=== design 1 ===
==> design_1/drive_strength.png <==
Drawn at 6 px/micron.
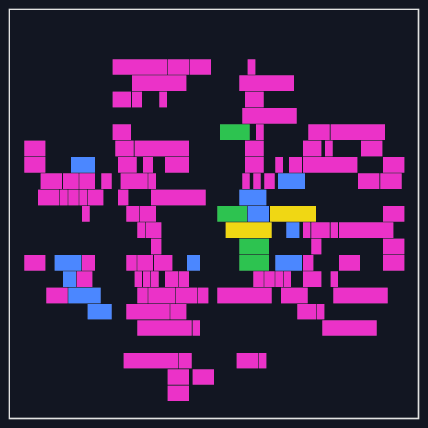
==> design_1/wire_density.png <==
Drawn at 6 px/micron. The die is cut into 14 by 14 equal tiles; black is low, pale yellow is high, scaled to the fullest tile. Values are wire area over tile area, all layers added.
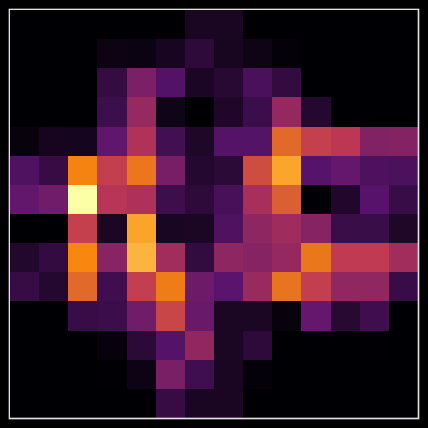
==> design_1/met3.png <==
Drawn at 6 px/micron.
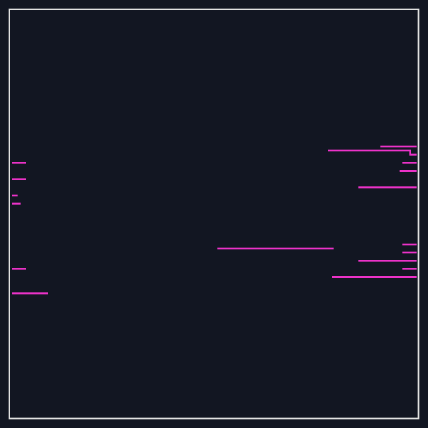
### config.mk
export PLATFORM = sky130hd
export DESIGN_NAME = encoder_42_rr
export DESIGN_NICKNAME = d
export VERILOG_FILES = /design/src/rtl/encoder_pkg.sv /design/src/rtl/encoder_42_rr_pick.sv /design/src/rtl/encoder_42_rr.sv
export SDC_FILE = /design/constraint.sdc
export NUM_CORES = 1
export LEC_CHECK = 0
export CORE_MARGIN = 2
export CORE_UTILIZATION = 24
export DETAILED_ROUTE_END_ITERATION = 12
export PLACE_DENSITY = 0.47
export SLEW_MARGIN = 40
export SYNTH_ARGS = -nofsm -noshare
export SYNTH_HDL_FRONTEND = slang
export SYNTH_SLANG_ARGS = --single-unit
### constraint.sdc
create_clock -name clk -period 6.7 [get_ports clk]
set_clock_uncertainty 0.1 [all_clocks]
set_input_delay 1.34 -clock clk [delete_from_list [all_inputs] [get_ports clk]]
set_output_delay 1.34 -clock clk [all_outputs]
set_load 0.01 [all_outputs]
### src/rtl/encoder_pkg.sv
// Shared types and helpers for the round-robin request encoder family.
package encoder_pkg;

  localparam int unsigned N_REQ = 4;
  localparam int unsigned IDX_W = 2;

  typedef enum logic {
    ST_IDLE = 1'b0,
    ST_HOLD = 1'b1
  } state_t;

  // True when more than one request bit is set (a collision).
  function automatic logic multi_bit(input logic [N_REQ-1:0] v);
    return ($countones(v) > 1);
  endfunction

endpackage

### src/rtl/encoder_42_rr_pick.sv
// Combinational round-robin pick: first set request at or after ptr.
module encoder_42_rr_pick
  import encoder_pkg::*;
(
  input  logic [N_REQ-1:0] a,
  input  logic [IDX_W-1:0] ptr,
  output logic [IDX_W-1:0] g,
  output logic             any
);

  logic [2*N_REQ-1:0] dbl;
  logic [2*N_REQ-1:0] shifted;
  logic [N_REQ-1:0]   rot;
  logic [IDX_W-1:0]   off;

  assign dbl     = {a, a};
  assign shifted = dbl >> ptr;
  assign rot     = shifted[N_REQ-1:0];
  assign any     = |a;

  // Lowest set bit of the rotated vector; descending scan so the lowest wins.
  always_comb begin
    off = '0;
    for (int unsigned i = N_REQ; i > 0; i--) begin
      if (rot[i-1]) off = IDX_W'(i - 1);
    end
  end

  // Undo the rotation; 2-bit add wraps mod 4.
  assign g = off + ptr;

endmodule

### src/rtl/encoder_42_rr.sv
// Registered 4-to-2 encoder with round-robin collision resolution,
// valid/ready hold and a saturating collision counter.
module encoder_42_rr
  import encoder_pkg::*;
#(
  parameter int unsigned CNT_W = 8
) (
  input  logic             clk,
  input  logic             rst,
  input  logic [N_REQ-1:0] a,
  input  logic             ready,
  input  logic             clr_cnt,
  output logic [IDX_W-1:0] y,
  output logic             valid,
  output logic             multi,
  output logic [CNT_W-1:0] coll_cnt,
  output logic [IDX_W-1:0] ptr
);

  state_t           state_q, state_d;
  logic [IDX_W-1:0] y_d, ptr_d;
  logic             multi_d;
  logic [CNT_W-1:0] cnt_d;
  logic [IDX_W-1:0] g;
  logic             any;
  logic             cw;
  logic             coll;

  encoder_42_rr_pick u_pick (
    .a   (a),
    .ptr (ptr),
    .g   (g),
    .any (any)
  );

  assign cw    = (state_q == ST_IDLE) || ready;
  assign coll  = multi_bit(a);
  assign valid = (state_q == ST_HOLD);

  // Next-state and next-output logic; everything holds outside the capture window.
  always_comb begin
    state_d = state_q;
    y_d     = y;
    multi_d = multi;
    ptr_d   = ptr;
    if (cw) begin
      if (any) begin
        state_d = ST_HOLD;
        y_d     = g;
        multi_d = coll;
        ptr_d   = g + IDX_W'(1);
      end else begin
        state_d = ST_IDLE;
      end
    end
  end

  // Collision counter: clear beats increment, increment saturates at all-ones.
  always_comb begin
    cnt_d = coll_cnt;
    if (clr_cnt) begin
      cnt_d = '0;
    end else if (cw && any && coll && (coll_cnt != '1)) begin
      cnt_d = coll_cnt + CNT_W'(1);
    end
  end

  // State, output, pointer and counter registers.
  always_ff @(posedge clk or posedge rst) begin
    if (rst) begin
      state_q  <= ST_IDLE;
      y        <= '0;
      multi    <= 1'b0;
      ptr      <= '0;
      coll_cnt <= '0;
    end else begin
      state_q  <= state_d;
      y        <= y_d;
      multi    <= multi_d;
      ptr      <= ptr_d;
      coll_cnt <= cnt_d;
    end
  end

endmodule

==> run notes <==
The synthesis and PnR run went through. For this run, the number of standard cells in the final layout without fillers is 171. The run finished with clean final reports. Count of buffering cells on the critical path with inverters included landed at 2. Clock network power consumption landed at between 0.08 and 0.09 mW.

Counting instances, the worst hold path has a depth of 1. Number of warnings issued by yosys landed at 0. The portion of synthesized area spent on multiplexers is approximately 2.3%. The cell area that synthesis handed to floorplanning was approximately 980 sq um. The dominant power group in this design is combinational cells. The global routing report lists met1 layer usage as 12.84%. The cell sequence reported for the critical path is clkdlybuf4s50_1, inv_1, fa_1, nand2b_1, a221o_1, nor4_4, xnor2_1, nor2_1. The worst register-to-register path begins at ptr[0].

Across the run, the number of max-cap violations was 0. Power density over the cells landed at ~290 mW/mm^2. The biggest slice of the area belongs to multi-input combinational cells. Setup repair after global routing left no endpoint under its margin. The internal portion of the total power is 0.2408 mW. XOR/XNOR share of the synthesized area landed at under 10%. For the worst-skew pair, the clock arrives at the later sink with an insertion delay of 0.24 ns.

The worst setup path is launched from a primary input. TritonRoute reported its final design rule violation total as 0. The post-route report lists met1 wire length as 935 microns. The finished layout reports a core utilization of roughly a third. Initial antenna violation count landed at 0. The largest registers in the layout are coll_cnt (8), ptr (2), y (2). Detailed-route iteration 0 reported a violation count of 10. Looking at the gate-level netlist, the highest instance count belongs to dfrtp_1. Total length of routed met3 wires landed at roughly 97 microns.
Notes on design_1/drive_strength.png above:
| color | size | cells | share |
|---|---|---|---|
| magenta | drive 1 or less | 104 | 86% |
| blue | drive 2 | 11 | 9.1% |
| green | drive 6 and up | 4 | 3.3% |
| yellow | drive 3 to 4 | 2 | 1.7% |

Notes on design_1/wire_density.png above:
tiles over half the peak: 11%
emptiest ninth of the die: north-west
nearly empty tiles: 36%

Notes on design_1/met3.png above:
share of all routed wire: 4.7%
longest straight run: 19.1 microns
number of vias in the routed layout: 803
total routed wirelength: 2.056 mm
M3 GR Usage: 1.645%


=== design 2 ===
==> design_2/drive_strength.png <==
Drawn at 3 px/micron.
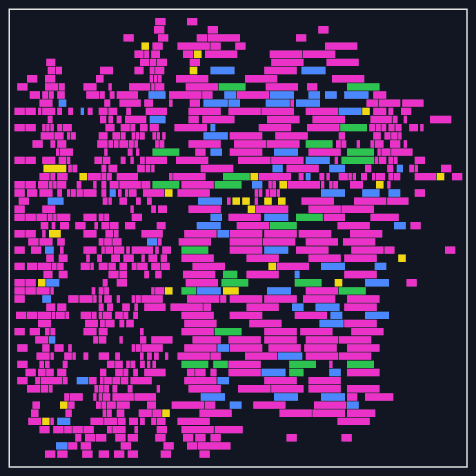
==> design_2/final_clocks.png <==
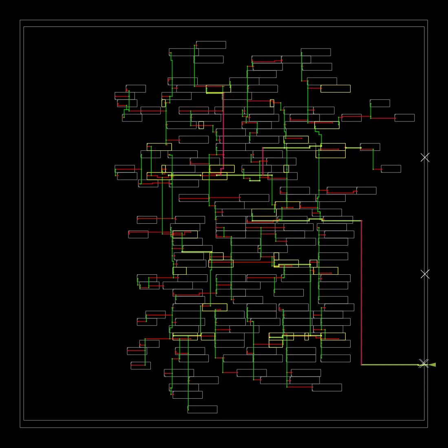
==> design_2/registers.png <==
Drawn at 2 px/micron. Other sequential cells in the stronger gray, the rest of the logic in the fainter gray.
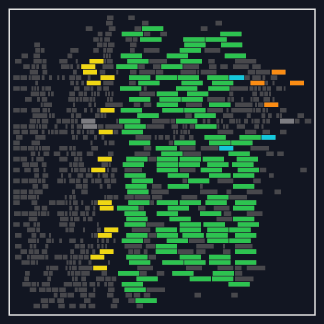
<file path="config.mk">
export PLATFORM = sky130hd
export DESIGN_NAME = pc_gen_ras
export DESIGN_NICKNAME = d
export VERILOG_FILES = /design/src/rtl/pc_gen_ras_pkg.sv /design/src/rtl/pc_gen_ras_ras_stack.sv /design/src/rtl/pc_gen_ras.sv
export SDC_FILE = /design/constraint.sdc
export NUM_CORES = 1
export LEC_CHECK = 0
export CORE_UTILIZATION = 37
export CTS_CLUSTER_DIAMETER = 200
export DETAILED_ROUTE_END_ITERATION = 8
export PLACE_DENSITY = 0.59
export SYNTH_ARGS = -nofsm -noshare
export SYNTH_HDL_FRONTEND = slang
export SYNTH_HIERARCHICAL = 1
export SYNTH_SLANG_ARGS = --single-unit
</file>
<file path="constraint.sdc">
create_clock -name clk -period 11.52 [get_ports clk]
set_clock_uncertainty 0.15 [all_clocks]
set_input_delay 2.88 -clock clk [delete_from_list [all_inputs] [get_ports clk]]
set_output_delay 2.88 -clock clk [all_outputs]
set_load 0.005 [all_outputs]
</file>
<file path="src/rtl/pc_gen_ras_pkg.sv">
// Shared definitions for the WISC next-PC generator.
//   cond_e      : branch condition codes as encoded in the instruction
//   cond_taken  : evaluates a condition code against the ALU flags
//   DEF_*       : default parameter values for pc_gen_ras
package pc_gen_ras_pkg;

  typedef enum logic [2:0] {
    COND_NE  = 3'b000,
    COND_EQ  = 3'b001,
    COND_GT  = 3'b010,
    COND_LT  = 3'b011,
    COND_GE  = 3'b100,
    COND_LE  = 3'b101,
    COND_OV  = 3'b110,
    COND_UNC = 3'b111
  } cond_e;

  localparam int unsigned DEF_PC_W      = 16;
  localparam int unsigned DEF_RAS_DEPTH = 8;

  function automatic logic cond_taken(input logic [2:0] cond,
                                      input logic z, input logic v, input logic n);
    logic t;
    t = 1'b0;
    case (cond_e'(cond))
      COND_NE:  t = !z;
      COND_EQ:  t = z;
      COND_GT:  t = !z && !n;
      COND_LT:  t = n;
      COND_GE:  t = !n;
      COND_LE:  t = n || z;
      COND_OV:  t = v;
      COND_UNC: t = 1'b1;
      default:  t = 1'b0;
    endcase
    return t;
  endfunction

endpackage

</file>
<file path="src/rtl/pc_gen_ras_ras_stack.sv">
// Hardware return-address stack as a circular buffer.
// Ports:
//   clk, rst     clock / synchronous active-high reset (clears count, pointer, ovf)
//   push, pop    push wins when both are asserted; pop on empty is ignored
//   push_data    value pushed
//   top          most recently pushed valid entry (undefined when empty)
//   empty, full  occupancy status
//   ovf          sticky: a push happened while full and overwrote the oldest entry
// DEPTH must be a power of two >= 2 so the pointer wraps naturally.
module ras_stack
  import pc_gen_ras_pkg::*;
#(
  parameter int W     = 16,
  parameter int DEPTH = 8
) (
  input  logic         clk,
  input  logic         rst,
  input  logic         push,
  input  logic         pop,
  input  logic [W-1:0] push_data,
  output logic [W-1:0] top,
  output logic         empty,
  output logic         full,
  output logic         ovf
);

  localparam int PW = $clog2(DEPTH);
  localparam logic [PW:0] FULL_CNT = (PW+1)'(DEPTH);

  logic [W-1:0]  mem_q [DEPTH];
  logic [PW-1:0] wr_ptr_q, wr_ptr_d;   // next slot to write; top lives one below
  logic [PW:0]   count_q, count_d;
  logic          ovf_q, ovf_d;
  logic [PW-1:0] top_idx;

  assign top_idx = wr_ptr_q - PW'(1);
  assign top     = mem_q[top_idx];
  assign empty   = (count_q == '0);
  assign full    = (count_q == FULL_CNT);
  assign ovf     = ovf_q;

  always_comb begin
    wr_ptr_d = wr_ptr_q;
    count_d  = count_q;
    ovf_d    = ovf_q;
    if (push) begin
      wr_ptr_d = wr_ptr_q + PW'(1);
      // When full the write lands on the oldest entry, so occupancy stays put.
      if (full) ovf_d = 1'b1;
      else      count_d = count_q + (PW+1)'(1);
    end else if (pop && !empty) begin
      wr_ptr_d = wr_ptr_q - PW'(1);
      count_d  = count_q - (PW+1)'(1);
    end
  end

  always_ff @(posedge clk) begin
    if (rst) begin
      wr_ptr_q <= '0;
      count_q  <= '0;
      ovf_q    <= 1'b0;
    end else begin
      wr_ptr_q <= wr_ptr_d;
      count_q  <= count_d;
      ovf_q    <= ovf_d;
    end
  end

  // Storage is not reset; entries are only visible through count.
  always_ff @(posedge clk) begin
    if (!rst && push) mem_q[wr_ptr_q] <= push_data;
  end

endmodule

</file>
<file path="src/rtl/pc_gen_ras.sv">
// Registered next-PC generator with a hardware return-address stack.
// Ports:
//   clk, rst                 clock / synchronous active-high reset
//   stall                    freeze PC and RAS for this cycle
//   branch, call, ret, halt  decoded control for the current instruction
//   cond, z, v, n            branch condition code and ALU flags
//   b_imm, c_imm             sign-extended branch / call offsets
//   ret_addr                 register-file return address used when the RAS is empty
//   pc, pc_plus1             registered PC and its combinational successor
//   halted                   sticky halt status, cleared only by rst
//   ras_empty, ras_full      RAS occupancy
//   ras_ovf                  sticky RAS overwrite indicator
//   ras_miss                 one-cycle pulse, aligned with pc taking ret_addr
// Each cycle one action is chosen in order:
//   rst > halted > stall > halt > call > ret > branch > sequential.
// The decision made in cycle t shows on pc (and the RAS) at t+1.
module pc_gen_ras
  import pc_gen_ras_pkg::*;
#(
  parameter int              PC_W      = DEF_PC_W,
  parameter int              RAS_DEPTH = DEF_RAS_DEPTH,
  parameter logic [PC_W-1:0] RESET_PC  = '0
) (
  input  logic            clk,
  input  logic            rst,
  input  logic            stall,
  input  logic            branch,
  input  logic            call,
  input  logic            ret,
  input  logic            halt,
  input  logic [2:0]      cond,
  input  logic            z,
  input  logic            v,
  input  logic            n,
  input  logic [PC_W-1:0] b_imm,
  input  logic [PC_W-1:0] c_imm,
  input  logic [PC_W-1:0] ret_addr,
  output logic [PC_W-1:0] pc,
  output logic [PC_W-1:0] pc_plus1,
  output logic            halted,
  output logic            ras_empty,
  output logic            ras_full,
  output logic            ras_ovf,
  output logic            ras_miss
);

  logic [PC_W-1:0] pc_q, pc_d;
  logic            halted_q, halted_d;
  logic            ras_miss_q, ras_miss_d;
  logic            ras_push, ras_pop;
  logic [PC_W-1:0] ras_top;
  logic            taken;

  assign pc_plus1 = pc_q + PC_W'(1);
  assign taken    = cond_taken(cond, z, v, n);

  ras_stack #(
    .W     (PC_W),
    .DEPTH (RAS_DEPTH)
  ) u_ras (
    .clk       (clk),
    .rst       (rst),
    .push      (ras_push),
    .pop       (ras_pop),
    .push_data (pc_plus1),
    .top       (ras_top),
    .empty     (ras_empty),
    .full      (ras_full),
    .ovf       (ras_ovf)
  );

  always_comb begin
    pc_d       = pc_q;
    halted_d   = halted_q;
    ras_miss_d = 1'b0;
    ras_push   = 1'b0;
    ras_pop    = 1'b0;
    if (halted_q) begin
      ras_miss_d = ras_miss_q;
    end else if (stall) begin
      // Everything holds; a pending halt is picked up once the stall drops.
    end else if (halt) begin
      halted_d = 1'b1;
    end else if (call) begin
      // A simultaneous ret is dropped here, so no pop happens.
      ras_push = 1'b1;
      pc_d     = pc_plus1 + c_imm;
    end else if (ret) begin
      if (!ras_empty) begin
        ras_pop = 1'b1;
        pc_d    = ras_top;
      end else begin
        pc_d       = ret_addr;
        ras_miss_d = 1'b1;
      end
    end else if (branch) begin
      pc_d = taken ? (pc_plus1 + b_imm) : pc_plus1;
    end else begin
      pc_d = pc_plus1;
    end
  end

  always_ff @(posedge clk) begin
    if (rst) begin
      pc_q       <= RESET_PC;
      halted_q   <= 1'b0;
      ras_miss_q <= 1'b0;
    end else begin
      pc_q       <= pc_d;
      halted_q   <= halted_d;
      ras_miss_q <= ras_miss_d;
    end
  end

  assign pc       = pc_q;
  assign halted   = halted_q;
  assign ras_miss = ras_miss_q;

endmodule

</file>
==> run notes <==
The synthesis and PnR run went through. Worst relative slew slack landed at 24.90%. The layout report gives the register share of total cell area as between 40 and 50%. Number of sinks handled by clock tree synthesis landed at about 150. Detail-routed via count per cell landed at 5.523.

The number of setup buffers added after CTS is 0. The flow ran to the end, but the final reports show violations. Hold-fix buffer count after cts landed at 0. Leakage dissipation landed at around 3.7 nW. The filler cells instantiated in the layout total 1931.

The longest clock path from root to sink contains 2 buffers. Share of layout cells above drive strength 1 landed at around 15%. The checks that failed: DRC. The most critical hold endpoint after final layout shows a slack of ~0.33 ns. Setup violations remaining at the end of the flow were counted as 0. Detailed-route DRC error count landed at 6. Per the layout area report, the combinational fraction of cell area is 36.60%.
## Picture notes: design_2/drive_strength.png
| color | size | cells | share |
|---|---|---|---|
| green | drive 6 and up | 24 | 3.1% |
| blue | drive 2 | 67 | 8.7% |
| yellow | drive 3 to 4 | 26 | 3.4% |
| magenta | drive 1 or less | 654 | 85% |

## Picture notes: design_2/final_clocks.png
clock buffer count: 25
insertion delay of the later-clocked pin in the worst-skew pair: 0.42 ns
FF+latch count: 154

## Picture notes: design_2/registers.png
| color | netlist name | flops |
|---|---|---|
| cyan | u_ras/wr_ptr_q | 3 |
| green | u_ras/mem_q | 128 |
| orange | u_ras/count_q | 4 |
| yellow | pc | 16 |


=== design 3 ===
==> design_3/registers.png <==
Drawn at 4 px/micron. Other sequential cells in the stronger gray, the rest of the logic in the fainter gray.
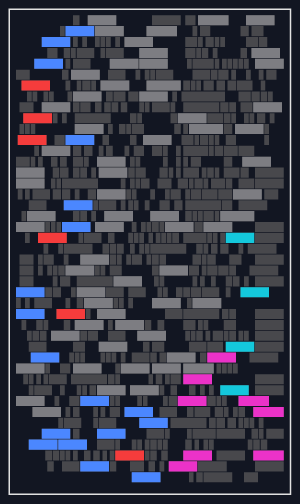
[src/rtl/ballot_pkg.sv]
`default_nettype none
// ============================================================================
//  Module      : ballot_pkg
//  Description : Shared constants and helpers for the ballot terminal:
//                FSM state encoding, one-hot candidate codes, the one-hot
//                test and the counter width derivation.
//  Revision    : 1.0 - initial release
// ============================================================================
package ballot_pkg;

    // FSM state encoding
    localparam int              c_STATE_W     = 3;
    localparam logic [2:0]      c_ST_IDLE     = 3'd0;
    localparam logic [2:0]      c_ST_ARMED    = 3'd1;
    localparam logic [2:0]      c_ST_SELECTED = 3'd2;
    localparam logic [2:0]      c_ST_SETUP    = 3'd3;
    localparam logic [2:0]      c_ST_SEND     = 3'd4;
    localparam logic [2:0]      c_ST_GAP      = 3'd5;

    // One-hot candidate codes as presented to the voting machine
    localparam logic [3:0]      c_CAND_NONE   = 4'b0000;
    localparam logic [3:0]      c_CAND_0      = 4'b0001;
    localparam logic [3:0]      c_CAND_1      = 4'b0010;
    localparam logic [3:0]      c_CAND_2      = 4'b0100;
    localparam logic [3:0]      c_CAND_3      = 4'b1000;

    // True only when exactly one candidate line is set
    function automatic logic is_onehot4(input logic [3:0] v);
        logic r;
        case (v)
            c_CAND_0, c_CAND_1, c_CAND_2, c_CAND_3: r = 1'b1;
            default:                                r = 1'b0;
        endcase
        return r;
    endfunction

    // Bits needed for a counter that runs 0 .. n-1 (at least one bit)
    function automatic int cnt_width(input int n);
        return (n <= 2) ? 1 : $clog2(n);
    endfunction

    function automatic int max_int(input int a, input int b);
        return (a > b) ? a : b;
    endfunction

endpackage
`default_nettype wire

[src/rtl/btn_debounce.sv]
`default_nettype none
// ============================================================================
//  Module      : btn_debounce
//  Description : One raw button: 2-flop synchronizer, stability counter,
//                debounced level and a registered press (rising) event.
//                A button held through reset must first be seen released
//                for a full debounce window before it can produce a press.
//  Revision    : 1.0 - initial release
// ============================================================================
module btn_debounce
    import ballot_pkg::*;
#(
    parameter int DEBOUNCE_CYCLES = 8
) (
    input  logic clk,
    input  logic rst,
    input  logic i_raw,
    output logic o_level,
    output logic o_press
);

    localparam int               c_CNT_W    = cnt_width(DEBOUNCE_CYCLES);
    localparam logic [c_CNT_W-1:0] c_CNT_LAST = c_CNT_W'(DEBOUNCE_CYCLES - 1);
    localparam logic [c_CNT_W-1:0] c_CNT_ONE  = c_CNT_W'(1);

    logic               r_sync1;
    logic               r_sync2;
    logic               r_level;
    logic               r_press;
    logic               r_released;
    logic [c_CNT_W-1:0] r_chg_cnt;
    logic [c_CNT_W-1:0] r_low_cnt;

    // Synchronize, count consecutive differing samples, accept new level
    always_ff @(posedge clk) begin
        if (rst) begin
            r_sync1    <= 1'b0;
            r_sync2    <= 1'b0;
            r_level    <= 1'b0;
            r_press    <= 1'b0;
            r_released <= 1'b0;
            r_chg_cnt  <= '0;
            r_low_cnt  <= '0;
        end else begin
            r_sync1 <= i_raw;
            r_sync2 <= r_sync1;
            r_press <= 1'b0;

            // Level flips once DEBOUNCE_CYCLES samples in a row disagree with it
            if (r_sync2 == r_level) begin
                r_chg_cnt <= '0;
            end else if (r_chg_cnt == c_CNT_LAST) begin
                r_chg_cnt <= '0;
                r_level   <= r_sync2;
                r_press   <= r_sync2 & r_released;
            end else begin
                r_chg_cnt <= r_chg_cnt + c_CNT_ONE;
            end

            // Presses are only honoured after a full window of release
            if (r_sync2) begin
                r_low_cnt <= '0;
            end else if (!r_released) begin
                if (r_low_cnt == c_CNT_LAST) begin
                    r_released <= 1'b1;
                end else begin
                    r_low_cnt <= r_low_cnt + c_CNT_ONE;
                end
            end
        end
    end

    assign o_level = r_level;
    assign o_press = r_press;

endmodule
`default_nettype wire

[src/rtl/ballot_unit.sv]
`default_nettype none
// ============================================================================
//  Module      : ballot_unit
//  Description : Voter-side ballot terminal. Debounces the front-panel
//                buttons, enforces one vote per officer authorization and
//                drives the voting machine's one-hot voter lines plus a
//                clean, spaced confirm pulse on each cast.
//  Revision    : 1.0 - initial release
// ============================================================================
module ballot_unit
    import ballot_pkg::*;
#(
    parameter int DEBOUNCE_CYCLES = 8,
    parameter int CONFIRM_CYCLES  = 4,
    parameter int GAP_CYCLES      = 4,
    parameter int TIMEOUT_CYCLES  = 255
) (
    input  logic       clk,
    input  logic       rst,
    input  logic       auth,
    input  logic [3:0] cand_btn,
    input  logic       cast_btn,
    input  logic       cancel_btn,
    output logic [3:0] voter_out,
    output logic       confirm_out,
    output logic       ready,
    output logic [3:0] sel,
    output logic       cast_done,
    output logic       err,
    output logic       timeout,
    output logic [7:0] ballot_cnt
);

    localparam int                 c_TMR_W     = cnt_width(TIMEOUT_CYCLES);
    localparam logic [c_TMR_W-1:0] c_TMR_LAST  = c_TMR_W'(TIMEOUT_CYCLES - 1);
    localparam logic [c_TMR_W-1:0] c_TMR_ONE   = c_TMR_W'(1);

    localparam int                 c_PH_W      = cnt_width(max_int(CONFIRM_CYCLES, GAP_CYCLES));
    localparam logic [c_PH_W-1:0]  c_SEND_LAST = c_PH_W'(CONFIRM_CYCLES - 1);
    localparam logic [c_PH_W-1:0]  c_GAP_LAST  = c_PH_W'(GAP_CYCLES - 1);
    localparam logic [c_PH_W-1:0]  c_GAP_PRE   = c_PH_W'(GAP_CYCLES - 2);
    localparam logic [c_PH_W-1:0]  c_PH_ONE    = c_PH_W'(1);

    // Button index map: [3:0] candidates, [4] cast, [5] cancel
    localparam int                 c_NUM_BTN   = 6;
    localparam int                 c_IDX_CAST  = 4;
    localparam int                 c_IDX_CNCL  = 5;

    logic [c_NUM_BTN-1:0] w_raw;
    logic [c_NUM_BTN-1:0] w_level;
    logic [c_NUM_BTN-1:0] w_press;
    logic [1:0]           w_unused_lvl;

    logic [3:0]           w_cand_level;
    logic                 w_cand_press;
    logic                 w_cast_press;
    logic                 w_cancel_press;
    logic                 w_cand_ok;

    logic [c_STATE_W-1:0] r_state;
    logic [c_TMR_W-1:0]   r_timer;
    logic [c_PH_W-1:0]    r_phase;
    logic [3:0]           r_voter;
    logic                 r_confirm;
    logic [3:0]           r_sel;
    logic                 r_cast_done;
    logic                 r_err;
    logic                 r_timeout;
    logic [7:0]           r_ballot_cnt;

    assign w_raw = {cancel_btn, cast_btn, cand_btn};

    generate
        for (genvar gi = 0; gi < c_NUM_BTN; gi++) begin : g_debounce
            btn_debounce #(
                .DEBOUNCE_CYCLES (DEBOUNCE_CYCLES)
            ) u_btn (
                .clk     (clk),
                .rst     (rst),
                .i_raw   (w_raw[gi]),
                .o_level (w_level[gi]),
                .o_press (w_press[gi])
            );
        end
    endgenerate

    // Only candidate levels matter; cast/cancel are used purely as events
    assign w_unused_lvl   = w_level[c_IDX_CNCL:c_IDX_CAST];

    assign w_cand_level   = w_level[3:0];
    assign w_cand_press   = |w_press[3:0];
    assign w_cast_press   = w_press[c_IDX_CAST];
    assign w_cancel_press = w_press[c_IDX_CNCL];
    assign w_cand_ok      = is_onehot4(w_cand_level);

    // Ballot FSM with inactivity timer and all registered outputs
    always_ff @(posedge clk) begin
        if (rst) begin
            r_state      <= c_ST_IDLE;
            r_timer      <= '0;
            r_phase      <= '0;
            r_voter      <= c_CAND_NONE;
            r_confirm    <= 1'b0;
            r_sel        <= c_CAND_NONE;
            r_cast_done  <= 1'b0;
            r_err        <= 1'b0;
            r_timeout    <= 1'b0;
            r_ballot_cnt <= 8'd0;
        end else begin
            r_err       <= 1'b0;
            r_timeout   <= 1'b0;
            r_cast_done <= 1'b0;

            case (r_state)
                c_ST_IDLE: begin
                    r_voter   <= c_CAND_NONE;
                    r_confirm <= 1'b0;
                    if (auth) begin
                        r_state <= c_ST_ARMED;
                        r_sel   <= c_CAND_NONE;
                        r_timer <= '0;
                    end
                end

                c_ST_ARMED, c_ST_SELECTED: begin
                    // cancel > cast > candidate; cast only counts once selected
                    if (w_cancel_press) begin
                        r_sel   <= c_CAND_NONE;
                        r_state <= c_ST_ARMED;
                        r_timer <= '0;
                    end else if (w_cast_press && (r_state == c_ST_SELECTED)) begin
                        r_state   <= c_ST_SETUP;
                        r_voter   <= r_sel;
                        r_confirm <= 1'b0;
                        r_timer   <= '0;
                    end else if (w_cand_press && w_cand_ok) begin
                        r_sel   <= w_cand_level;
                        r_state <= c_ST_SELECTED;
                        r_timer <= '0;
                    end else begin
                        // Ambiguous press is flagged but does not reset the timer
                        if (w_cand_press) begin
                            r_err <= 1'b1;
                        end
                        if (r_timer == c_TMR_LAST) begin
                            r_state   <= c_ST_IDLE;
                            r_sel     <= c_CAND_NONE;
                            r_timeout <= 1'b1;
                            r_timer   <= '0;
                        end else begin
                            r_timer <= r_timer + c_TMR_ONE;
                        end
                    end
                end

                c_ST_SETUP: begin
                    // voter lines already settled for one cycle
                    r_state   <= c_ST_SEND;
                    r_confirm <= 1'b1;
                    r_phase   <= '0;
                end

                c_ST_SEND: begin
                    if (r_phase == c_SEND_LAST) begin
                        r_state   <= c_ST_GAP;
                        r_confirm <= 1'b0;
                        r_phase   <= '0;
                        if (GAP_CYCLES == 1) begin
                            r_cast_done  <= 1'b1;
                            r_ballot_cnt <= r_ballot_cnt + 8'd1;
                        end
                    end else begin
                        r_phase <= r_phase + c_PH_ONE;
                    end
                end

                c_ST_GAP: begin
                    // voter held low-confirm; done pulse lands in the final GAP cycle
                    if (r_phase == c_GAP_LAST) begin
                        r_state <= c_ST_IDLE;
                        r_voter <= c_CAND_NONE;
                        r_phase <= '0;
                    end else begin
                        r_phase <= r_phase + c_PH_ONE;
                        if ((GAP_CYCLES >= 2) && (r_phase == c_GAP_PRE)) begin
                            r_cast_done  <= 1'b1;
                            r_ballot_cnt <= r_ballot_cnt + 8'd1;
                        end
                    end
                end

                default: begin
                    r_state   <= c_ST_IDLE;
                    r_voter   <= c_CAND_NONE;
                    r_confirm <= 1'b0;
                end
            endcase
        end
    end

    assign ready       = (r_state == c_ST_IDLE);
    assign voter_out   = r_voter;
    assign confirm_out = r_confirm;
    assign sel         = r_sel;
    assign cast_done   = r_cast_done;
    assign err         = r_err;
    assign timeout     = r_timeout;
    assign ballot_cnt  = r_ballot_cnt;

endmodule
`default_nettype wire

[config.mk]
export PLATFORM = sky130hd
export DESIGN_NAME = ballot_unit
export DESIGN_NICKNAME = d
export VERILOG_FILES = /design/src/rtl/ballot_pkg.sv /design/src/rtl/btn_debounce.sv /design/src/rtl/ballot_unit.sv
export SDC_FILE = /design/constraint.sdc
export NUM_CORES = 1
export LEC_CHECK = 0
export ABC_AREA = 1
export CORE_ASPECT_RATIO = 1.75
export CORE_UTILIZATION = 52
export DETAILED_ROUTE_END_ITERATION = 10
export GPL_ROUTABILITY_DRIVEN = 0
export PLACE_DENSITY_LB_ADDON = 0.05
export SLEW_MARGIN = 0
export SYNTH_ARGS = -nofsm -noshare
export SYNTH_HDL_FRONTEND = slang
export SYNTH_SLANG_ARGS = --single-unit
[constraint.sdc]
create_clock -name clk -period 1.4 [get_ports clk]
set_input_delay 0.21 -clock clk [delete_from_list [all_inputs] [get_ports clk]]
set_output_delay 0.21 -clock clk [all_outputs]
set_load 0.05 [all_outputs]
==> run notes <==
The synthesis and PnR run went through. The run finished with clean final reports. The number of cells on the worst reg-to-reg path is 9. Leakage dissipation landed at 2.444 nW. Path length in cells of the critical path landed at 9.

The type recorded for the worst min-delay path is primary input to register. After detailed routing, no signal wire sits above met4. The end-of-flow timing check tallies setup violations at 0. Area of the chip landed at around 0.0085 sq mm. STA classifies the critical path startpoint as a register. The largest registers in the layout are g_debounce.u_btn.r_chg_cnt (18), g_debounce.u_btn.r_low_cnt (18). Measured against its own limit, the worst slew margin works out to 80.90%.

Per the area breakdown, the dominant cell category is multi-input combinational cells. The top cell types in the final layout, fill and taps aside, are nor2_1 (93), dfxtp_1 (90), nand2_1 (72). Per STA, the startpoint of the critical path is r_state[0].

Looking at the worst setup and hold paths, the clock pins of their registers show a slew of roughly 0.07 ns. Number of violations of the max-capacitance limit landed at 0. The detailed router reported a total wirelength of just over 8 mm.

Including well taps, the total number of placed cells is ~680. The capture point of the worst register-to-register path is recorded as r_state[0]. Worst path setup slack after routing landed at between 0.015 and 0.02 ns. The initial antenna violation count came to 0.

Detailed routing placed a total of approximately 4.6 mm of wire on met2.
About design_3/registers.png:
| color | netlist name | flops |
|---|---|---|
| red | g_debounce.u_btn.r_sync1 | 6 |
| blue | g_debounce.u_btn.r_low_cnt | 18 |
| cyan | voter_out | 4 |
| magenta | ballot_cnt | 8 |


=== design 4 ===
--- src/rtl/nabp_filtered_ram_ring_control.sv ---
// Ring controller for NUM_BUFS filtered-RAM swappables: the host fills buffers in
// ring order while the processing array works them in the same order.
module nabp_filtered_ram_ring_control #(
    parameter int NUM_BUFS = 4,
    parameter int ANGLE_W  = 8,
    parameter int SEL_W    = 2
) (
    input  logic                clk,
    input  logic                reset_n,
    input  logic [ANGLE_W-1:0]  hs_angle,
    input  logic                hs_has_next_angle,
    output logic                hs_next_angle,
    input  logic                hs_next_angle_ack,
    input  logic                pr_next_angle,
    output logic                pr_next_angle_ack,
    output logic [ANGLE_W-1:0]  pr_angle,
    output logic                pr_has_next_angle,
    output logic [NUM_BUFS-1:0] buf_fill_kick,
    input  logic [NUM_BUFS-1:0] buf_fill_done,
    output logic [SEL_W-1:0]    fill_sel,
    output logic [SEL_W-1:0]    work_sel,
    output logic [SEL_W:0]      ready_count
);

    typedef enum logic [1:0] {
        CTRL_IDLE  = 2'd0,
        CTRL_RUN   = 2'd1,
        CTRL_DRAIN = 2'd2
    } ctrl_state_t;

    typedef enum logic [1:0] {
        BUF_FREE    = 2'd0,
        BUF_FILLING = 2'd1,
        BUF_FULL    = 2'd2,
        BUF_WORKING = 2'd3
    } buf_state_t;

    localparam logic [SEL_W-1:0] SEL_ONE   = SEL_W'(1'b1);
    localparam logic [SEL_W-1:0] SEL_LAST  = SEL_W'(NUM_BUFS - 1);
    localparam logic [SEL_W:0]   READY_MAX = (SEL_W + 1)'(NUM_BUFS - 1);

    function automatic logic [SEL_W-1:0] next_ptr(input logic [SEL_W-1:0] p);
        return (p == SEL_LAST) ? {SEL_W{1'b0}} : (p + SEL_ONE);
    endfunction

    ctrl_state_t          ctrl_q, ctrl_d;
    buf_state_t           buf_q [NUM_BUFS];
    buf_state_t           buf_d [NUM_BUFS];
    logic [ANGLE_W-1:0]   angle_q [NUM_BUFS];
    logic [ANGLE_W-1:0]   angle_d [NUM_BUFS];
    logic [NUM_BUFS-1:0]  last_q, last_d;
    logic [SEL_W-1:0]     fp_q, fp_d, wp_q, wp_d;
    logic [SEL_W-1:0]     fill_sel_q, fill_sel_d, work_sel_q, work_sel_d;
    logic [ANGLE_W-1:0]   pr_angle_q, pr_angle_d;
    logic                 pr_has_next_q, pr_has_next_d;
    logic [NUM_BUFS-1:0]  kick_q, kick_d;
    logic [SEL_W:0]       ready_count_q, ready_count_d;

    logic any_filling_s;
    logic work_avail_s;
    logic drain_release_s;
    logic hs_req_s;
    logic host_ack_s;
    logic pr_ack_s;

    // Status decode for both handshakes
    always_comb begin
        any_filling_s = 1'b0;
        for (int i = 0; i < NUM_BUFS; i++) begin
            any_filling_s = any_filling_s | (buf_q[i] == BUF_FILLING);
        end
        work_avail_s    = (buf_q[wp_q] == BUF_FULL);
        // Release of the final angle: nothing left to hand over, last buffer in work.
        drain_release_s = (ctrl_q == CTRL_DRAIN) && !work_avail_s &&
                          (buf_q[work_sel_q] == BUF_WORKING) && !pr_has_next_q;
        hs_req_s = 1'b0;
        if (reset_n) begin
            case (ctrl_q)
                CTRL_IDLE: hs_req_s = 1'b1;
                CTRL_RUN:  hs_req_s = (buf_q[fp_q] == BUF_FREE) && !any_filling_s &&
                                      (ready_count_q < READY_MAX);
                default:   hs_req_s = 1'b0;
            endcase
        end else begin
            hs_req_s = 1'b0;
        end
        host_ack_s = hs_next_angle_ack && hs_req_s;
        pr_ack_s   = reset_n && pr_next_angle && (work_avail_s || drain_release_s);
    end

    // Next-state for the controller FSM, buffer ring and output registers
    always_comb begin
        ctrl_d        = ctrl_q;
        last_d        = last_q;
        fp_d          = fp_q;
        wp_d          = wp_q;
        fill_sel_d    = fill_sel_q;
        work_sel_d    = work_sel_q;
        pr_angle_d    = pr_angle_q;
        pr_has_next_d = pr_has_next_q;
        kick_d        = {NUM_BUFS{1'b0}};
        ready_count_d = {(SEL_W + 1){1'b0}};
        for (int i = 0; i < NUM_BUFS; i++) begin
            angle_d[i] = angle_q[i];
            buf_d[i]   = (buf_fill_done[i] && (buf_q[i] == BUF_FILLING)) ? BUF_FULL : buf_q[i];
        end

        // Only one fill is ever in flight and it always sits at fp.
        if (buf_fill_done[fp_q] && (buf_q[fp_q] == BUF_FILLING)) begin
            fp_d = next_ptr(fp_q);
        end else begin
            fp_d = fp_q;
        end

        if (host_ack_s) begin
            buf_d[fp_q]   = BUF_FILLING;
            angle_d[fp_q] = hs_angle;
            last_d[fp_q]  = ~hs_has_next_angle;
            fill_sel_d    = fp_q;
            kick_d[fp_q]  = 1'b1;
            ctrl_d        = hs_has_next_angle ? CTRL_RUN : CTRL_DRAIN;
        end else begin
            kick_d = {NUM_BUFS{1'b0}};
        end

        if (pr_ack_s) begin
            if (buf_q[work_sel_q] == BUF_WORKING) begin
                buf_d[work_sel_q] = BUF_FREE;
            end else begin
                buf_d[work_sel_q] = buf_d[work_sel_q];
            end
            if (work_avail_s) begin
                buf_d[wp_q]   = BUF_WORKING;
                work_sel_d    = wp_q;
                pr_angle_d    = angle_q[wp_q];
                pr_has_next_d = ~last_q[wp_q];
                wp_d          = next_ptr(wp_q);
            end else begin
                ctrl_d = CTRL_IDLE;
            end
        end else begin
            wp_d = wp_q;
        end

        for (int i = 0; i < NUM_BUFS; i++) begin
            ready_count_d = ready_count_d + {{SEL_W{1'b0}}, (buf_d[i] == BUF_FULL)};
        end
    end

    // State registers with synchronous active-low reset
    always_ff @(posedge clk) begin
        if (!reset_n) begin
            ctrl_q        <= CTRL_IDLE;
            last_q        <= {NUM_BUFS{1'b0}};
            fp_q          <= {SEL_W{1'b0}};
            wp_q          <= {SEL_W{1'b0}};
            fill_sel_q    <= {SEL_W{1'b0}};
            work_sel_q    <= {SEL_W{1'b0}};
            pr_angle_q    <= {ANGLE_W{1'b0}};
            pr_has_next_q <= 1'b0;
            kick_q        <= {NUM_BUFS{1'b0}};
            ready_count_q <= {(SEL_W + 1){1'b0}};
            for (int i = 0; i < NUM_BUFS; i++) begin
                buf_q[i]   <= BUF_FREE;
                angle_q[i] <= {ANGLE_W{1'b0}};
            end
        end else begin
            ctrl_q        <= ctrl_d;
            last_q        <= last_d;
            fp_q          <= fp_d;
            wp_q          <= wp_d;
            fill_sel_q    <= fill_sel_d;
            work_sel_q    <= work_sel_d;
            pr_angle_q    <= pr_angle_d;
            pr_has_next_q <= pr_has_next_d;
            kick_q        <= kick_d;
            ready_count_q <= ready_count_d;
            for (int i = 0; i < NUM_BUFS; i++) begin
                buf_q[i]   <= buf_d[i];
                angle_q[i] <= angle_d[i];
            end
        end
    end

    assign hs_next_angle     = hs_req_s;
    assign pr_next_angle_ack = pr_ack_s;
    assign pr_angle          = pr_angle_q;
    assign pr_has_next_angle = pr_has_next_q;
    assign buf_fill_kick     = kick_q;
    assign fill_sel          = fill_sel_q;
    assign work_sel          = work_sel_q;
    assign ready_count       = ready_count_q;

endmodule
--- config.mk ---
export PLATFORM = sky130hd
export DESIGN_NAME = nabp_filtered_ram_ring_control
export DESIGN_NICKNAME = d
export VERILOG_FILES = /design/src/rtl/nabp_filtered_ram_ring_control.sv
export SDC_FILE = /design/constraint.sdc
export NUM_CORES = 1
export LEC_CHECK = 0
export ABC_AREA = 0
export CAP_MARGIN = 20
export CORE_MARGIN = 3
export CORE_UTILIZATION = 51
export DETAILED_ROUTE_END_ITERATION = 12
export PLACE_DENSITY = 0.71
export SETUP_SLACK_MARGIN = 0.15
export SKIP_CTS_REPAIR_TIMING = 1
export SYNTH_ARGS = -nofsm -noshare
export SYNTH_HDL_FRONTEND = slang
export SYNTH_SLANG_ARGS = --single-unit
--- constraint.sdc ---
create_clock -name clk -period 8.8 [get_ports clk]
set_input_delay 1.32 -clock clk [delete_from_list [all_inputs] [get_ports clk]]
set_output_delay 1.32 -clock clk [all_outputs]
set_load 0.01 [all_outputs]
==> design_4/registers.png <==
Drawn at 4 px/micron. Other sequential cells in the stronger gray, the rest of the logic in the fainter gray.
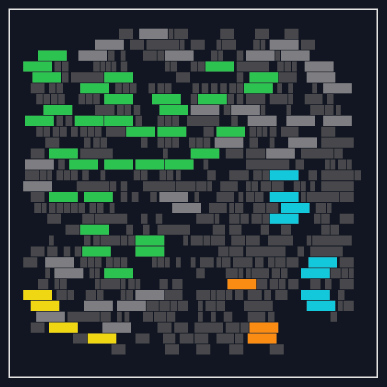
| color | netlist name | flops |
|---|---|---|
| cyan | buf_q | 8 |
| green | angle_q | 32 |
| orange | ready_count | 3 |
| yellow | buf_fill_kick | 4 |

==> design_4/final_clocks.png <==
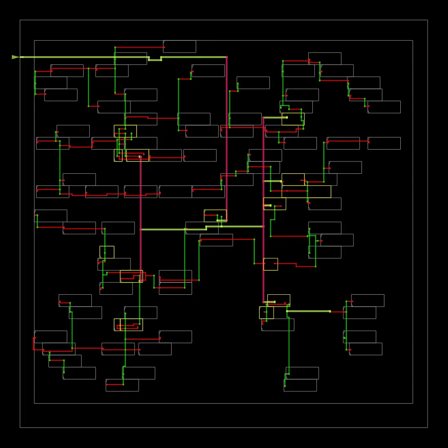
clock buffer count: 10
clock tree skew after final layout: 0.01018 ns

==> run notes <==
The synthesis and PnR run went through. Die span in x landed at ~92 microns. On met1, the global router reports a usage of a little under a third. Power density over the cells landed at between 150 and 200 mW/mm^2. Per the timing report, the achievable frequency comes out to between 200 and 250 MHz.

STA classifies the critical path startpoint as a primary input. Number of standard cells reported by yosys landed at ~400. Per report_power, the Sequential row totals 0.362 mW.

For this run, the detailed router's first-pass iteration total came to 5. The clock period could shrink to 4.640 ns. Synthesis produced a netlist with a net count of about 440. Via count of the first global-routing pass landed at between 3000 and 4000. The run finished with clean final reports. In the Yosys stats the netlist draws on approximately 48 distinct library cells. The final design was reported to hold multi-input combinational gates totalling between 200 and 300. Non-clock buffers in the final layout number roughly 40. Tracing the worst setup path back leads to its startpoint at reset_n. The most common logic cell in the final layout is dfxtp_1. The chip occupies between 0.008 and 0.009 sq mm.

CTS placed an instance of clkbuf_8 at the clock tree root. Number of sinks handled by clock tree synthesis landed at between 70 and 80. Ranked by flip-flop count, first place goes to angle_q.

The endpoint identified for the worst register-to-register timing path is ready_count[1]. H-tree depth reported by CTS landed at 3. Part of the power in the clock network landed at a little over a third. After layout the signal buffers, clock cells excluded, come to 9.189% of cell area.

Number of tap cells inserted landed at 96. met2 is the most crowded layer.

=== design 5 ===
==> design_5/registers.png <==
Drawn at 2 px/micron. Other sequential cells in the stronger gray, the rest of the logic in the fainter gray.
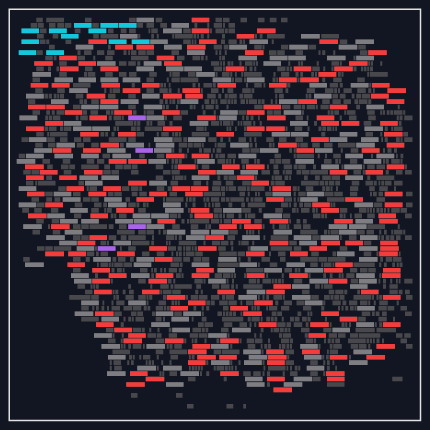
==> design_5/final_clocks.png <==
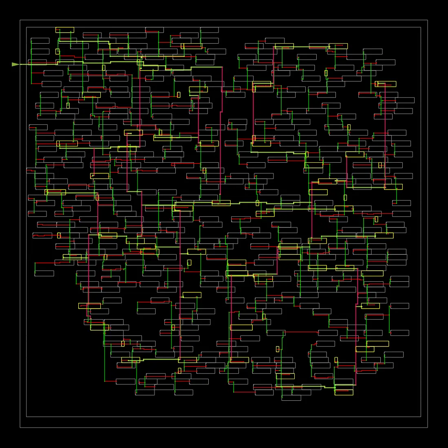
[src/rtl/vga_pkg.sv]
// vga_pkg: shared field codes, rectangle record and reset layout for the rectangle compositor.
// The rect_t record gains dx/dy velocity fields when RECT_ANIM_EN is defined.
package vga_pkg;

    localparam int VGA_X_W     = 10;
    localparam int VGA_Y_W     = 9;
    localparam int VGA_COLOR_W = 4;
    localparam int VGA_CW      = 3 * VGA_COLOR_W;

    localparam logic [2:0] FLD_X0    = 3'd0;
    localparam logic [2:0] FLD_Y0    = 3'd1;
    localparam logic [2:0] FLD_X1    = 3'd2;
    localparam logic [2:0] FLD_Y1    = 3'd3;
    localparam logic [2:0] FLD_COLOR = 3'd4;
    localparam logic [2:0] FLD_EN    = 3'd5;
    localparam logic [2:0] FLD_VEL   = 3'd6;

    localparam logic [VGA_CW-1:0] CLR_RED   = {{VGA_COLOR_W{1'b1}}, {(2*VGA_COLOR_W){1'b0}}};
    localparam logic [VGA_CW-1:0] CLR_GREEN = {{VGA_COLOR_W{1'b0}}, {VGA_COLOR_W{1'b1}}, {VGA_COLOR_W{1'b0}}};
    localparam logic [VGA_CW-1:0] CLR_BLUE  = {{(2*VGA_COLOR_W){1'b0}}, {VGA_COLOR_W{1'b1}}};

    typedef struct packed {
        logic [VGA_X_W-1:0] x0;
        logic [VGA_Y_W-1:0] y0;
        logic [VGA_X_W-1:0] x1;
        logic [VGA_Y_W-1:0] y1;
        logic [VGA_CW-1:0]  color;
        logic               en;
`ifdef RECT_ANIM_EN
        logic signed [3:0]  dx;
        logic signed [3:0]  dy;
`endif
    } rect_t;

    localparam int RST_X0 [4] = '{120, 200, 280, 360};
    localparam int RST_Y0 [4] = '{40, 120, 200, 280};
    localparam int RST_X1 [4] = '{280, 360, 440, 520};
    localparam int RST_Y1 [4] = '{200, 280, 360, 440};
    localparam logic [VGA_CW-1:0] RST_COLOR [4] = '{CLR_GREEN, CLR_RED, CLR_BLUE, CLR_GREEN};

    // Rectangles beyond the four defaults come up disabled and zeroed.
    function automatic rect_t rst_rect(input int idx);
        rect_t r;
        r = '0;
        if (idx < 4) begin
            r.x0    = VGA_X_W'(RST_X0[idx[1:0]]);
            r.y0    = VGA_Y_W'(RST_Y0[idx[1:0]]);
            r.x1    = VGA_X_W'(RST_X1[idx[1:0]]);
            r.y1    = VGA_Y_W'(RST_Y1[idx[1:0]]);
            r.color = RST_COLOR[idx[1:0]];
            r.en    = 1'b1;
        end
        return r;
    endfunction

endpackage

[src/rtl/vga_rect_hit.sv]
// vga_rect_hit: strict-bounds hit test of one pixel against one rectangle.
module vga_rect_hit
    import vga_pkg::*;
(
    input  rect_t              i_rect,
    input  logic [VGA_X_W-1:0] i_x,
    input  logic [VGA_Y_W-1:0] i_y,
    output logic               o_hit
);

    assign o_hit = i_rect.en && (i_x > i_rect.x0) && (i_x < i_rect.x1)
                             && (i_y > i_rect.y0) && (i_y < i_rect.y1);

endmodule

[src/rtl/vga_rect_compositor.sv]
// vga_rect_compositor: programmable priority rectangle compositor with frame-start shadow commit.
// Define RECT_ANIM_EN to add per-rectangle velocity with edge bounce applied at each commit.
module vga_rect_compositor
    import vga_pkg::*;
#(
    parameter int                     NUM_RECTS = 4,
    parameter int                     X_W       = VGA_X_W,
    parameter int                     Y_W       = VGA_Y_W,
    parameter int                     COLOR_W   = VGA_COLOR_W,
    parameter int                     H_ACTIVE  = 640,
    parameter int                     V_ACTIVE  = 480,
    parameter logic [3*COLOR_W-1:0]   BG_COLOR  = '0
) (
    input  logic               i_clk,
    input  logic               i_rst_n,
    input  logic               i_pix_stb,
    input  logic [X_W-1:0]     i_x,
    input  logic [Y_W-1:0]     i_y,
    input  logic               i_active,
    input  logic               i_frame_start,
    input  logic               i_wr_valid,
    output logic               o_wr_ready,
    input  logic [3:0]         i_wr_idx,
    input  logic [2:0]         i_wr_field,
    input  logic [15:0]        i_wr_data,
    output logic [COLOR_W-1:0] o_r,
    output logic [COLOR_W-1:0] o_g,
    output logic [COLOR_W-1:0] o_b,
    output logic               o_active
);

    localparam int CW = 3 * COLOR_W;

    rect_t                r_shadow [NUM_RECTS];
    rect_t                r_live   [NUM_RECTS];
    rect_t                w_next   [NUM_RECTS];
    logic [NUM_RECTS-1:0] w_hit;
    logic [NUM_RECTS-1:0] r_hit;
    logic                 r_act1;
    logic                 r_act2;
    logic [CW-1:0]        r_rgb;
    logic [CW-1:0]        w_sel;
    logic                 w_unused;

    assign w_unused   = ^{i_wr_data[15:12], H_ACTIVE[0], V_ACTIVE[0]};
    assign o_wr_ready = ~i_frame_start;

`ifdef RECT_ANIM_EN
    // A move that would leave the visible area reverses that axis instead of moving.
    function automatic rect_t anim_step(input rect_t r);
        logic signed [X_W+1:0] x0n, x1n;
        logic signed [Y_W+1:0] y0n, y1n;
        x0n = $signed({2'b00, r.x0}) + $signed({{(X_W-2){r.dx[3]}}, r.dx});
        x1n = $signed({2'b00, r.x1}) + $signed({{(X_W-2){r.dx[3]}}, r.dx});
        y0n = $signed({2'b00, r.y0}) + $signed({{(Y_W-2){r.dy[3]}}, r.dy});
        y1n = $signed({2'b00, r.y1}) + $signed({{(Y_W-2){r.dy[3]}}, r.dy});
        if (r.en) begin
            if (x0n < 0 || x1n > H_ACTIVE - 1) r.dx = -r.dx;
            else begin
                r.x0 = x0n[X_W-1:0];
                r.x1 = x1n[X_W-1:0];
            end
            if (y0n < 0 || y1n > V_ACTIVE - 1) r.dy = -r.dy;
            else begin
                r.y0 = y0n[Y_W-1:0];
                r.y1 = y1n[Y_W-1:0];
            end
        end
        return r;
    endfunction
`endif

    always_comb begin
        for (int i = 0; i < NUM_RECTS; i++) begin
`ifdef RECT_ANIM_EN
            w_next[i] = anim_step(r_shadow[i]);
`else
            w_next[i] = r_shadow[i];
`endif
        end
    end

    for (genvar g = 0; g < NUM_RECTS; g++) begin : g_hit
        vga_rect_hit u_hit (
            .i_rect (r_live[g]),
            .i_x    (i_x),
            .i_y    (i_y),
            .o_hit  (w_hit[g])
        );
    end

    // Lowest index wins, so scan from the top down and let lower hits overwrite.
    always_comb begin
        w_sel = BG_COLOR;
        for (int i = NUM_RECTS - 1; i >= 0; i--)
            if (r_hit[i]) w_sel = r_live[i].color;
    end

    always_ff @(posedge i_clk or negedge i_rst_n) begin
        if (!i_rst_n) begin
            for (int i = 0; i < NUM_RECTS; i++) begin
                r_shadow[i] <= rst_rect(i);
                r_live[i]   <= rst_rect(i);
            end
        end else if (i_frame_start) begin
            for (int i = 0; i < NUM_RECTS; i++) begin
                r_live[i] <= w_next[i];
`ifdef RECT_ANIM_EN
                r_shadow[i] <= w_next[i];
`endif
            end
        end else if (i_wr_valid) begin
            for (int i = 0; i < NUM_RECTS; i++) begin
                if (i_wr_idx == 4'(i)) begin
                    case (i_wr_field)
                        FLD_X0:    r_shadow[i].x0    <= i_wr_data[X_W-1:0];
                        FLD_Y0:    r_shadow[i].y0    <= i_wr_data[Y_W-1:0];
                        FLD_X1:    r_shadow[i].x1    <= i_wr_data[X_W-1:0];
                        FLD_Y1:    r_shadow[i].y1    <= i_wr_data[Y_W-1:0];
                        FLD_COLOR: r_shadow[i].color <= i_wr_data[CW-1:0];
                        FLD_EN:    r_shadow[i].en    <= i_wr_data[0];
`ifdef RECT_ANIM_EN
                        FLD_VEL: begin
                            r_shadow[i].dx <= i_wr_data[3:0];
                            r_shadow[i].dy <= i_wr_data[7:4];
                        end
`endif
                        default: ;
                    endcase
                end
            end
        end
    end

    always_ff @(posedge i_clk or negedge i_rst_n) begin
        if (!i_rst_n) begin
            r_hit  <= '0;
            r_act1 <= 1'b0;
            r_act2 <= 1'b0;
            r_rgb  <= '0;
        end else if (i_pix_stb) begin
            r_hit  <= w_hit;
            r_act1 <= i_active;
            r_act2 <= r_act1;
            r_rgb  <= r_act1 ? w_sel : '0;
        end
    end

    assign o_r      = r_rgb[3*COLOR_W-1:2*COLOR_W];
    assign o_g      = r_rgb[2*COLOR_W-1:COLOR_W];
    assign o_b      = r_rgb[COLOR_W-1:0];
    assign o_active = r_act2;

endmodule

[config.mk]
export PLATFORM = sky130hd
export DESIGN_NAME = vga_rect_compositor
export DESIGN_NICKNAME = d
export VERILOG_FILES = /design/src/rtl/vga_pkg.sv /design/src/rtl/vga_rect_hit.sv /design/src/rtl/vga_rect_compositor.sv
export SDC_FILE = /design/constraint.sdc
export NUM_CORES = 1
export LEC_CHECK = 0
export CAP_MARGIN = 10
export CORE_MARGIN = 3
export CORE_UTILIZATION = 50
export CTS_BUF_LIST = sky130_fd_sc_hd__clkbuf_16
export DETAILED_ROUTE_END_ITERATION = 8
export GPL_TIMING_DRIVEN = 0
export PLACE_DENSITY = 0.69
export SKIP_LAST_GASP = 1
export SYNTH_ARGS = -nofsm -noshare
export SYNTH_HDL_FRONTEND = slang
export SYNTH_SLANG_ARGS = --single-unit
[constraint.sdc]
create_clock -name i_clk -period 5.3 [get_ports i_clk]
set_input_delay 0.53 -clock i_clk [delete_from_list [all_inputs] [get_ports i_clk]]
set_output_delay 0.53 -clock i_clk [all_outputs]
set_load 0.02 [all_outputs]
==> run notes <==
The synthesis and PnR run went through. For this run the top cell type by instance count after synthesis was dfrtp_1. Part of the power in the clock network landed at 43.3%. The total area inside the core boundary comes to slightly below 0.04 sq mm. Peak supply drop landed at 0.2587 mV.

Final setup skew landed at ~0.012 ns. Fraction of synthesis flops using an asynchronous set or reset pin landed at 100.0%. The number of buffers and inverters on the critical path is 1. Overall via count from detail_route landed at ~13000.

Per the finish-stage timing summary, setup violations number 0. Number of placed I/O pins landed at between 60 and 70. Number of design-rule violations left by the first detailed-router iteration landed at 799. STA classifies the critical path endpoint as a register. The largest individual stage delay along the critical path comes from the cell a2111oi_0. Number of warnings in the stage logs landed at 30.

Number of hold-slack violations in the final timing report landed at 3. The flow ran to the end, but the final reports show violations. The checks that failed: hold timing. STA classifies the critical path startpoint as a primary input.

The flow reports power dissipated in sequential cells as 3.52 mW. Tightest hold margin landed at -0.006255 ns. Including well taps, the total number of placed cells is approximately 2200. The timing report lists the critical path depth as 6 cells. Per the summary, power density relative to cell area is about 330 mW/mm^2.
Notes on design_5/registers.png above:
| color | netlist name | flops |
|---|---|---|
| purple | r_hit | 4 |
| cyan | r_rgb | 12 |
| red | r_live | 204 |
sequential cell area share: 48.10%
Util after Layout: 58.09%

Notes on design_5/final_clocks.png above:
Num CTS Buffers: 46
FF+latch count: 426
clock buffer count: 49
insertion delay of the later-clocked pin in the worst-skew pair: 0.55 ns


=== design 6 ===
==> design_6/drive_strength.png <==
Drawn at 4 px/micron.
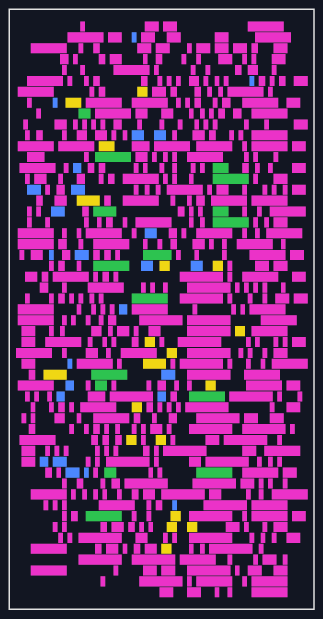
<file path="config.mk">
export PLATFORM = sky130hd
export DESIGN_NAME = uart_frame_decoder
export DESIGN_NICKNAME = d
export VERILOG_FILES = /design/src/rtl/uart_frame_decoder.sv
export SDC_FILE = /design/constraint.sdc
export NUM_CORES = 1
export LEC_CHECK = 0
export ABC_AREA = 1
export CAP_MARGIN = 40
export CELL_PAD_IN_SITES_DETAIL_PLACEMENT = 1
export CELL_PAD_IN_SITES_GLOBAL_PLACEMENT = 1
export CORE_ASPECT_RATIO = 2
export CORE_UTILIZATION = 43
export CTS_CLUSTER_DIAMETER = 80
export DETAILED_ROUTE_END_ITERATION = 8
export GPL_ROUTABILITY_DRIVEN = 0
export PLACE_DENSITY_LB_ADDON = 0.1
export SETUP_SLACK_MARGIN = 0.2
export SYNTH_ARGS = -nofsm -noshare
export SYNTH_HDL_FRONTEND = slang
export SYNTH_SLANG_ARGS = --single-unit
</file>
<file path="constraint.sdc">
create_clock -name clk -period 3 [get_ports clk]
set_clock_uncertainty 0.15 [all_clocks]
set_input_delay 0.45 -clock clk [delete_from_list [all_inputs] [get_ports clk]]
set_output_delay 0.45 -clock clk [all_outputs]
set_load 0.005 [all_outputs]
</file>
<file path="src/rtl/uart_frame_decoder.sv">
// Frame decoder between uart_rx and per-channel consumers: collects a payload,
// optional XOR checksum and terminator, and commits the payload atomically.
module uart_frame_decoder #(
    parameter int          N_CH        = 3,
    parameter int          CH_BYTES    = 1,
    parameter logic [7:0]  TERM        = 8'h0A,
    parameter bit          USE_CSUM    = 1'b1,
    parameter int          TIMEOUT_CYC = 270000,
    // Value frame_count takes on reset.
    parameter logic [15:0] COUNT_RST   = 16'h0000
) (
    input  logic                       clk,
    input  logic                       reset_uart,
    input  logic                       rx_valid,
    input  logic [7:0]                 rx_data,
    output logic [8*N_CH*CH_BYTES-1:0] frame_data,
    output logic                       frame_valid,
    output logic                       frame_err,
    output logic [1:0]                 err_code,
    output logic [15:0]                frame_count,
    output logic                       busy
);

    localparam int P     = N_CH * CH_BYTES;
    localparam int IDX_W = (P > 1) ? $clog2(P) : 1;
    localparam int TMO_W = (TIMEOUT_CYC > 0) ? $clog2(TIMEOUT_CYC + 1) : 1;

    localparam logic [IDX_W-1:0] IDX_LAST = IDX_W'(P - 1);
    // The counter is compared one short of the limit so the error lands on
    // exactly the TIMEOUT_CYC-th idle edge after the last byte.
    localparam logic [TMO_W-1:0] TMO_LAST = (TIMEOUT_CYC > 0) ? TMO_W'(TIMEOUT_CYC - 1) : '0;

    typedef enum logic [2:0] {
        IDLE,
        PAYLOAD,
        CSUM,
        TERMS,
        HUNT
    } state_t;

    state_t           state;
    state_t           state_nxt;
    logic [IDX_W-1:0] byte_idx;
    logic [IDX_W-1:0] idx_nxt;
    logic [IDX_W-1:0] wr_idx;
    logic [7:0]       xor_acc;
    logic [7:0]       xor_nxt;
    logic             csum_ok;
    logic             csum_ok_nxt;
    logic [TMO_W-1:0] idle_cnt;
    logic [8*P-1:0]   shadow;
    logic             shadow_wr;
    logic             commit;
    logic             err_fire;
    logic [1:0]       err_nxt;
    logic             tmo_hit;

    assign tmo_hit = (TIMEOUT_CYC > 0) && (state != IDLE) && !rx_valid && (idle_cnt == TMO_LAST);
    assign busy    = (state == PAYLOAD) || (state == CSUM) || (state == TERMS);

    always_comb begin
        state_nxt   = state;
        idx_nxt     = byte_idx;
        xor_nxt     = xor_acc;
        csum_ok_nxt = csum_ok;
        wr_idx      = byte_idx;
        shadow_wr   = 1'b0;
        commit      = 1'b0;
        err_fire    = 1'b0;
        err_nxt     = err_code;
        if (rx_valid) begin
            case (state)
                IDLE: begin
                    shadow_wr = 1'b1;
                    wr_idx    = '0;
                    xor_nxt   = rx_data;
                    idx_nxt   = IDX_W'(1);
                    if (P > 1)
                        state_nxt = PAYLOAD;
                    else
                        state_nxt = USE_CSUM ? CSUM : TERMS;
                end
                PAYLOAD: begin
                    shadow_wr = 1'b1;
                    xor_nxt   = xor_acc ^ rx_data;
                    idx_nxt   = byte_idx + 1'b1;
                    if (byte_idx == IDX_LAST)
                        state_nxt = USE_CSUM ? CSUM : TERMS;
                end
                CSUM: begin
                    csum_ok_nxt = (rx_data == xor_acc);
                    state_nxt   = TERMS;
                end
                TERMS: begin
                    // A wrong terminator takes priority: the stream is out of
                    // step, so hunt for the next terminator before restarting.
                    if (rx_data != TERM) begin
                        err_fire  = 1'b1;
                        err_nxt   = 2'd1;
                        state_nxt = HUNT;
                    end else if (!csum_ok) begin
                        err_fire  = 1'b1;
                        err_nxt   = 2'd2;
                        state_nxt = IDLE;
                    end else begin
                        commit    = 1'b1;
                        state_nxt = IDLE;
                    end
                end
                HUNT: begin
                    if (rx_data == TERM)
                        state_nxt = IDLE;
                end
                default: state_nxt = IDLE;
            endcase
        end else if (tmo_hit) begin
            state_nxt = IDLE;
            if (state != HUNT) begin
                err_fire = 1'b1;
                err_nxt  = 2'd3;
            end
        end
    end

    always_ff @(posedge clk or posedge reset_uart) begin
        if (reset_uart) begin
            state       <= IDLE;
            byte_idx    <= '0;
            csum_ok     <= !USE_CSUM;
            idle_cnt    <= '0;
            frame_data  <= '0;
            frame_valid <= 1'b0;
            frame_err   <= 1'b0;
            err_code    <= 2'd0;
            frame_count <= COUNT_RST;
        end else begin
            state       <= state_nxt;
            byte_idx    <= idx_nxt;
            csum_ok     <= USE_CSUM ? csum_ok_nxt : 1'b1;
            frame_valid <= commit;
            frame_err   <= err_fire;
            err_code    <= err_nxt;
            if (commit) begin
                frame_data  <= shadow;
                frame_count <= frame_count + 16'd1;
            end
            if (rx_valid || (state == IDLE) || tmo_hit)
                idle_cnt <= '0;
            else if (TIMEOUT_CYC > 0)
                idle_cnt <= idle_cnt + 1'b1;
        end
    end

    // Shadow payload and running XOR are pure datapath and need no reset.
    always_ff @(posedge clk) begin
        xor_acc <= xor_nxt;
        if (shadow_wr) begin
            for (int k = 0; k < P; k++) begin
                if (wr_idx == IDX_W'(k))
                    shadow[8*(P-k)-1 -: 8] <= rx_data;
            end
        end
    end

endmodule

</file>
==> run notes <==
The synthesis and PnR run went through. Number of nets in the synthesized netlist landed at ~530. The cell that appears most often on the critical path is inv_1. Met2 usage in global routing landed at 43.85%. Non-filler instance count after layout landed at 729.

The flow ran to the end, and the final reports show no timing, DRC or antenna violations. The power report puts the net switching power at 1.102 mW. The power report puts the leakage power at between 2 and 3 nW. Total setup buffers inserted after CTS landed at 0. Number of placed I/O pins landed at roughly 56. After detailed routing, the number of vias per cell comes to 5.128. Per the post-CTS timing run, clock transition at the registers of the reported paths is 0.08 ns. The capture point of the critical path was reported as shadow[23]. Synthesized-area fraction occupied by and/or/nand/nor cells landed at roughly 28%. Summing the areas of all fa, ha and maj instances in the mapped netlist gives 0.8009% of the synthesized area.

After synthesis, the mean cell area works out to roughly 9 sq um. STA classifies the critical path endpoint as a register. Summed over the clock group, the power is around 1.1 mW.

XOR/XNOR share of the synthesized area landed at 4.485%. After synthesis, the largest family of logic cells by area is simple AND/OR/NAND/NOR gates. CTS placed an instance of clkbuf_16 at the clock tree root.

In the final layout, the registers with the most flip-flops are frame_data (24), shadow (24), idle_cnt (19). The synthesis report gives the async set-or-reset register share as 68.32%. Tightest hold margin landed at about 0.30 ns. For the final routed database, the setup TNS stands at 0 ns. In this design, the largest share of critical-path delay is due to simple AND/OR/NAND/NOR gates. In the layout the commonest cells are nand2_1 (191), dfrtp_1 (69), clkdlybuf4s50_1 (55).
About design_6/drive_strength.png:
| color | size | cells | share |
|---|---|---|---|
| magenta | drive 1 or less | 532 | 90% |
| blue | drive 2 | 25 | 4.2% |
| yellow | drive 3 to 4 | 19 | 3.2% |
| green | drive 6 and up | 16 | 2.7% |
PnR worst setup slack: 0.7868 ns
post-route cell area: 0.005754 sq mm
layout overhead on the synthesized area: 22.77%
non-clock buffer instance count of the final layout: 69


=== design 7 ===
==> design_7/registers.png <==
Drawn at 1 px/micron. Other sequential cells in the stronger gray, the rest of the logic in the fainter gray.
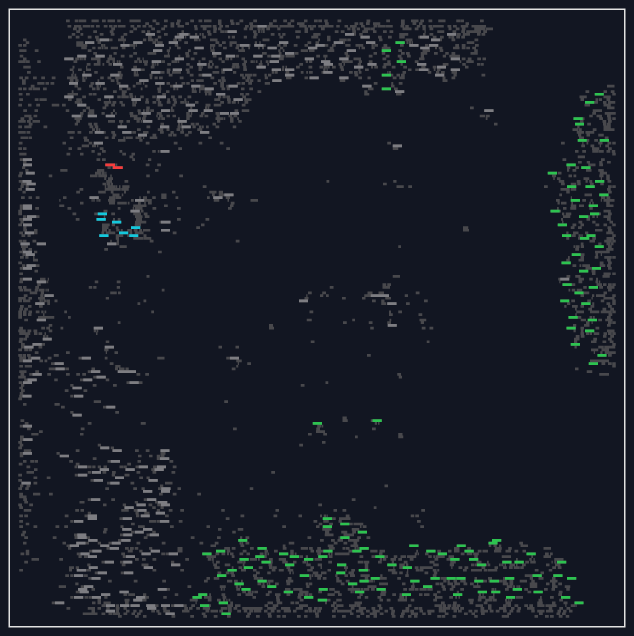
==> design_7/met3.png <==
Drawn at 1 px/micron.
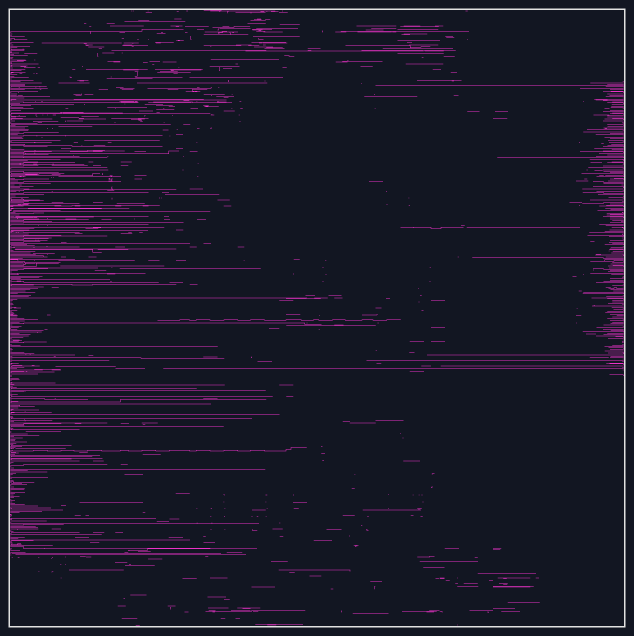
$ cat config.mk
export PLATFORM = sky130hd
export DESIGN_NAME = aes128_rr_scheduler
export DESIGN_NICKNAME = d
export VERILOG_FILES = /design/src/rtl/aes128_rr_scheduler.sv
export SDC_FILE = /design/constraint.sdc
export NUM_CORES = 1
export LEC_CHECK = 0
export CORE_AREA = 8 8 606 608
export CTS_BUF_LIST = sky130_fd_sc_hd__clkbuf_8
export CTS_CLUSTER_DIAMETER = 150
export CTS_CLUSTER_SIZE = 12
export DETAILED_ROUTE_END_ITERATION = 6
export DIE_AREA = 0 0 614 616
export HOLD_SLACK_MARGIN = 0.02
export PLACE_DENSITY = 0.35
export SLEW_MARGIN = 20
export SYNTH_ARGS = -nofsm -noshare
export SYNTH_HDL_FRONTEND = slang
export SYNTH_SLANG_ARGS = --single-unit
$ cat constraint.sdc
create_clock -name clock -period 4.9 [get_ports clock]
set_input_delay 0.98 -clock clock [delete_from_list [all_inputs] [get_ports clock]]
set_output_delay 0.98 -clock clock [all_outputs]
set_load 0.005 [all_outputs]
$ cat src/rtl/aes128_rr_scheduler.sv
// Round-robin front end for a single shared AES-128 encryption core.
// Grants one requester at a time, latches its plaintext/key, runs the core
// through its reset/ce start sequence under a watchdog, and returns the
// ciphertext tagged with the requester ID on a valid/ready response port.
module aes128_rr_scheduler #(
  parameter int NUM_REQ = 4,
  parameter int ID_W    = 2,
  parameter int TIMEOUT = 64
) (
  input  logic                     clock,
  input  logic                     reset,
  input  logic [NUM_REQ-1:0]       req_valid,
  output logic [NUM_REQ-1:0]       req_ready,
  input  logic [NUM_REQ*128-1:0]   req_data,
  input  logic [NUM_REQ*128-1:0]   req_key,
  output logic                     rsp_valid,
  input  logic                     rsp_ready,
  output logic [127:0]             rsp_data,
  output logic [ID_W-1:0]          rsp_id,
  output logic                     rsp_error,
  output logic                     busy,
  output logic                     core_reset,
  output logic                     core_ce,
  output logic [127:0]             core_data_in,
  output logic [127:0]             core_key,
  input  logic [127:0]             core_data_out,
  input  logic                     core_done
);

  localparam int TMR_W = $clog2(TIMEOUT + 1);

  localparam logic [1:0] S_IDLE = 2'd0;
  localparam logic [1:0] S_LOAD = 2'd1;
  localparam logic [1:0] S_RUN  = 2'd2;
  localparam logic [1:0] S_RESP = 2'd3;

  logic [1:0]      state;
  logic [1:0]      state_nxt;
  logic [ID_W-1:0] last_grant;
  logic [ID_W-1:0] grant;
  logic [ID_W-1:0] scan_idx;
  logic            grant_vld;
  logic [TMR_W-1:0] timer;
  logic            run_done;
  logic            run_tmo;

  // Pick the first active requester after the one served last, wrapping around
  always_comb begin
    grant     = '0;
    grant_vld = 1'b0;
    scan_idx  = '0;
    for (int i = 1; i <= NUM_REQ; i++) begin
      scan_idx = ID_W'((int'(last_grant) + i) % NUM_REQ);
      if (!grant_vld && req_valid[scan_idx]) begin
        grant_vld = 1'b1;
        grant     = scan_idx;
      end
    end
  end

  // Accept is only offered in IDLE and never while reset is held
  always_comb begin
    req_ready = '0;
    if (reset && (state == S_IDLE) && grant_vld) req_ready[grant] = 1'b1;
  end

  // Core completion beats the watchdog when both land in the same cycle
  always_comb begin
    run_done  = (state == S_RUN) && core_done;
    run_tmo   = (state == S_RUN) && !core_done && (timer == TMR_W'(TIMEOUT - 1));
    state_nxt = state;
    case (state)
      S_IDLE: if (grant_vld) state_nxt = S_LOAD;
      S_LOAD: state_nxt = S_RUN;
      S_RUN:  if (run_done || run_tmo) state_nxt = S_RESP;
      S_RESP: if (rsp_ready) state_nxt = S_IDLE;
      default: state_nxt = S_IDLE;
    endcase
  end

  assign busy = (state != S_IDLE);

  // Control state; core strobes are registered from the state being entered
  always_ff @(posedge clock or negedge reset) begin
    if (!reset) begin
      state      <= S_IDLE;
      last_grant <= ID_W'(NUM_REQ - 1);
      timer      <= '0;
      core_reset <= 1'b1;
      core_ce    <= 1'b0;
      rsp_valid  <= 1'b0;
    end else begin
      state      <= state_nxt;
      core_reset <= (state_nxt == S_LOAD);
      core_ce    <= (state_nxt == S_LOAD) || (state_nxt == S_RUN);
      if ((state == S_IDLE) && grant_vld) last_grant <= grant;
      if (state == S_LOAD)     timer <= '0;
      else if (state == S_RUN) timer <= timer + 1'b1;
      if (run_done || run_tmo)                rsp_valid <= 1'b1;
      else if ((state == S_RESP) && rsp_ready) rsp_valid <= 1'b0;
    end
  end

  // Operand latch at grant and result capture at the end of RUN
  always_ff @(posedge clock or negedge reset) begin
    if (!reset) begin
      core_data_in <= '0;
      core_key     <= '0;
      rsp_id       <= '0;
      rsp_data     <= '0;
      rsp_error    <= 1'b0;
    end else begin
      if ((state == S_IDLE) && grant_vld) begin
        core_data_in <= req_data[grant*128 +: 128];
        core_key     <= req_key[grant*128 +: 128];
        rsp_id       <= grant;
      end
      if (run_done) begin
        rsp_data  <= core_data_out;
        rsp_error <= 1'b0;
      end else if (run_tmo) begin
        rsp_data  <= '0;
        rsp_error <= 1'b1;
      end
    end
  end

endmodule

==> run notes <==
The synthesis and PnR run went through. Among logic cells in the layout, the one with the most instances is clkdlybuf4s50_1. Worst reg-to-reg setup slack landed at between 1.5 and 2 ns. Number of violations of the max-capacitance limit landed at 0. STA classifies the critical path endpoint as a primary output. Derived from the worst setup path, the maximum achievable clock frequency is 216.2 MHz.

The report shows a maximum critical-path fanout of 7. Mux contribution to synthesized area landed at between 10% and 20%. Post-synth tally of flip-flops with integrated enable landed at 0. Along the worst hold path, the cell count comes to 1. By area, buffers come first. Proportion of total power due to net switching landed at between 40 and 50%. Final setup violation count landed at 0. In this run the top signal layer used is met5. The run finished with clean final reports. For this run, combinational gates with multiple inputs come to roughly 1500. Per the repair_timing log after CTS, setup buffers inserted total 0.
## Picture notes: design_7/registers.png
| color | netlist name | flops |
|---|---|---|
| cyan | timer | 7 |
| green | core_data_in | 128 |
| red | last_grant | 2 |
not colored: 264
power consumed by sequential cells: 6.19 mW
Util after Layout: 12.56%
sequential cell area share: 22.36%

## Picture notes: design_7/met3.png
share of all routed wire: 10%
nets with wire on the layer: 877
wire length on this layer: 29.7 mm
total routed wirelength: 285.1 mm
number of vias in the routed layout: 27395
M3 GR Usage: 6.166%


=== design 8 ===
File: src/rtl/fp_class_stimulus_gen_if.sv
// Operand stream produced by fp_class_stimulus_gen: valid/ready handshake
// carrying an IEEE-754 operand, its FCLASS index and an end-of-run marker.
interface fp_class_stimulus_gen_if #(
  parameter int FLEN = 32
);
  logic            out_valid;
  logic            out_ready;
  logic [FLEN-1:0] out_operand;
  logic [3:0]      out_class;
  logic            out_last;

  modport master (
    output out_valid,
    output out_operand,
    output out_class,
    output out_last,
    input  out_ready
  );

  modport slave (
    input  out_valid,
    input  out_operand,
    input  out_class,
    input  out_last,
    output out_ready
  );
endinterface

File: src/rtl/fp_class_stimulus_gen.sv
// Inverse FCLASS: for every class requested in an FCLASS-encoded mask, streams
// SAMPLES_PER_CLASS LFSR-derived operands that are guaranteed to fall in that class.
module fp_class_stimulus_gen #(
  parameter int          FLEN              = 32,
  parameter int          SAMPLES_PER_CLASS = 4,
  parameter logic [31:0] LFSR_SEED         = 32'hACE12345
) (
  input  logic                    clk,
  input  logic                    reset,
  input  logic                    start,
  input  logic [9:0]              class_mask,
  input  logic                    fmt,
  output logic                    busy,
  output logic                    done,
  fp_class_stimulus_gen_if.master out_if
);

  localparam logic [1:0]  S_IDLE    = 2'd0;
  localparam logic [1:0]  S_SCAN    = 2'd1;
  localparam logic [1:0]  S_EMIT    = 2'd2;
  localparam logic [1:0]  S_FIN     = 2'd3;
  localparam logic [31:0] SEED      = (LFSR_SEED == 32'd0) ? 32'd1 : LFSR_SEED;
  localparam logic [7:0]  CNT_LAST  = 8'(SAMPLES_PER_CLASS - 1);
  localparam logic [31:0] LFSR_TAPS = 32'h8020_0003;

  logic [1:0]      state_q, state_d;
  logic [9:0]      rem_q, rem_d;
  logic            fmt_q, fmt_d;
  logic [3:0]      cur_q, cur_d;
  logic [7:0]      cnt_q, cnt_d;
  logic [31:0]     lfsr_q, lfsr_d;
  logic            busy_q, busy_d;
  logic            done_q, done_d;
  logic            valid_q, valid_d;
  logic            last_q, last_d;
  logic [3:0]      class_q, class_d;
  logic [FLEN-1:0] operand_q, operand_d;
  logic            hs_s;
  logic            emit_s;

  // Galois form of x^32+x^22+x^2+x+1, shifting right.
  function automatic logic [31:0] lfsr_step(input logic [31:0] r);
    return {1'b0, r[31:1]} ^ ({32{r[0]}} & LFSR_TAPS);
  endfunction

  function automatic logic [3:0] lowest_set(input logic [9:0] m);
    logic [3:0] idx;
    idx = 4'd0;
    for (int i = 9; i >= 0; i--) begin
      idx = m[i] ? 4'(i) : idx;
    end
    return idx;
  endfunction

  function automatic logic single_bit(input logic [9:0] m);
    return (m != 10'd0) && ((m & (m - 10'd1)) == 10'd0);
  endfunction

  function automatic logic [31:0] build_sp(input logic [3:0] cls, input logic [31:0] r);
    logic        s;
    logic [7:0]  e;
    logic [22:0] m;
    s = (cls < 4'd4);
    e = 8'h00;
    m = 23'h0;
    case (cls)
      4'd0, 4'd7: e = 8'hFF;
      4'd1, 4'd6: begin
        e = (r[30:23] == 8'h00) ? 8'h01 : ((r[30:23] == 8'hFF) ? 8'hFE : r[30:23]);
        m = r[22:0];
      end
      4'd2, 4'd5: m = (r[22:0] == 23'h0) ? 23'h1 : r[22:0];
      4'd3, 4'd4: m = 23'h0;
      4'd8: begin
        s = r[31];
        e = 8'hFF;
        m = {1'b0, (r[21:0] == 22'h0) ? 22'h1 : r[21:0]};
      end
      4'd9: begin
        s = r[31];
        e = 8'hFF;
        m = {1'b1, r[21:0]};
      end
      default: s = 1'b0;
    endcase
    return {s, e, m};
  endfunction

  // Double uses {r[19:0], r} as a 52-bit mantissa source.
  function automatic logic [63:0] build_dp(input logic [3:0] cls, input logic [31:0] r);
    logic        s;
    logic [10:0] e;
    logic [51:0] m;
    logic [51:0] src;
    src = {r[19:0], r};
    s   = (cls < 4'd4);
    e   = 11'h000;
    m   = 52'h0;
    case (cls)
      4'd0, 4'd7: e = 11'h7FF;
      4'd1, 4'd6: begin
        e = (r[30:20] == 11'h000) ? 11'h001 : ((r[30:20] == 11'h7FF) ? 11'h7FE : r[30:20]);
        m = src;
      end
      4'd2, 4'd5: m = (src == 52'h0) ? 52'h1 : src;
      4'd3, 4'd4: m = 52'h0;
      4'd8: begin
        s = r[31];
        e = 11'h7FF;
        m = {1'b0, (src[50:0] == 51'h0) ? 51'h1 : src[50:0]};
      end
      4'd9: begin
        s = r[31];
        e = 11'h7FF;
        m = {1'b1, src[50:0]};
      end
      default: s = 1'b0;
    endcase
    return {s, e, m};
  endfunction

  // Single results are NaN-boxed; the box falls away when FLEN is 32.
  function automatic logic [FLEN-1:0] build_operand(input logic [3:0] cls, input logic [31:0] r,
                                                    input logic dbl);
    logic [63:0] w;
    w = dbl ? build_dp(cls, r) : {32'hFFFF_FFFF, build_sp(cls, r)};
    return w[FLEN-1:0];
  endfunction

  assign hs_s = valid_q & out_if.out_ready;

  // Next-state logic for the IDLE/SCAN/EMIT/FIN sequencer.
  always_comb begin
    state_d = state_q;
    rem_d   = rem_q;
    fmt_d   = fmt_q;
    cur_d   = cur_q;
    cnt_d   = cnt_q;
    lfsr_d  = lfsr_q;
    case (state_q)
      S_IDLE: begin
        if (start) begin
          rem_d   = class_mask;
          fmt_d   = (FLEN == 64) ? fmt : 1'b0;
          lfsr_d  = SEED;
          state_d = S_SCAN;
        end else begin
          state_d = S_IDLE;
        end
      end
      S_SCAN: begin
        if (rem_q == 10'd0) begin
          state_d = S_FIN;
        end else begin
          cur_d   = lowest_set(rem_q);
          cnt_d   = 8'd0;
          state_d = S_EMIT;
        end
      end
      S_EMIT: begin
        if (hs_s) begin
          lfsr_d = lfsr_step(lfsr_q);
          cnt_d  = cnt_q + 8'd1;
          if (cnt_q == CNT_LAST) begin
            rem_d   = rem_q & ~(10'd1 << cur_q);
            state_d = (rem_d == 10'd0) ? S_FIN : S_SCAN;
          end else begin
            state_d = S_EMIT;
          end
        end else begin
          state_d = S_EMIT;
        end
      end
      S_FIN:   state_d = S_IDLE;
      default: state_d = S_IDLE;
    endcase
  end

  // Outputs are computed from next state so they come straight off flops.
  always_comb begin
    emit_s    = (state_d == S_EMIT);
    valid_d   = emit_s;
    busy_d    = (state_d != S_IDLE);
    done_d    = (state_d == S_FIN);
    class_d   = emit_s ? cur_d : 4'd0;
    last_d    = emit_s && (cnt_d == CNT_LAST) && single_bit(rem_d);
    operand_d = emit_s ? build_operand(cur_d, lfsr_d, fmt_d) : {FLEN{1'b0}};
  end

  // State and output registers with synchronous reset.
  always_ff @(posedge clk) begin
    if (reset) begin
      state_q   <= S_IDLE;
      rem_q     <= 10'd0;
      fmt_q     <= 1'b0;
      cur_q     <= 4'd0;
      cnt_q     <= 8'd0;
      lfsr_q    <= SEED;
      busy_q    <= 1'b0;
      done_q    <= 1'b0;
      valid_q   <= 1'b0;
      last_q    <= 1'b0;
      class_q   <= 4'd0;
      operand_q <= {FLEN{1'b0}};
    end else begin
      state_q   <= state_d;
      rem_q     <= rem_d;
      fmt_q     <= fmt_d;
      cur_q     <= cur_d;
      cnt_q     <= cnt_d;
      lfsr_q    <= lfsr_d;
      busy_q    <= busy_d;
      done_q    <= done_d;
      valid_q   <= valid_d;
      last_q    <= last_d;
      class_q   <= class_d;
      operand_q <= operand_d;
    end
  end

  assign busy               = busy_q;
  assign done               = done_q;
  assign out_if.out_valid   = valid_q;
  assign out_if.out_operand = operand_q;
  assign out_if.out_class   = class_q;
  assign out_if.out_last    = last_q;

endmodule

File: src/flat_wrapper.sv
// flat-port wrapper written by rule: the top's interface ports become plain ports
module fp_class_stimulus_gen_flat 
#(
  parameter int          FLEN              = 32,
  parameter int          SAMPLES_PER_CLASS = 4,
  parameter logic [31:0] LFSR_SEED         = 32'hACE12345
)
  (clk, reset, start, class_mask, fmt, busy, done, out_if_out_valid, out_if_out_operand, out_if_out_class, out_if_out_last, out_if_out_ready);
  fp_class_stimulus_gen_if #(.FLEN(FLEN)) out_if_i ();
  input  logic clk;
  input  logic reset;
  input  logic start;
  input  logic [9:0] class_mask;
  input  logic fmt;
  output logic busy;
  output logic done;
  output wire logic [$bits(out_if_i.out_valid)-1:0] out_if_out_valid;
  output wire logic [$bits(out_if_i.out_operand)-1:0] out_if_out_operand;
  output wire logic [$bits(out_if_i.out_class)-1:0] out_if_out_class;
  output wire logic [$bits(out_if_i.out_last)-1:0] out_if_out_last;
  input wire logic [$bits(out_if_i.out_ready)-1:0] out_if_out_ready;
  assign out_if_out_valid = out_if_i.out_valid;
  assign out_if_out_operand = out_if_i.out_operand;
  assign out_if_out_class = out_if_i.out_class;
  assign out_if_out_last = out_if_i.out_last;
  assign out_if_i.out_ready = out_if_out_ready;
  fp_class_stimulus_gen #(.FLEN(FLEN), .SAMPLES_PER_CLASS(SAMPLES_PER_CLASS), .LFSR_SEED(LFSR_SEED)) u_core (.clk(clk), .reset(reset), .start(start), .class_mask(class_mask), .fmt(fmt), .busy(busy), .done(done), .out_if(out_if_i));
endmodule
File: config.mk
export PLATFORM = sky130hd
export DESIGN_NAME = fp_class_stimulus_gen_flat
export DESIGN_NICKNAME = d
export VERILOG_FILES = /design/src/rtl/fp_class_stimulus_gen_if.sv /design/src/rtl/fp_class_stimulus_gen.sv /design/src/flat_wrapper.sv
export SDC_FILE = /design/constraint.sdc
export NUM_CORES = 1
export LEC_CHECK = 0
export ABC_AREA = 1
export CAP_MARGIN = 20
export CORE_MARGIN = 2
export CORE_UTILIZATION = 25
export CTS_CLUSTER_SIZE = 24
export DETAILED_ROUTE_END_ITERATION = 10
export PLACE_DENSITY_LB_ADDON = 0.08
export SLEW_MARGIN = 0
export SYNTH_ARGS = -nofsm -noshare
export SYNTH_HDL_FRONTEND = slang
export SYNTH_SLANG_ARGS = --single-unit
File: constraint.sdc
create_clock -name clk -period 4.9 [get_ports clk]
set_input_delay 0.735 -clock clk [delete_from_list [all_inputs] [get_ports clk]]
set_output_delay 0.735 -clock clk [all_outputs]
set_load 0.02 [all_outputs]
==> design_8/drive_strength.png <==
Drawn at 3 px/micron.
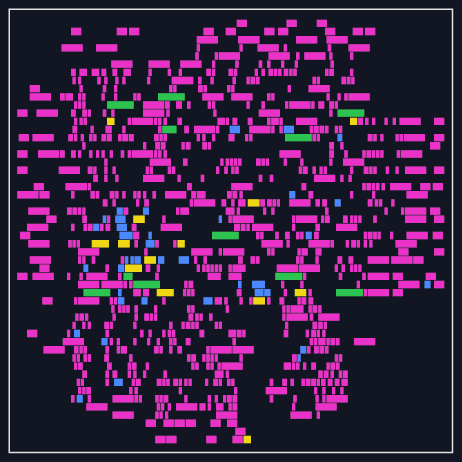
| color | size | cells | share |
|---|---|---|---|
| green | drive 6 and up | 11 | 1.3% |
| yellow | drive 3 to 4 | 13 | 1.5% |
| blue | drive 2 | 38 | 4.5% |
| magenta | drive 1 or less | 782 | 93% |

==> design_8/final_clocks.png <==
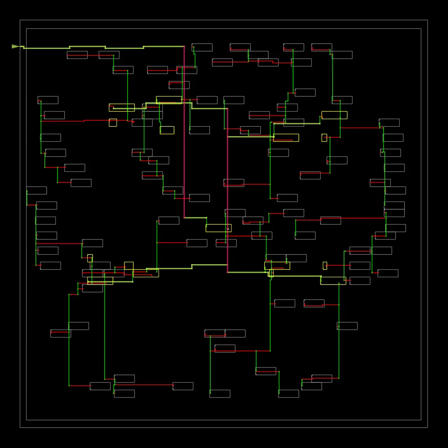
clock buffer count: 12
CTS sink cnt: 97

==> run notes <==
The synthesis and PnR run went through. The biggest slice of the total power is consumed by sequential cells. The combinational power reported by the tool is between 0.4 and 0.5 mW. STA classifies the critical path endpoint as a register. Post-synth tally of flip-flops with integrated enable landed at 0. Per the post-run analysis, buffers plus inverters along the critical path come to 3. The layout has approximately 2300 filler cells. Power density over the cells landed at 327.0 mW/mm^2. Proportion of cell area spent on the clock network landed at 4.444%. The power report attributes to the combinational group a share of around a quarter. Initial antenna violation count landed at 0.

The layer flagged by global routing as most heavily used is met2. For met3 alone, demand over resource in global routing was 3.043%. The biggest slice of the area belongs to multi-input combinational cells. The flow ran to the end, and the final reports show no timing, DRC or antenna violations. Fraction of synthesis flops using an asynchronous set or reset pin landed at 0%. The top cell type in the final layout, fill and taps aside, is nand2_1. The wire length recorded after detailed routing is ~14 mm. Area of the core landed at 0.02017 sq mm. Final setup violation count landed at 0. Die span in x landed at about 150 microns. The final route contains about 4700 vias. In this run the remaining antenna-violating nets after routing total 0.

Sequential power landed at ~0.83 mW. Number of tap cells inserted landed at roughly 270. Per the timing report, the most critical flop-to-flop path finishes at u_core.out_if.out_operand[0]. The repair_antennas step left the layout with diodes totalling 0. Counting tap cells, the placed design contains a total of around 1100 instances.

=== design 9 ===
==> design_9/registers.png <==
Drawn at 3 px/micron. Other sequential cells in the stronger gray, the rest of the logic in the fainter gray.
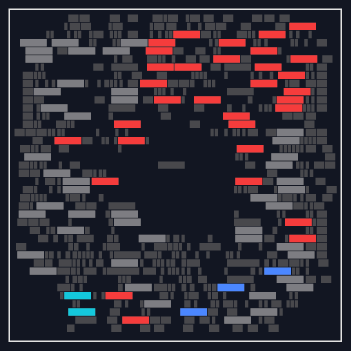
==> design_9/met3.png <==
Drawn at 4 px/micron.
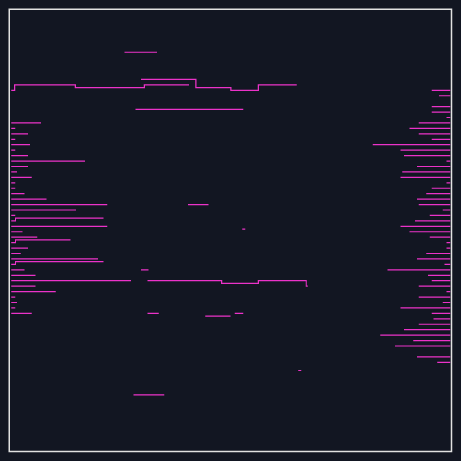
==> design_9/final_clocks.png <==
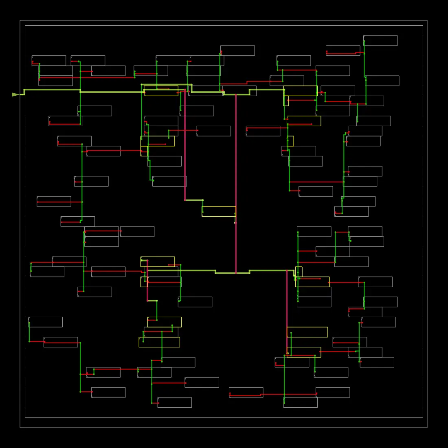
## src/rtl/stage_reader_if.sv

```systemverilog
// Handshake and RAM-port bundle between the stage-buffer reader, the stage RAM and the butterfly unit.
// The slave modport is the reader's view; the master modport is the surrounding control/RAM/consumer side.
interface stage_reader_if #(
   parameter int N     = 8,
   parameter int LOG_N = 3,
   parameter int WIDTH = 32
);
   logic               start;
   logic [LOG_N-1:0]   stage_idx;
   logic [LOG_N-1:0]   rd_addr0;
   logic [LOG_N-1:0]   rd_addr1;
   logic [WIDTH-1:0]   rd_data0;
   logic [WIDTH-1:0]   rd_data1;
   logic [WIDTH-1:0]   out_data0;
   logic [WIDTH-1:0]   out_data1;
   logic [LOG_N-1:0]   out_addr0;
   logic [LOG_N-1:0]   out_addr1;
   logic [LOG_N-2:0]   out_tw;
   logic               out_nd;
   logic               out_ready;
   logic               busy;
   logic               done;
   logic               error;

   modport slave (
      input  start, stage_idx, rd_data0, rd_data1, out_ready,
      output rd_addr0, rd_addr1, out_data0, out_data1, out_addr0, out_addr1,
             out_tw, out_nd, busy, done, error
   );

   modport master (
      output start, stage_idx, rd_data0, rd_data1, out_ready,
      input  rd_addr0, rd_addr1, out_data0, out_data1, out_addr0, out_addr1,
             out_tw, out_nd, busy, done, error
   );
endinterface

```

## src/rtl/stage_reader.sv

```systemverilog
// Walks the N/2 radix-2 DIT butterflies of one FFT stage, reading operand pairs from a
// combinational-read stage RAM and handing them to the butterfly unit over valid/ready.
module stage_reader #(
   parameter int N     = 8,
   parameter int LOG_N = 3,
   parameter int WIDTH = 32
) (
   input logic            clk,
   input logic            rst_n,
   stage_reader_if.slave  bus
);

   typedef enum logic [1:0] {IDLE, RUN, FLUSH} state_t;

   localparam logic [LOG_N-2:0] K_LAST      = (LOG_N-1)'(N/2 - 1);
   localparam logic [LOG_N:0]   STAGE_LIMIT = (LOG_N+1)'(LOG_N);

   state_t             state_q, state_d;
   logic [LOG_N-2:0]   k_q, k_d;
   logic [LOG_N-1:0]   stage_q, stage_d;
   logic [WIDTH-1:0]   out_data0_q, out_data0_d;
   logic [WIDTH-1:0]   out_data1_q, out_data1_d;
   logic [LOG_N-1:0]   out_addr0_q, out_addr0_d;
   logic [LOG_N-1:0]   out_addr1_q, out_addr1_d;
   logic [LOG_N-2:0]   out_tw_q, out_tw_d;
   logic               out_nd_q, out_nd_d;
   logic               busy_q, busy_d;
   logic               done_q, done_d;
   logic               error_q, error_d;

   logic [LOG_N-1:0]   k_ext;
   logic [LOG_N-1:0]   span;
   logic [LOG_N-1:0]   pos;
   logic [LOG_N-1:0]   tw_shift;
   logic [LOG_N-1:0]   map_addr0;
   logic [LOG_N-1:0]   map_addr1;
   logic [LOG_N-2:0]   map_tw;
   logic               load;

   // Butterfly k of stage s pairs the elements span apart inside block k>>s; twiddle scales pos up to N/2.
   always_comb begin
      k_ext     = {1'b0, k_q};
      span      = LOG_N'(1) << stage_q;
      pos       = k_ext & (span - 1'b1);
      map_addr0 = ((k_ext >> stage_q) << (stage_q + 1'b1)) | pos;
      map_addr1 = map_addr0 + span;
      tw_shift  = LOG_N'(LOG_N - 1) - stage_q;
      map_tw    = (LOG_N-1)'(pos << tw_shift);
   end

   always_comb begin
      state_d     = state_q;
      k_d         = k_q;
      stage_d     = stage_q;
      out_data0_d = out_data0_q;
      out_data1_d = out_data1_q;
      out_addr0_d = out_addr0_q;
      out_addr1_d = out_addr1_q;
      out_tw_d    = out_tw_q;
      out_nd_d    = out_nd_q;
      busy_d      = busy_q;
      done_d      = 1'b0;
      error_d     = error_q;
      load        = 1'b0;

      case (state_q)
         IDLE: begin
            if (bus.start) begin
               if ({1'b0, bus.stage_idx} >= STAGE_LIMIT) begin
                  error_d = 1'b1;
               end else begin
                  stage_d = bus.stage_idx;
                  k_d     = '0;
                  busy_d  = 1'b1;
                  state_d = RUN;
               end
            end
         end
         RUN: begin
            if (bus.start) error_d = 1'b1;
            // A pair may be loaded on the same edge the previous one is handed off.
            load = !out_nd_q || bus.out_ready;
            if (load) begin
               out_data0_d = bus.rd_data0;
               out_data1_d = bus.rd_data1;
               out_addr0_d = map_addr0;
               out_addr1_d = map_addr1;
               out_tw_d    = map_tw;
               out_nd_d    = 1'b1;
               if (k_q == K_LAST) state_d = FLUSH;
               else               k_d     = k_q + 1'b1;
            end
         end
         FLUSH: begin
            if (bus.start) error_d = 1'b1;
            if (out_nd_q && bus.out_ready) begin
               out_nd_d = 1'b0;
               busy_d   = 1'b0;
               done_d   = 1'b1;
               k_d      = '0;
               state_d  = IDLE;
            end
         end
         default: state_d = IDLE;
      endcase
   end

   always_ff @(posedge clk or negedge rst_n) begin
      if (!rst_n) begin
         state_q     <= IDLE;
         k_q         <= '0;
         stage_q     <= '0;
         out_data0_q <= '0;
         out_data1_q <= '0;
         out_addr0_q <= '0;
         out_addr1_q <= '0;
         out_tw_q    <= '0;
         out_nd_q    <= 1'b0;
         busy_q      <= 1'b0;
         done_q      <= 1'b0;
         error_q     <= 1'b0;
      end else begin
         state_q     <= state_d;
         k_q         <= k_d;
         stage_q     <= stage_d;
         out_data0_q <= out_data0_d;
         out_data1_q <= out_data1_d;
         out_addr0_q <= out_addr0_d;
         out_addr1_q <= out_addr1_d;
         out_tw_q    <= out_tw_d;
         out_nd_q    <= out_nd_d;
         busy_q      <= busy_d;
         done_q      <= done_d;
         error_q     <= error_d;
      end
   end

   assign bus.rd_addr0  = map_addr0;
   assign bus.rd_addr1  = map_addr1;
   assign bus.out_data0 = out_data0_q;
   assign bus.out_data1 = out_data1_q;
   assign bus.out_addr0 = out_addr0_q;
   assign bus.out_addr1 = out_addr1_q;
   assign bus.out_tw    = out_tw_q;
   assign bus.out_nd    = out_nd_q;
   assign bus.busy      = busy_q;
   assign bus.done      = done_q;
   assign bus.error     = error_q;

endmodule

```

## src/flat_wrapper.sv

```systemverilog
// flat-port wrapper written by rule: the top's interface ports become plain ports
module stage_reader_flat 
#(
   parameter int N     = 8,
   parameter int LOG_N = 3,
   parameter int WIDTH = 32
)
  (clk, rst_n, bus_start, bus_stage_idx, bus_rd_data0, bus_rd_data1, bus_out_ready, bus_rd_addr0, bus_rd_addr1, bus_out_data0, bus_out_data1, bus_out_addr0, bus_out_addr1, bus_out_tw, bus_out_nd, bus_busy, bus_done, bus_error);
  stage_reader_if #(.N(N), .LOG_N(LOG_N), .WIDTH(WIDTH)) bus_i ();
  input logic clk;
  input logic rst_n;
  input wire logic [$bits(bus_i.start)-1:0] bus_start;
  input wire logic [$bits(bus_i.stage_idx)-1:0] bus_stage_idx;
  input wire logic [$bits(bus_i.rd_data0)-1:0] bus_rd_data0;
  input wire logic [$bits(bus_i.rd_data1)-1:0] bus_rd_data1;
  input wire logic [$bits(bus_i.out_ready)-1:0] bus_out_ready;
  output wire logic [$bits(bus_i.rd_addr0)-1:0] bus_rd_addr0;
  output wire logic [$bits(bus_i.rd_addr1)-1:0] bus_rd_addr1;
  output wire logic [$bits(bus_i.out_data0)-1:0] bus_out_data0;
  output wire logic [$bits(bus_i.out_data1)-1:0] bus_out_data1;
  output wire logic [$bits(bus_i.out_addr0)-1:0] bus_out_addr0;
  output wire logic [$bits(bus_i.out_addr1)-1:0] bus_out_addr1;
  output wire logic [$bits(bus_i.out_tw)-1:0] bus_out_tw;
  output wire logic [$bits(bus_i.out_nd)-1:0] bus_out_nd;
  output wire logic [$bits(bus_i.busy)-1:0] bus_busy;
  output wire logic [$bits(bus_i.done)-1:0] bus_done;
  output wire logic [$bits(bus_i.error)-1:0] bus_error;
  assign bus_i.start = bus_start;
  assign bus_i.stage_idx = bus_stage_idx;
  assign bus_i.rd_data0 = bus_rd_data0;
  assign bus_i.rd_data1 = bus_rd_data1;
  assign bus_i.out_ready = bus_out_ready;
  assign bus_rd_addr0 = bus_i.rd_addr0;
  assign bus_rd_addr1 = bus_i.rd_addr1;
  assign bus_out_data0 = bus_i.out_data0;
  assign bus_out_data1 = bus_i.out_data1;
  assign bus_out_addr0 = bus_i.out_addr0;
  assign bus_out_addr1 = bus_i.out_addr1;
  assign bus_out_tw = bus_i.out_tw;
  assign bus_out_nd = bus_i.out_nd;
  assign bus_busy = bus_i.busy;
  assign bus_done = bus_i.done;
  assign bus_error = bus_i.error;
  stage_reader #(.N(N), .LOG_N(LOG_N), .WIDTH(WIDTH)) u_core (.clk(clk), .rst_n(rst_n), .bus(bus_i));
endmodule
```

## config.mk

```make
export PLATFORM = sky130hd
export DESIGN_NAME = stage_reader_flat
export DESIGN_NICKNAME = d
export VERILOG_FILES = /design/src/rtl/stage_reader_if.sv /design/src/rtl/stage_reader.sv /design/src/flat_wrapper.sv
export SDC_FILE = /design/constraint.sdc
export NUM_CORES = 1
export LEC_CHECK = 0
export ABC_AREA = 1
export CORE_UTILIZATION = 30
export CTS_CLUSTER_DIAMETER = 200
export DETAILED_ROUTE_END_ITERATION = 8
export GPL_TIMING_DRIVEN = 0
export SYNTH_ARGS = -nofsm -noshare
export SYNTH_HDL_FRONTEND = slang
export SYNTH_SLANG_ARGS = --single-unit
```

## constraint.sdc

```tcl
create_clock -name clk -period 7.5 [get_ports clk]
set_input_delay 1.125 -clock clk [delete_from_list [all_inputs] [get_ports clk]]
set_output_delay 1.125 -clock clk [all_outputs]
set_load 0.05 [all_outputs]
```

==> run notes <==
The synthesis and PnR run went through. Per the detail_route report, vias per standard cell equal 4.371. In the final routed layout, each cell accounts on average for around 12 microns. Counting instances in the post-synthesis netlist gives the leading cell types as nand2_1 (234), dfrtp_1 (83), inv_1 (21). The number of sequential cells reported for the layout is ~83. nand2_1 is the most common cell in the netlist.

On the worst setup and hold paths after CTS, the clock-pin slew comes to approximately 0.060 ns. The run finished with clean final reports. STA shows the worst min-delay path finishing at u_core.bus.error.

For this design, the sink count on the clock tree is ~83. The worst path uses between 60% and 70% of the clock period. Proportion of total power due to net switching landed at 49.77%. Across all hold checks on the routed design, the worst slack comes to ~0.46 ns.

Top cell type's share of synthesized area landed at about three fifths. Entering global routing, the biggest net connects ~45 pins. Yosys synthesis chip area landed at about 0.0035 sq mm.
About design_9/registers.png:
| color | netlist name | flops |
|---|---|---|
| blue | u_core.bus.out_addr0 | 3 |
| red | u_core.bus.out_data1 | 32 |
| cyan | u_core.state_q | 2 |
not colored: 46
power consumed by sequential cells: 0.772 mW
Sequential cell area: 0.002077 sq mm
Util after Layout: 48.50%
sequential cell area share: 37.51%

About design_9/met3.png:
main direction: horizontal
share of all routed wire: 9.0%
wire length on this layer: 816 microns
longest straight run: 29.7 microns
nets with wire on the layer: 92
M3 GR Usage: 5.232%
total routed wirelength: 9.018 mm
number of vias in the routed layout: 3173

About design_9/final_clocks.png:
Num CTS Buffers: 9
clock network power: 0.457 mW


=== design 10 ===
==> design_10/drive_strength.png <==
Drawn at 4 px/micron.
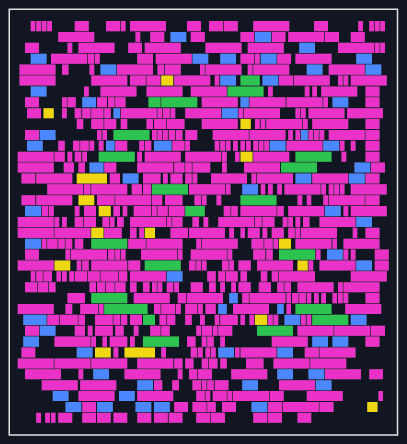
==> design_10/met3.png <==
Drawn at 4 px/micron.
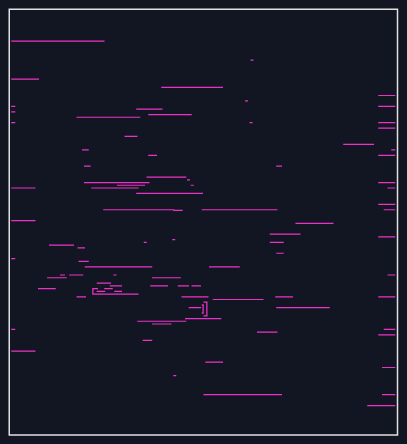
`config.mk`:
```
export PLATFORM = sky130hd
export DESIGN_NAME = imem_loader
export DESIGN_NICKNAME = d
export VERILOG_FILES = /design/src/rtl/imem_loader.sv
export SDC_FILE = /design/constraint.sdc
export NUM_CORES = 1
export LEC_CHECK = 0
export CORE_ASPECT_RATIO = 1.1
export CORE_MARGIN = 1.5
export CORE_UTILIZATION = 59
export DETAILED_ROUTE_END_ITERATION = 8
export PLACE_DENSITY_LB_ADDON = 0.1
export SYNTH_ARGS = -nofsm -noshare
export SYNTH_HDL_FRONTEND = slang
export SYNTH_SLANG_ARGS = --single-unit
```
`constraint.sdc`:
```
create_clock -name clk_i -period 7.8 [get_ports clk_i]
set_input_delay 2.34 -clock clk_i [delete_from_list [all_inputs] [get_ports clk_i]]
set_output_delay 2.34 -clock clk_i [all_outputs]
set_load 0.02 [all_outputs]
```
`src/rtl/imem_loader.sv`:
```
// Boot-time loader: assembles a byte stream into 32-bit words and writes them into the cpu.
// Optional trailing XOR checksum byte when IMEM_LOADER_CHECKSUM_EN is defined.
module imem_loader #(
   parameter logic [31:0] BASE_ADDR = 32'd0,
   parameter int unsigned MAX_WORDS = 256
) (
   input  logic        clk_i,
   input  logic        rst_ni,
   input  logic        start_i,
   input  logic [7:0]  in_data_i,
   input  logic        in_valid_i,
   output logic        in_ready_o,
   output logic        initialize_o,
   output logic        cpu_rst_o,
   output logic [31:0] instruction_initialize_address_o,
   output logic [31:0] instruction_initialize_data_o,
   output logic        init_we_o,
   output logic        busy_o,
   output logic        done_o,
   output logic        error_o
);

   typedef enum logic [2:0] {StIdle, StCnt, StData, StWr, StRun, StErr, StChk} state_e;

`ifdef IMEM_LOADER_CHECKSUM_EN
   localparam state_e PostLoadSt = StChk;
`else
   localparam state_e PostLoadSt = StRun;
`endif

   state_e      state_q, state_d;
   logic [15:0] n_q, n_d;
   logic [15:0] idx_q, idx_d;
   logic [1:0]  byte_cnt_q, byte_cnt_d;
   logic [23:0] word_q, word_d;
   logic [7:0]  csum_q, csum_d;
   logic [31:0] addr_q, addr_d;
   logic [31:0] data_q, data_d;

   logic        fire;
   logic [15:0] n_new;
   logic [16:0] idx_inc;

   always_comb begin
      state_d    = state_q;
      n_d        = n_q;
      idx_d      = idx_q;
      byte_cnt_d = byte_cnt_q;
      word_d     = word_q;
      csum_d     = csum_q;
      addr_d     = addr_q;
      data_d     = data_q;

      in_ready_o = (state_q == StCnt) || (state_q == StData) || (state_q == StChk);
      fire       = in_valid_i && in_ready_o;
      n_new      = {n_q[15:8], in_data_i};
      idx_inc    = {1'b0, idx_q} + 17'd1;

      unique case (state_q)
         StIdle, StRun, StErr: begin
            if (start_i) begin
               state_d    = StCnt;
               idx_d      = '0;
               byte_cnt_d = '0;
               csum_d     = '0;
            end
         end
         StCnt: begin
            if (fire) begin
               if (byte_cnt_q == 2'd0) begin
                  n_d[15:8]  = in_data_i;
                  byte_cnt_d = 2'd1;
               end else begin
                  n_d        = n_new;
                  byte_cnt_d = 2'd0;
                  if (n_new == 16'd0) begin
                     state_d = PostLoadSt;
                  end else if ({16'd0, n_new} > MAX_WORDS) begin
                     state_d = StErr;
                  end else begin
                     state_d = StData;
                  end
               end
            end
         end
         StData: begin
            if (fire) begin
               word_d     = {word_q[15:0], in_data_i};
               csum_d     = csum_q ^ in_data_i;
               byte_cnt_d = byte_cnt_q + 2'd1;
               // Register the word on its last byte so it is visible throughout WR.
               if (byte_cnt_q == 2'd3) begin
                  addr_d  = BASE_ADDR + {14'd0, idx_q, 2'b00};
                  data_d  = {word_q, in_data_i};
                  state_d = StWr;
               end
            end
         end
         StWr: begin
            idx_d   = idx_inc[15:0];
            state_d = (idx_inc < {1'b0, n_q}) ? StData : PostLoadSt;
         end
         StChk: begin
            if (fire) begin
               state_d = (in_data_i == csum_q) ? StRun : StErr;
            end
         end
         default: state_d = StIdle;
      endcase
   end

   always_ff @(posedge clk_i or negedge rst_ni) begin
      if (!rst_ni) begin
         state_q    <= StIdle;
         n_q        <= '0;
         idx_q      <= '0;
         byte_cnt_q <= '0;
         word_q     <= '0;
         csum_q     <= '0;
         addr_q     <= BASE_ADDR;
         data_q     <= '0;
      end else begin
         state_q    <= state_d;
         n_q        <= n_d;
         idx_q      <= idx_d;
         byte_cnt_q <= byte_cnt_d;
         word_q     <= word_d;
         csum_q     <= csum_d;
         addr_q     <= addr_d;
         data_q     <= data_d;
      end
   end

   // A start in RUN re-asserts cpu reset combinationally in the same cycle.
   assign initialize_o = (state_q != StRun) || start_i;
   assign cpu_rst_o    = (state_q != StRun) || start_i;
   assign init_we_o    = (state_q == StWr);
   assign busy_o       = (state_q == StCnt) || (state_q == StData) || (state_q == StWr) ||
                         (state_q == StChk);
   assign done_o       = (state_q == StRun);
   assign error_o      = (state_q == StErr);
   assign instruction_initialize_address_o = addr_q;
   assign instruction_initialize_data_o    = data_q;

endmodule
```
==> run notes <==
The synthesis and PnR run went through. In the layout the tool counted multi-input logic cells amounting to 379. Among all stages on the critical path, the largest delay is contributed by clkdlybuf4s50_1. Top fanout value on the critical path landed at 4. The worst hold path passes through 2 cells. Antenna diode instance count landed at 0.

OpenSTA lists the critical path endpoint as initialize_o. Along the critical path, the tally of buffer and inverter instances is 2. By area, sequential cells come first.

Looking at the power breakdown, the clock network takes roughly two fifths of the total. Across all stage logs, warnings added up to 27. Adder-cell area share of the yosys netlist landed at between 3 and 4%.

The power report attributes to the sequential group a share of between 40% and 50%. In the synthesized netlist, the dominant kind of combinational cell is simple AND/OR/NAND/NOR gates. According to the finish report, the design has a final net count of around 640. Summed over all layers, the global routing overflow is 0. Across the whole layout, multi-input logic makes up a little over a third of the cell area. For hold timing, the worst endpoint is word_q[21]. The run finished with clean final reports. For this run the top cell type by instance count after synthesis was dfrtp_1.

For the worst reg-to-reg path, the startpoint reported by OpenROAD is state_q[2]. Area growth from synthesis to layout landed at 20.79%. The most critical setup path has its startpoint at start_i.

Looking at the max-slew report, the worst-margin pin has a slew of approximately 1.0 ns. Data required time of the critical path landed at 5.46 ns. The synth_stat.txt file lists the number of cells as approximately 550.

Finished layout cell area landed at approximately 0.0069 sq mm. Total clock buffers created by CTS landed at 17. Walking the worst path, the cells encountered are clkdlybuf4s50_1, nand2b_1, clkdlybuf4s50_1. Setup repair after global routing left no endpoint under its margin.

Top achievable clock speed landed at roughly 170 MHz.
Notes on design_10/drive_strength.png above:
| color | size | cells | share |
|---|---|---|---|
| blue | drive 2 | 65 | 10% |
| green | drive 6 and up | 21 | 3.4% |
| magenta | drive 1 or less | 518 | 84% |
| yellow | drive 3 to 4 | 16 | 2.6% |

Notes on design_10/met3.png above:
nets with wire on the layer: 68
main direction: horizontal
longest straight run: 23.0 microns
wire length on this layer: 488 microns
share of all routed wire: 4.0%
M3 GR Usage: 4.734%
total routed wirelength: 12.25 mm
number of vias in the routed layout: 4251


=== design 11 ===
==> design_11/met3.png <==
Drawn at 4 px/micron.
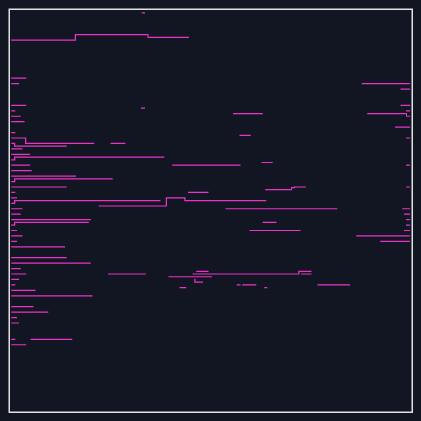
==> design_11/wire_density.png <==
Drawn at 4 px/micron. The die is cut into 20 by 20 equal tiles; black is low, pale yellow is high, scaled to the fullest tile. Values are wire area over tile area, all layers added.
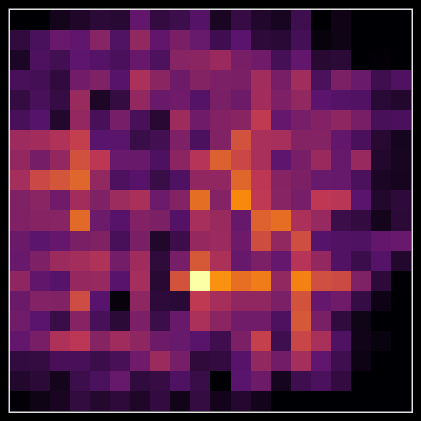
File: config.mk
export PLATFORM = sky130hd
export DESIGN_NAME = trace_capture_ctrl
export DESIGN_NICKNAME = d
export VERILOG_FILES = /design/src/rtl/trace_pkg.sv /design/src/rtl/trace_trig_match.sv /design/src/rtl/trace_capture_ctrl.sv
export VERILOG_INCLUDE_DIRS = /design/src /design/src/rtl
export SDC_FILE = /design/constraint.sdc
export NUM_CORES = 1
export LEC_CHECK = 0
export CAP_MARGIN = 20
export CORE_UTILIZATION = 50
export DETAILED_ROUTE_END_ITERATION = 8
export HOLD_SLACK_MARGIN = 0.12
export PLACE_DENSITY_LB_ADDON = 0.15
export SYNTH_ARGS = -nofsm -noshare
export SYNTH_HDL_FRONTEND = slang
export SYNTH_SLANG_ARGS = --single-unit
File: constraint.sdc
create_clock -name clk -period 7.4 [get_ports clk]
set_input_delay 2.22 -clock clk [delete_from_list [all_inputs] [get_ports clk]]
set_output_delay 2.22 -clock clk [all_outputs]
set_load 0.01 [all_outputs]
File: src/rtl/util.vh
// Elaboration-time helpers shared across the trace capture design.
`ifndef TRACE_UTIL_VH
`define TRACE_UTIL_VH
function automatic int clog2(input int value);
    int r;
    r = 0;
    for (int i = 0; i < 31; i++) begin
        if ((1 << i) < value) begin
            r = i + 1;
        end
    end
    return r;
endfunction
`endif

File: src/rtl/trace_pkg.sv
// Shared types and default geometry for the trace buffer write side.
package trace_pkg;
    `include "util.vh"

    localparam int TRACE_WIDTH = 18;
    localparam int TRACE_DEPTH = 64;

    typedef enum logic [2:0] {
        IDLE,
        PRE,
        WAIT,
        POST,
        DONE
    } capture_state_t;
endpackage

File: src/rtl/trace_trig_match.sv
// Trigger qualifier: mask/value captured on arm, compare is combinational.
// Zero latency on the compare; no backpressure, evaluates every cycle.
module trace_trig_match
    import trace_pkg::*;
#(
    parameter int Width = TRACE_WIDTH
) (
    input  logic             clk,
    input  logic             rst,
    input  logic             load,
    input  logic [Width-1:0] cfg_mask,
    input  logic [Width-1:0] cfg_value,
    input  logic             sample_valid,
    input  logic [Width-1:0] sample_data,
    output logic             match
);

    logic [Width-1:0] mask_q;
    logic [Width-1:0] value_q;

    always_ff @(posedge clk or posedge rst) begin
        if (rst) begin
            mask_q  <= '0;
            value_q <= '0;
        end else if (load) begin
            mask_q  <= cfg_mask;
            value_q <= cfg_value;
        end
    end

    // A zero mask matches any valid sample.
    assign match = sample_valid && (((sample_data ^ value_q) & mask_q) == '0);

endmodule

File: src/rtl/trace_capture_ctrl.sv
// Circular trace writer: fills RAM around a trigger, then freezes for readout.
// Write port is registered (1-cycle latency); no backpressure, invalid samples skip.
module trace_capture_ctrl
    import trace_pkg::*;
#(
    parameter  int Width    = TRACE_WIDTH,
    parameter  int Depth    = TRACE_DEPTH,
    localparam int AddrBits = clog2(Depth)
) (
    input  logic                clk,
    input  logic                rst,
    input  logic                arm,
    input  logic                abort,
    input  logic [AddrBits-1:0] cfg_pre_trig,
    input  logic [Width-1:0]    cfg_trig_mask,
    input  logic [Width-1:0]    cfg_trig_value,
    input  logic                sample_valid,
    input  logic [Width-1:0]    sample_data,
    output logic                wr_en,
    output logic [AddrBits-1:0] wr_addr,
    output logic [Width-1:0]    wr_data,
    output logic                busy,
    output logic                triggered,
    output logic                done,
    output logic [AddrBits-1:0] trig_addr,
    output logic [AddrBits-1:0] start_addr
);

    localparam logic [AddrBits-1:0] LAST_ADDR = AddrBits'(Depth - 1);
    localparam logic [AddrBits:0]   DEPTH_EXT = (AddrBits + 1)'(Depth);

    capture_state_t state, state_nxt;

    logic [AddrBits-1:0] pre_q;
    logic [AddrBits-1:0] ptr_q;
    logic [AddrBits-1:0] count_q;
    logic [AddrBits-1:0] post_left_q;

    logic                arm_ok;
    logic                capturing;
    logic                wr_go;
    logic                match;
    logic                trig_hit;
    logic [AddrBits-1:0] pre_sel;
    logic [AddrBits-1:0] count_inc;
    logic [AddrBits-1:0] post_init;
    logic [AddrBits:0]   start_diff;
    logic [AddrBits-1:0] start_calc;

    assign arm_ok    = arm && !abort && (state == IDLE || state == DONE);
    assign capturing = (state == PRE) || (state == WAIT) || (state == POST);
    assign wr_go     = capturing && sample_valid && !abort;
    assign trig_hit  = (state == WAIT) && wr_go && match;
    assign pre_sel   = (cfg_pre_trig > LAST_ADDR) ? LAST_ADDR : cfg_pre_trig;
    assign count_inc = count_q + 1'b1;
    assign post_init = LAST_ADDR - pre_q;

    // Oldest retained sample sits pre entries behind the trigger, wrapping at Depth.
    always_comb begin
        start_diff = {1'b0, ptr_q} - {1'b0, pre_q};
        if (start_diff[AddrBits]) begin
            start_diff = start_diff + DEPTH_EXT;
        end
        start_calc = start_diff[AddrBits-1:0];
    end

    trace_trig_match #(
        .Width(Width)
    ) u_trig_match (
        .clk         (clk),
        .rst         (rst),
        .load        (arm_ok),
        .cfg_mask    (cfg_trig_mask),
        .cfg_value   (cfg_trig_value),
        .sample_valid(sample_valid),
        .sample_data (sample_data),
        .match       (match)
    );

    always_ff @(posedge clk or posedge rst) begin
        if (rst) begin
            state <= IDLE;
        end else begin
            state <= state_nxt;
        end
    end

    always_comb begin
        state_nxt = state;
        if (abort) begin
            state_nxt = IDLE;
        end else begin
            case (state)
                IDLE, DONE: begin
                    if (arm_ok) begin
                        state_nxt = (pre_sel == '0) ? WAIT : PRE;
                    end
                end
                PRE: begin
                    if (wr_go && count_inc == pre_q) begin
                        state_nxt = WAIT;
                    end
                end
                WAIT: begin
                    if (trig_hit) begin
                        state_nxt = (post_init == '0) ? DONE : POST;
                    end
                end
                POST: begin
                    if (wr_go && post_left_q == AddrBits'(1)) begin
                        state_nxt = DONE;
                    end
                end
                default: state_nxt = IDLE;
            endcase
        end
    end

    always_ff @(posedge clk or posedge rst) begin
        if (rst) begin
            wr_en       <= 1'b0;
            wr_addr     <= '0;
            wr_data     <= '0;
            ptr_q       <= '0;
            pre_q       <= '0;
            count_q     <= '0;
            post_left_q <= '0;
            triggered   <= 1'b0;
            trig_addr   <= '0;
            start_addr  <= '0;
        end else begin
            wr_en <= wr_go;
            if (wr_go) begin
                wr_addr <= ptr_q;
                wr_data <= sample_data;
                ptr_q   <= (ptr_q == LAST_ADDR) ? '0 : ptr_q + 1'b1;
            end

            if (abort) begin
                triggered  <= 1'b0;
                trig_addr  <= '0;
                start_addr <= '0;
            end else if (arm_ok) begin
                pre_q      <= pre_sel;
                ptr_q      <= '0;
                count_q    <= '0;
                triggered  <= 1'b0;
                trig_addr  <= '0;
                start_addr <= '0;
            end else begin
                if (state == PRE && wr_go) begin
                    count_q <= count_inc;
                end
                if (trig_hit) begin
                    trig_addr   <= ptr_q;
                    start_addr  <= start_calc;
                    triggered   <= 1'b1;
                    post_left_q <= post_init;
                end
                if (state == POST && wr_go) begin
                    post_left_q <= post_left_q - 1'b1;
                end
            end
        end
    end

    assign busy = capturing;
    assign done = (state == DONE);

endmodule
==> run notes <==
The synthesis and PnR run went through. The group that draws the most power in this run is sequential cells. For reference, compound AND-OR and OR-AND cells occupy about a tenth of the area reported after synthesis. The worst hold path belongs to the class register to register.

Total number of placement rows landed at 35. Area of the core landed at approximately 0.0093 sq mm. Per the timing report, the most critical flop-to-flop path originates at state[0]. In the final design, more cell area goes to sequential cells than to any other class. Across all setup checks in the final design, the least slack found is 2.516 ns. For this run, global-route usage on met1 was measured as ~28%. Transition time of the tightest slew-check pin landed at between 0.9 and 1 ns. Final RePlAce weighted congestion landed at around 0.87. Share of layout cells above drive strength 1 landed at a little under an eighth. The endpoint identified for the worst register-to-register timing path is ptr_q[5]. According to the CTS report, the clock sink count is slightly above 100. Final clock period utilization by the worst path landed at 66.00%. Total number of multi-input combinational cells landed at 324.

The flow ran to the end, and the final reports show no timing, DRC or antenna violations. Buffer depth of the longest clock path landed at 2. Hold-fix buffer count after cts landed at 0. Per the repair_timing log after CTS, setup buffers inserted total 0.

The horizontal die dimension reported for this design is approximately 100 microns. By instance count after routing, the leading logic cell types are clkdlybuf4s50_1 (104), dfrtp_1 (101), nand2_1 (86).
## Picture notes: design_11/met3.png
wire length on this layer: 672 microns
nets with wire on the layer: 74
main direction: horizontal

## Picture notes: design_11/wire_density.png
fullest tile: 0.63
tiles over half the peak: 8.3%
mean over tiles: 0.17
nearly empty tiles: 7.7%
post-DR wirelength/cell: 15.19 microns
overall track demand over capacity in global routing: 22.30%
total routed wirelength: 10.62 mm
number of vias in the routed layout: 3689


=== design 12 ===
==> design_12/met3.png <==
Drawn at 3 px/micron.
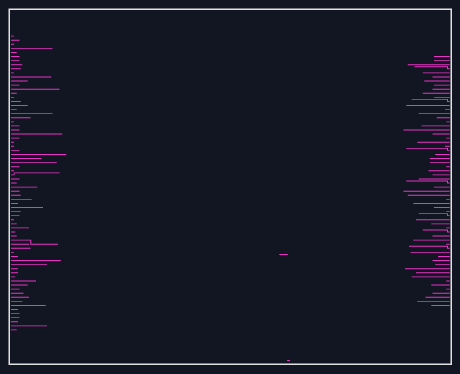
File: config.mk
export PLATFORM = sky130hd
export DESIGN_NAME = gcm_tag_mask_compare
export DESIGN_NICKNAME = d
export VERILOG_FILES = /design/src/rtl/gcm_pkg.sv /design/src/rtl/gcm_tag_mask_compare.sv
export SDC_FILE = /design/constraint.sdc
export NUM_CORES = 1
export LEC_CHECK = 0
export ABC_AREA = 1
export CAP_MARGIN = 20
export CELL_PAD_IN_SITES_DETAIL_PLACEMENT = 0
export CELL_PAD_IN_SITES_GLOBAL_PLACEMENT = 2
export CORE_ASPECT_RATIO = 0.8
export CORE_MARGIN = 1
export CORE_UTILIZATION = 10
export DETAILED_ROUTE_END_ITERATION = 8
export PLACE_DENSITY = 0.95
export SLEW_MARGIN = 10
export SYNTH_ARGS = -nofsm -noshare
export SYNTH_HDL_FRONTEND = slang
export SYNTH_SLANG_ARGS = --single-unit
File: constraint.sdc
create_clock -name vclk -period 1.1
set_input_delay 0.22 -clock vclk [all_inputs]
set_output_delay 0.22 -clock vclk [all_outputs]
set_load 0.01 [all_outputs]
File: src/rtl/gcm_pkg.sv
// gcm_pkg: shared GCM widths, tag-length bounds and tag-checker FSM encoding
package gcm_pkg;
    localparam int NB_BLOCK    = 128;
    localparam int NB_BYTE     = 8;
    localparam int TAG_LEN_MIN = 12;
    localparam int TAG_LEN_MAX = 16;
    typedef enum logic [2:0] {
        IDLE,
        WAIT_BOTH,
        WAIT_RX,
        WAIT_CALC,
        REPORT
    } state_t;
endpackage

File: src/rtl/gcm_tag_mask_compare.sv
// gcm_tag_mask_compare: equality of the top tag-length bytes of two blocks
module gcm_tag_mask_compare #(
    parameter int NB_BLOCK   = 128,
    parameter int NB_TAG_LEN = 5
) (
    input  logic [NB_BLOCK-1:0]   i_a,
    input  logic [NB_BLOCK-1:0]   i_b,
    input  logic [NB_TAG_LEN-1:0] i_len,
    output logic                  o_equal
);
    import gcm_pkg::*;
    localparam int NB_BYTES = NB_BLOCK / NB_BYTE;
    int w_len;
    logic [NB_BYTES-1:0] w_diff;
    // illegal lengths fall back to a full-width compare
    assign w_len = (int'(i_len) < TAG_LEN_MIN || int'(i_len) > TAG_LEN_MAX) ? TAG_LEN_MAX : int'(i_len);
    for (genvar g = 0; g < NB_BYTES; g++) begin : g_byte
        assign w_diff[g] = (i_a[g*NB_BYTE +: NB_BYTE] != i_b[g*NB_BYTE +: NB_BYTE]) && (NB_BYTES - 1 - g < w_len);
    end
    assign o_equal = ~|w_diff;
endmodule

==> run notes <==
The synthesis and PnR run went through. Final core utilization landed at roughly a quarter. Counting pins that exceed their max-slew limit in the final report gives 0. Setup repair after global routing could not meet its margin everywhere. At the pin with the least slew margin, the transition time is between 0.1 and 0.15 ns. Proportion of total power due to net switching landed at a little under two fifths. In the global route stage, overall resource usage came out at 8.703%.

Final clock period utilization by the worst path landed at 139.4%. The biggest slice of the total power is consumed by combinational cells. met1 track demand over resource after global routing is under 10%. The run finished, with violations left. The post-route report lists met1 wire length as 2.983 mm. The checks that failed: setup timing. Worst relative slew slack landed at roughly nine tenths.

The report counts max-capacitance violations totalling 0. Part of the power in the clock network landed at 0%. STA classifies the critical path endpoint as a primary output. Power consumed by combinational cells landed at 1.21 mW.

Per the placement log, port buffering inserted around 260 buffers. Largest net degree at the start of global routing landed at 4. Across all layers, the routed design uses 2550 vias. In the post-route analysis, the smallest setup slack over all paths is -0.4330 ns. In the routed layout, each cell is associated on average with a via count of 3.360. Number of search-and-repair iterations in the first detailed-routing pass landed at 2.

The vertical die dimension reported for this design is about 120 microns. The end-of-flow timing check tallies setup violations at 1. Per the GRT log, the top usage layer is met2. Post-CTS repair ended up resizing around 520 cells.
Notes on design_12/met3.png above:
share of all routed wire: 11%
longest straight run: 18.2 microns
main direction: horizontal
wire length on this layer: 837 microns
M3 GR Usage: 1.938%
total routed wirelength: 7.949 mm



==> notes/layouts.md <==
Pictures saved along the way, in no particular order.

Drive-strength map.
picture 1
Drawn at 4 px/micron.
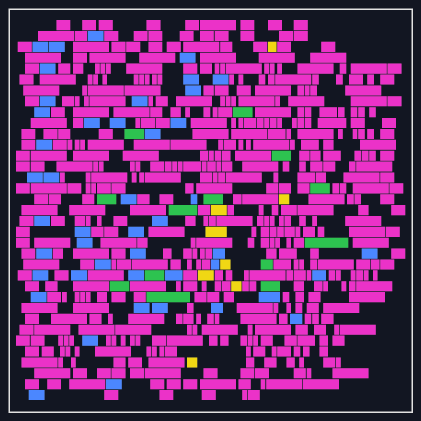
picture 2
Drawn at 4 px/micron.
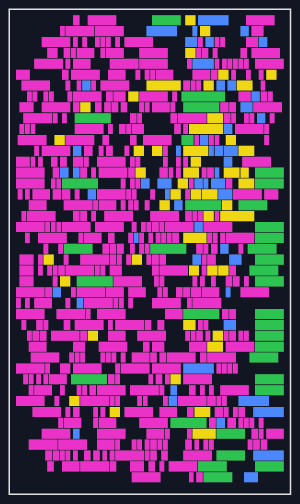
picture 3
Drawn at 2 px/micron.
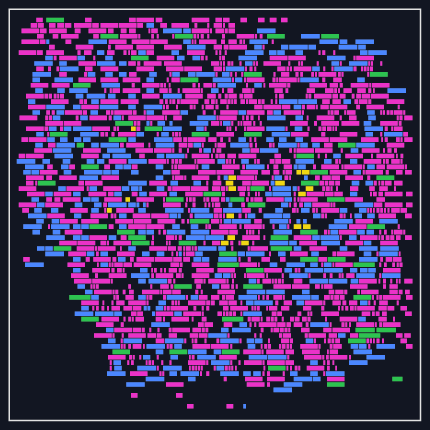
picture 4
Drawn at 4 px/micron.
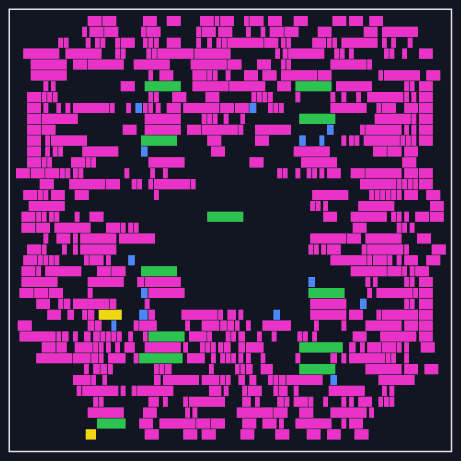
picture 5
Drawn at 4 px/micron.
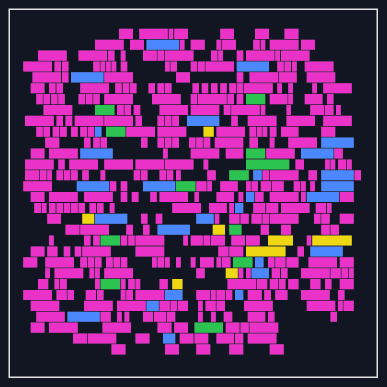
picture 6
Drawn at 3 px/micron.
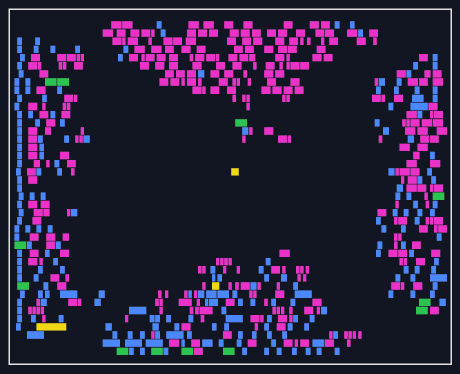
- picture 5 = design 4
- picture 1 = design 11
- picture 3 = design 5
- picture 2 = design 3
- picture 4 = design 9
- picture 6 = design 12
Of these, fewest cells: picture 5
Of these, largest die: picture 3

Key to picture 1:
| color | size | cells | share |
|---|---|---|---|
| green | drive 6 and up | 13 | 2.3% |
| yellow | drive 3 to 4 | 8 | 1.4% |
| blue | drive 2 | 45 | 7.9% |
| magenta | drive 1 or less | 504 | 88% |


==> notes/layouts.md <==
Pictures saved along the way, in no particular order.

M3 wires.
image #1
Drawn at 4 px/micron.
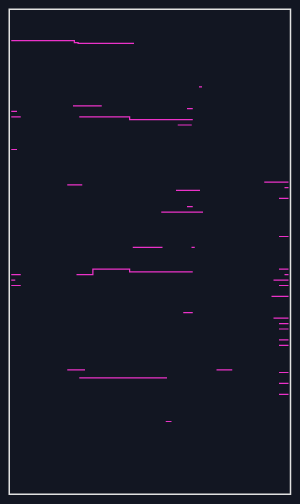
image #2
Drawn at 3 px/micron.
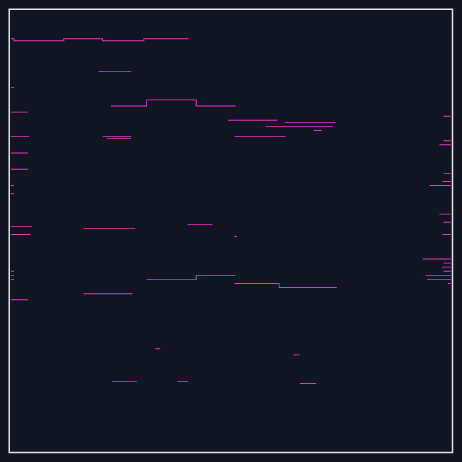
image #3
Drawn at 3 px/micron.
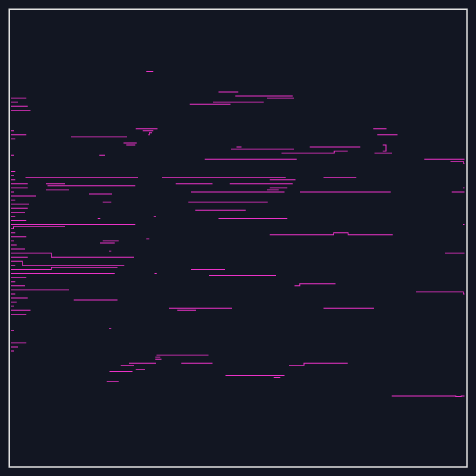
image #4
Drawn at 4 px/micron.
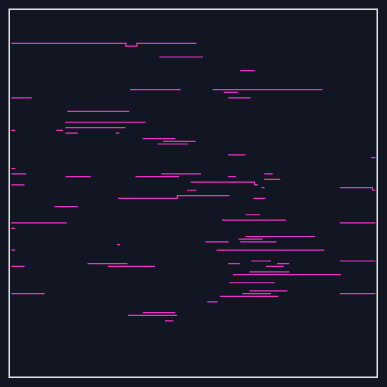
image #5
Drawn at 2 px/micron.
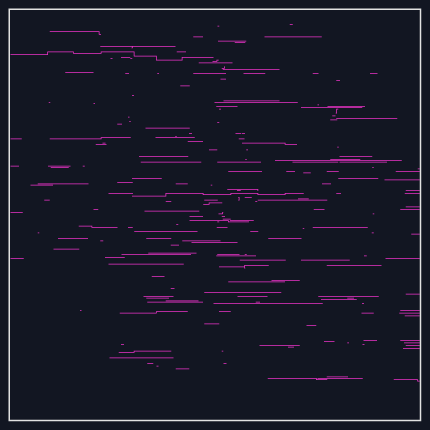
image #6
Drawn at 4 px/micron.
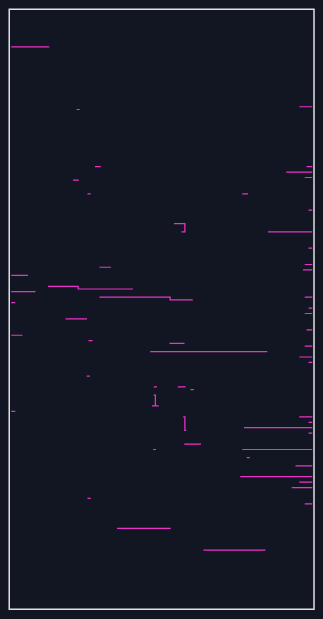
Design 8 is image #2.
Design 5 is image #5.
Design 6 is image #6.
Design 3 is image #1.
Design 2 is image #3.
Design 4 is image #4.
Of these, largest die: image #5

Key to image #6:
share of all routed wire: 2.3%
longest straight run: 29.0 microns

Power is estimated from default activity; no workload was simulated.
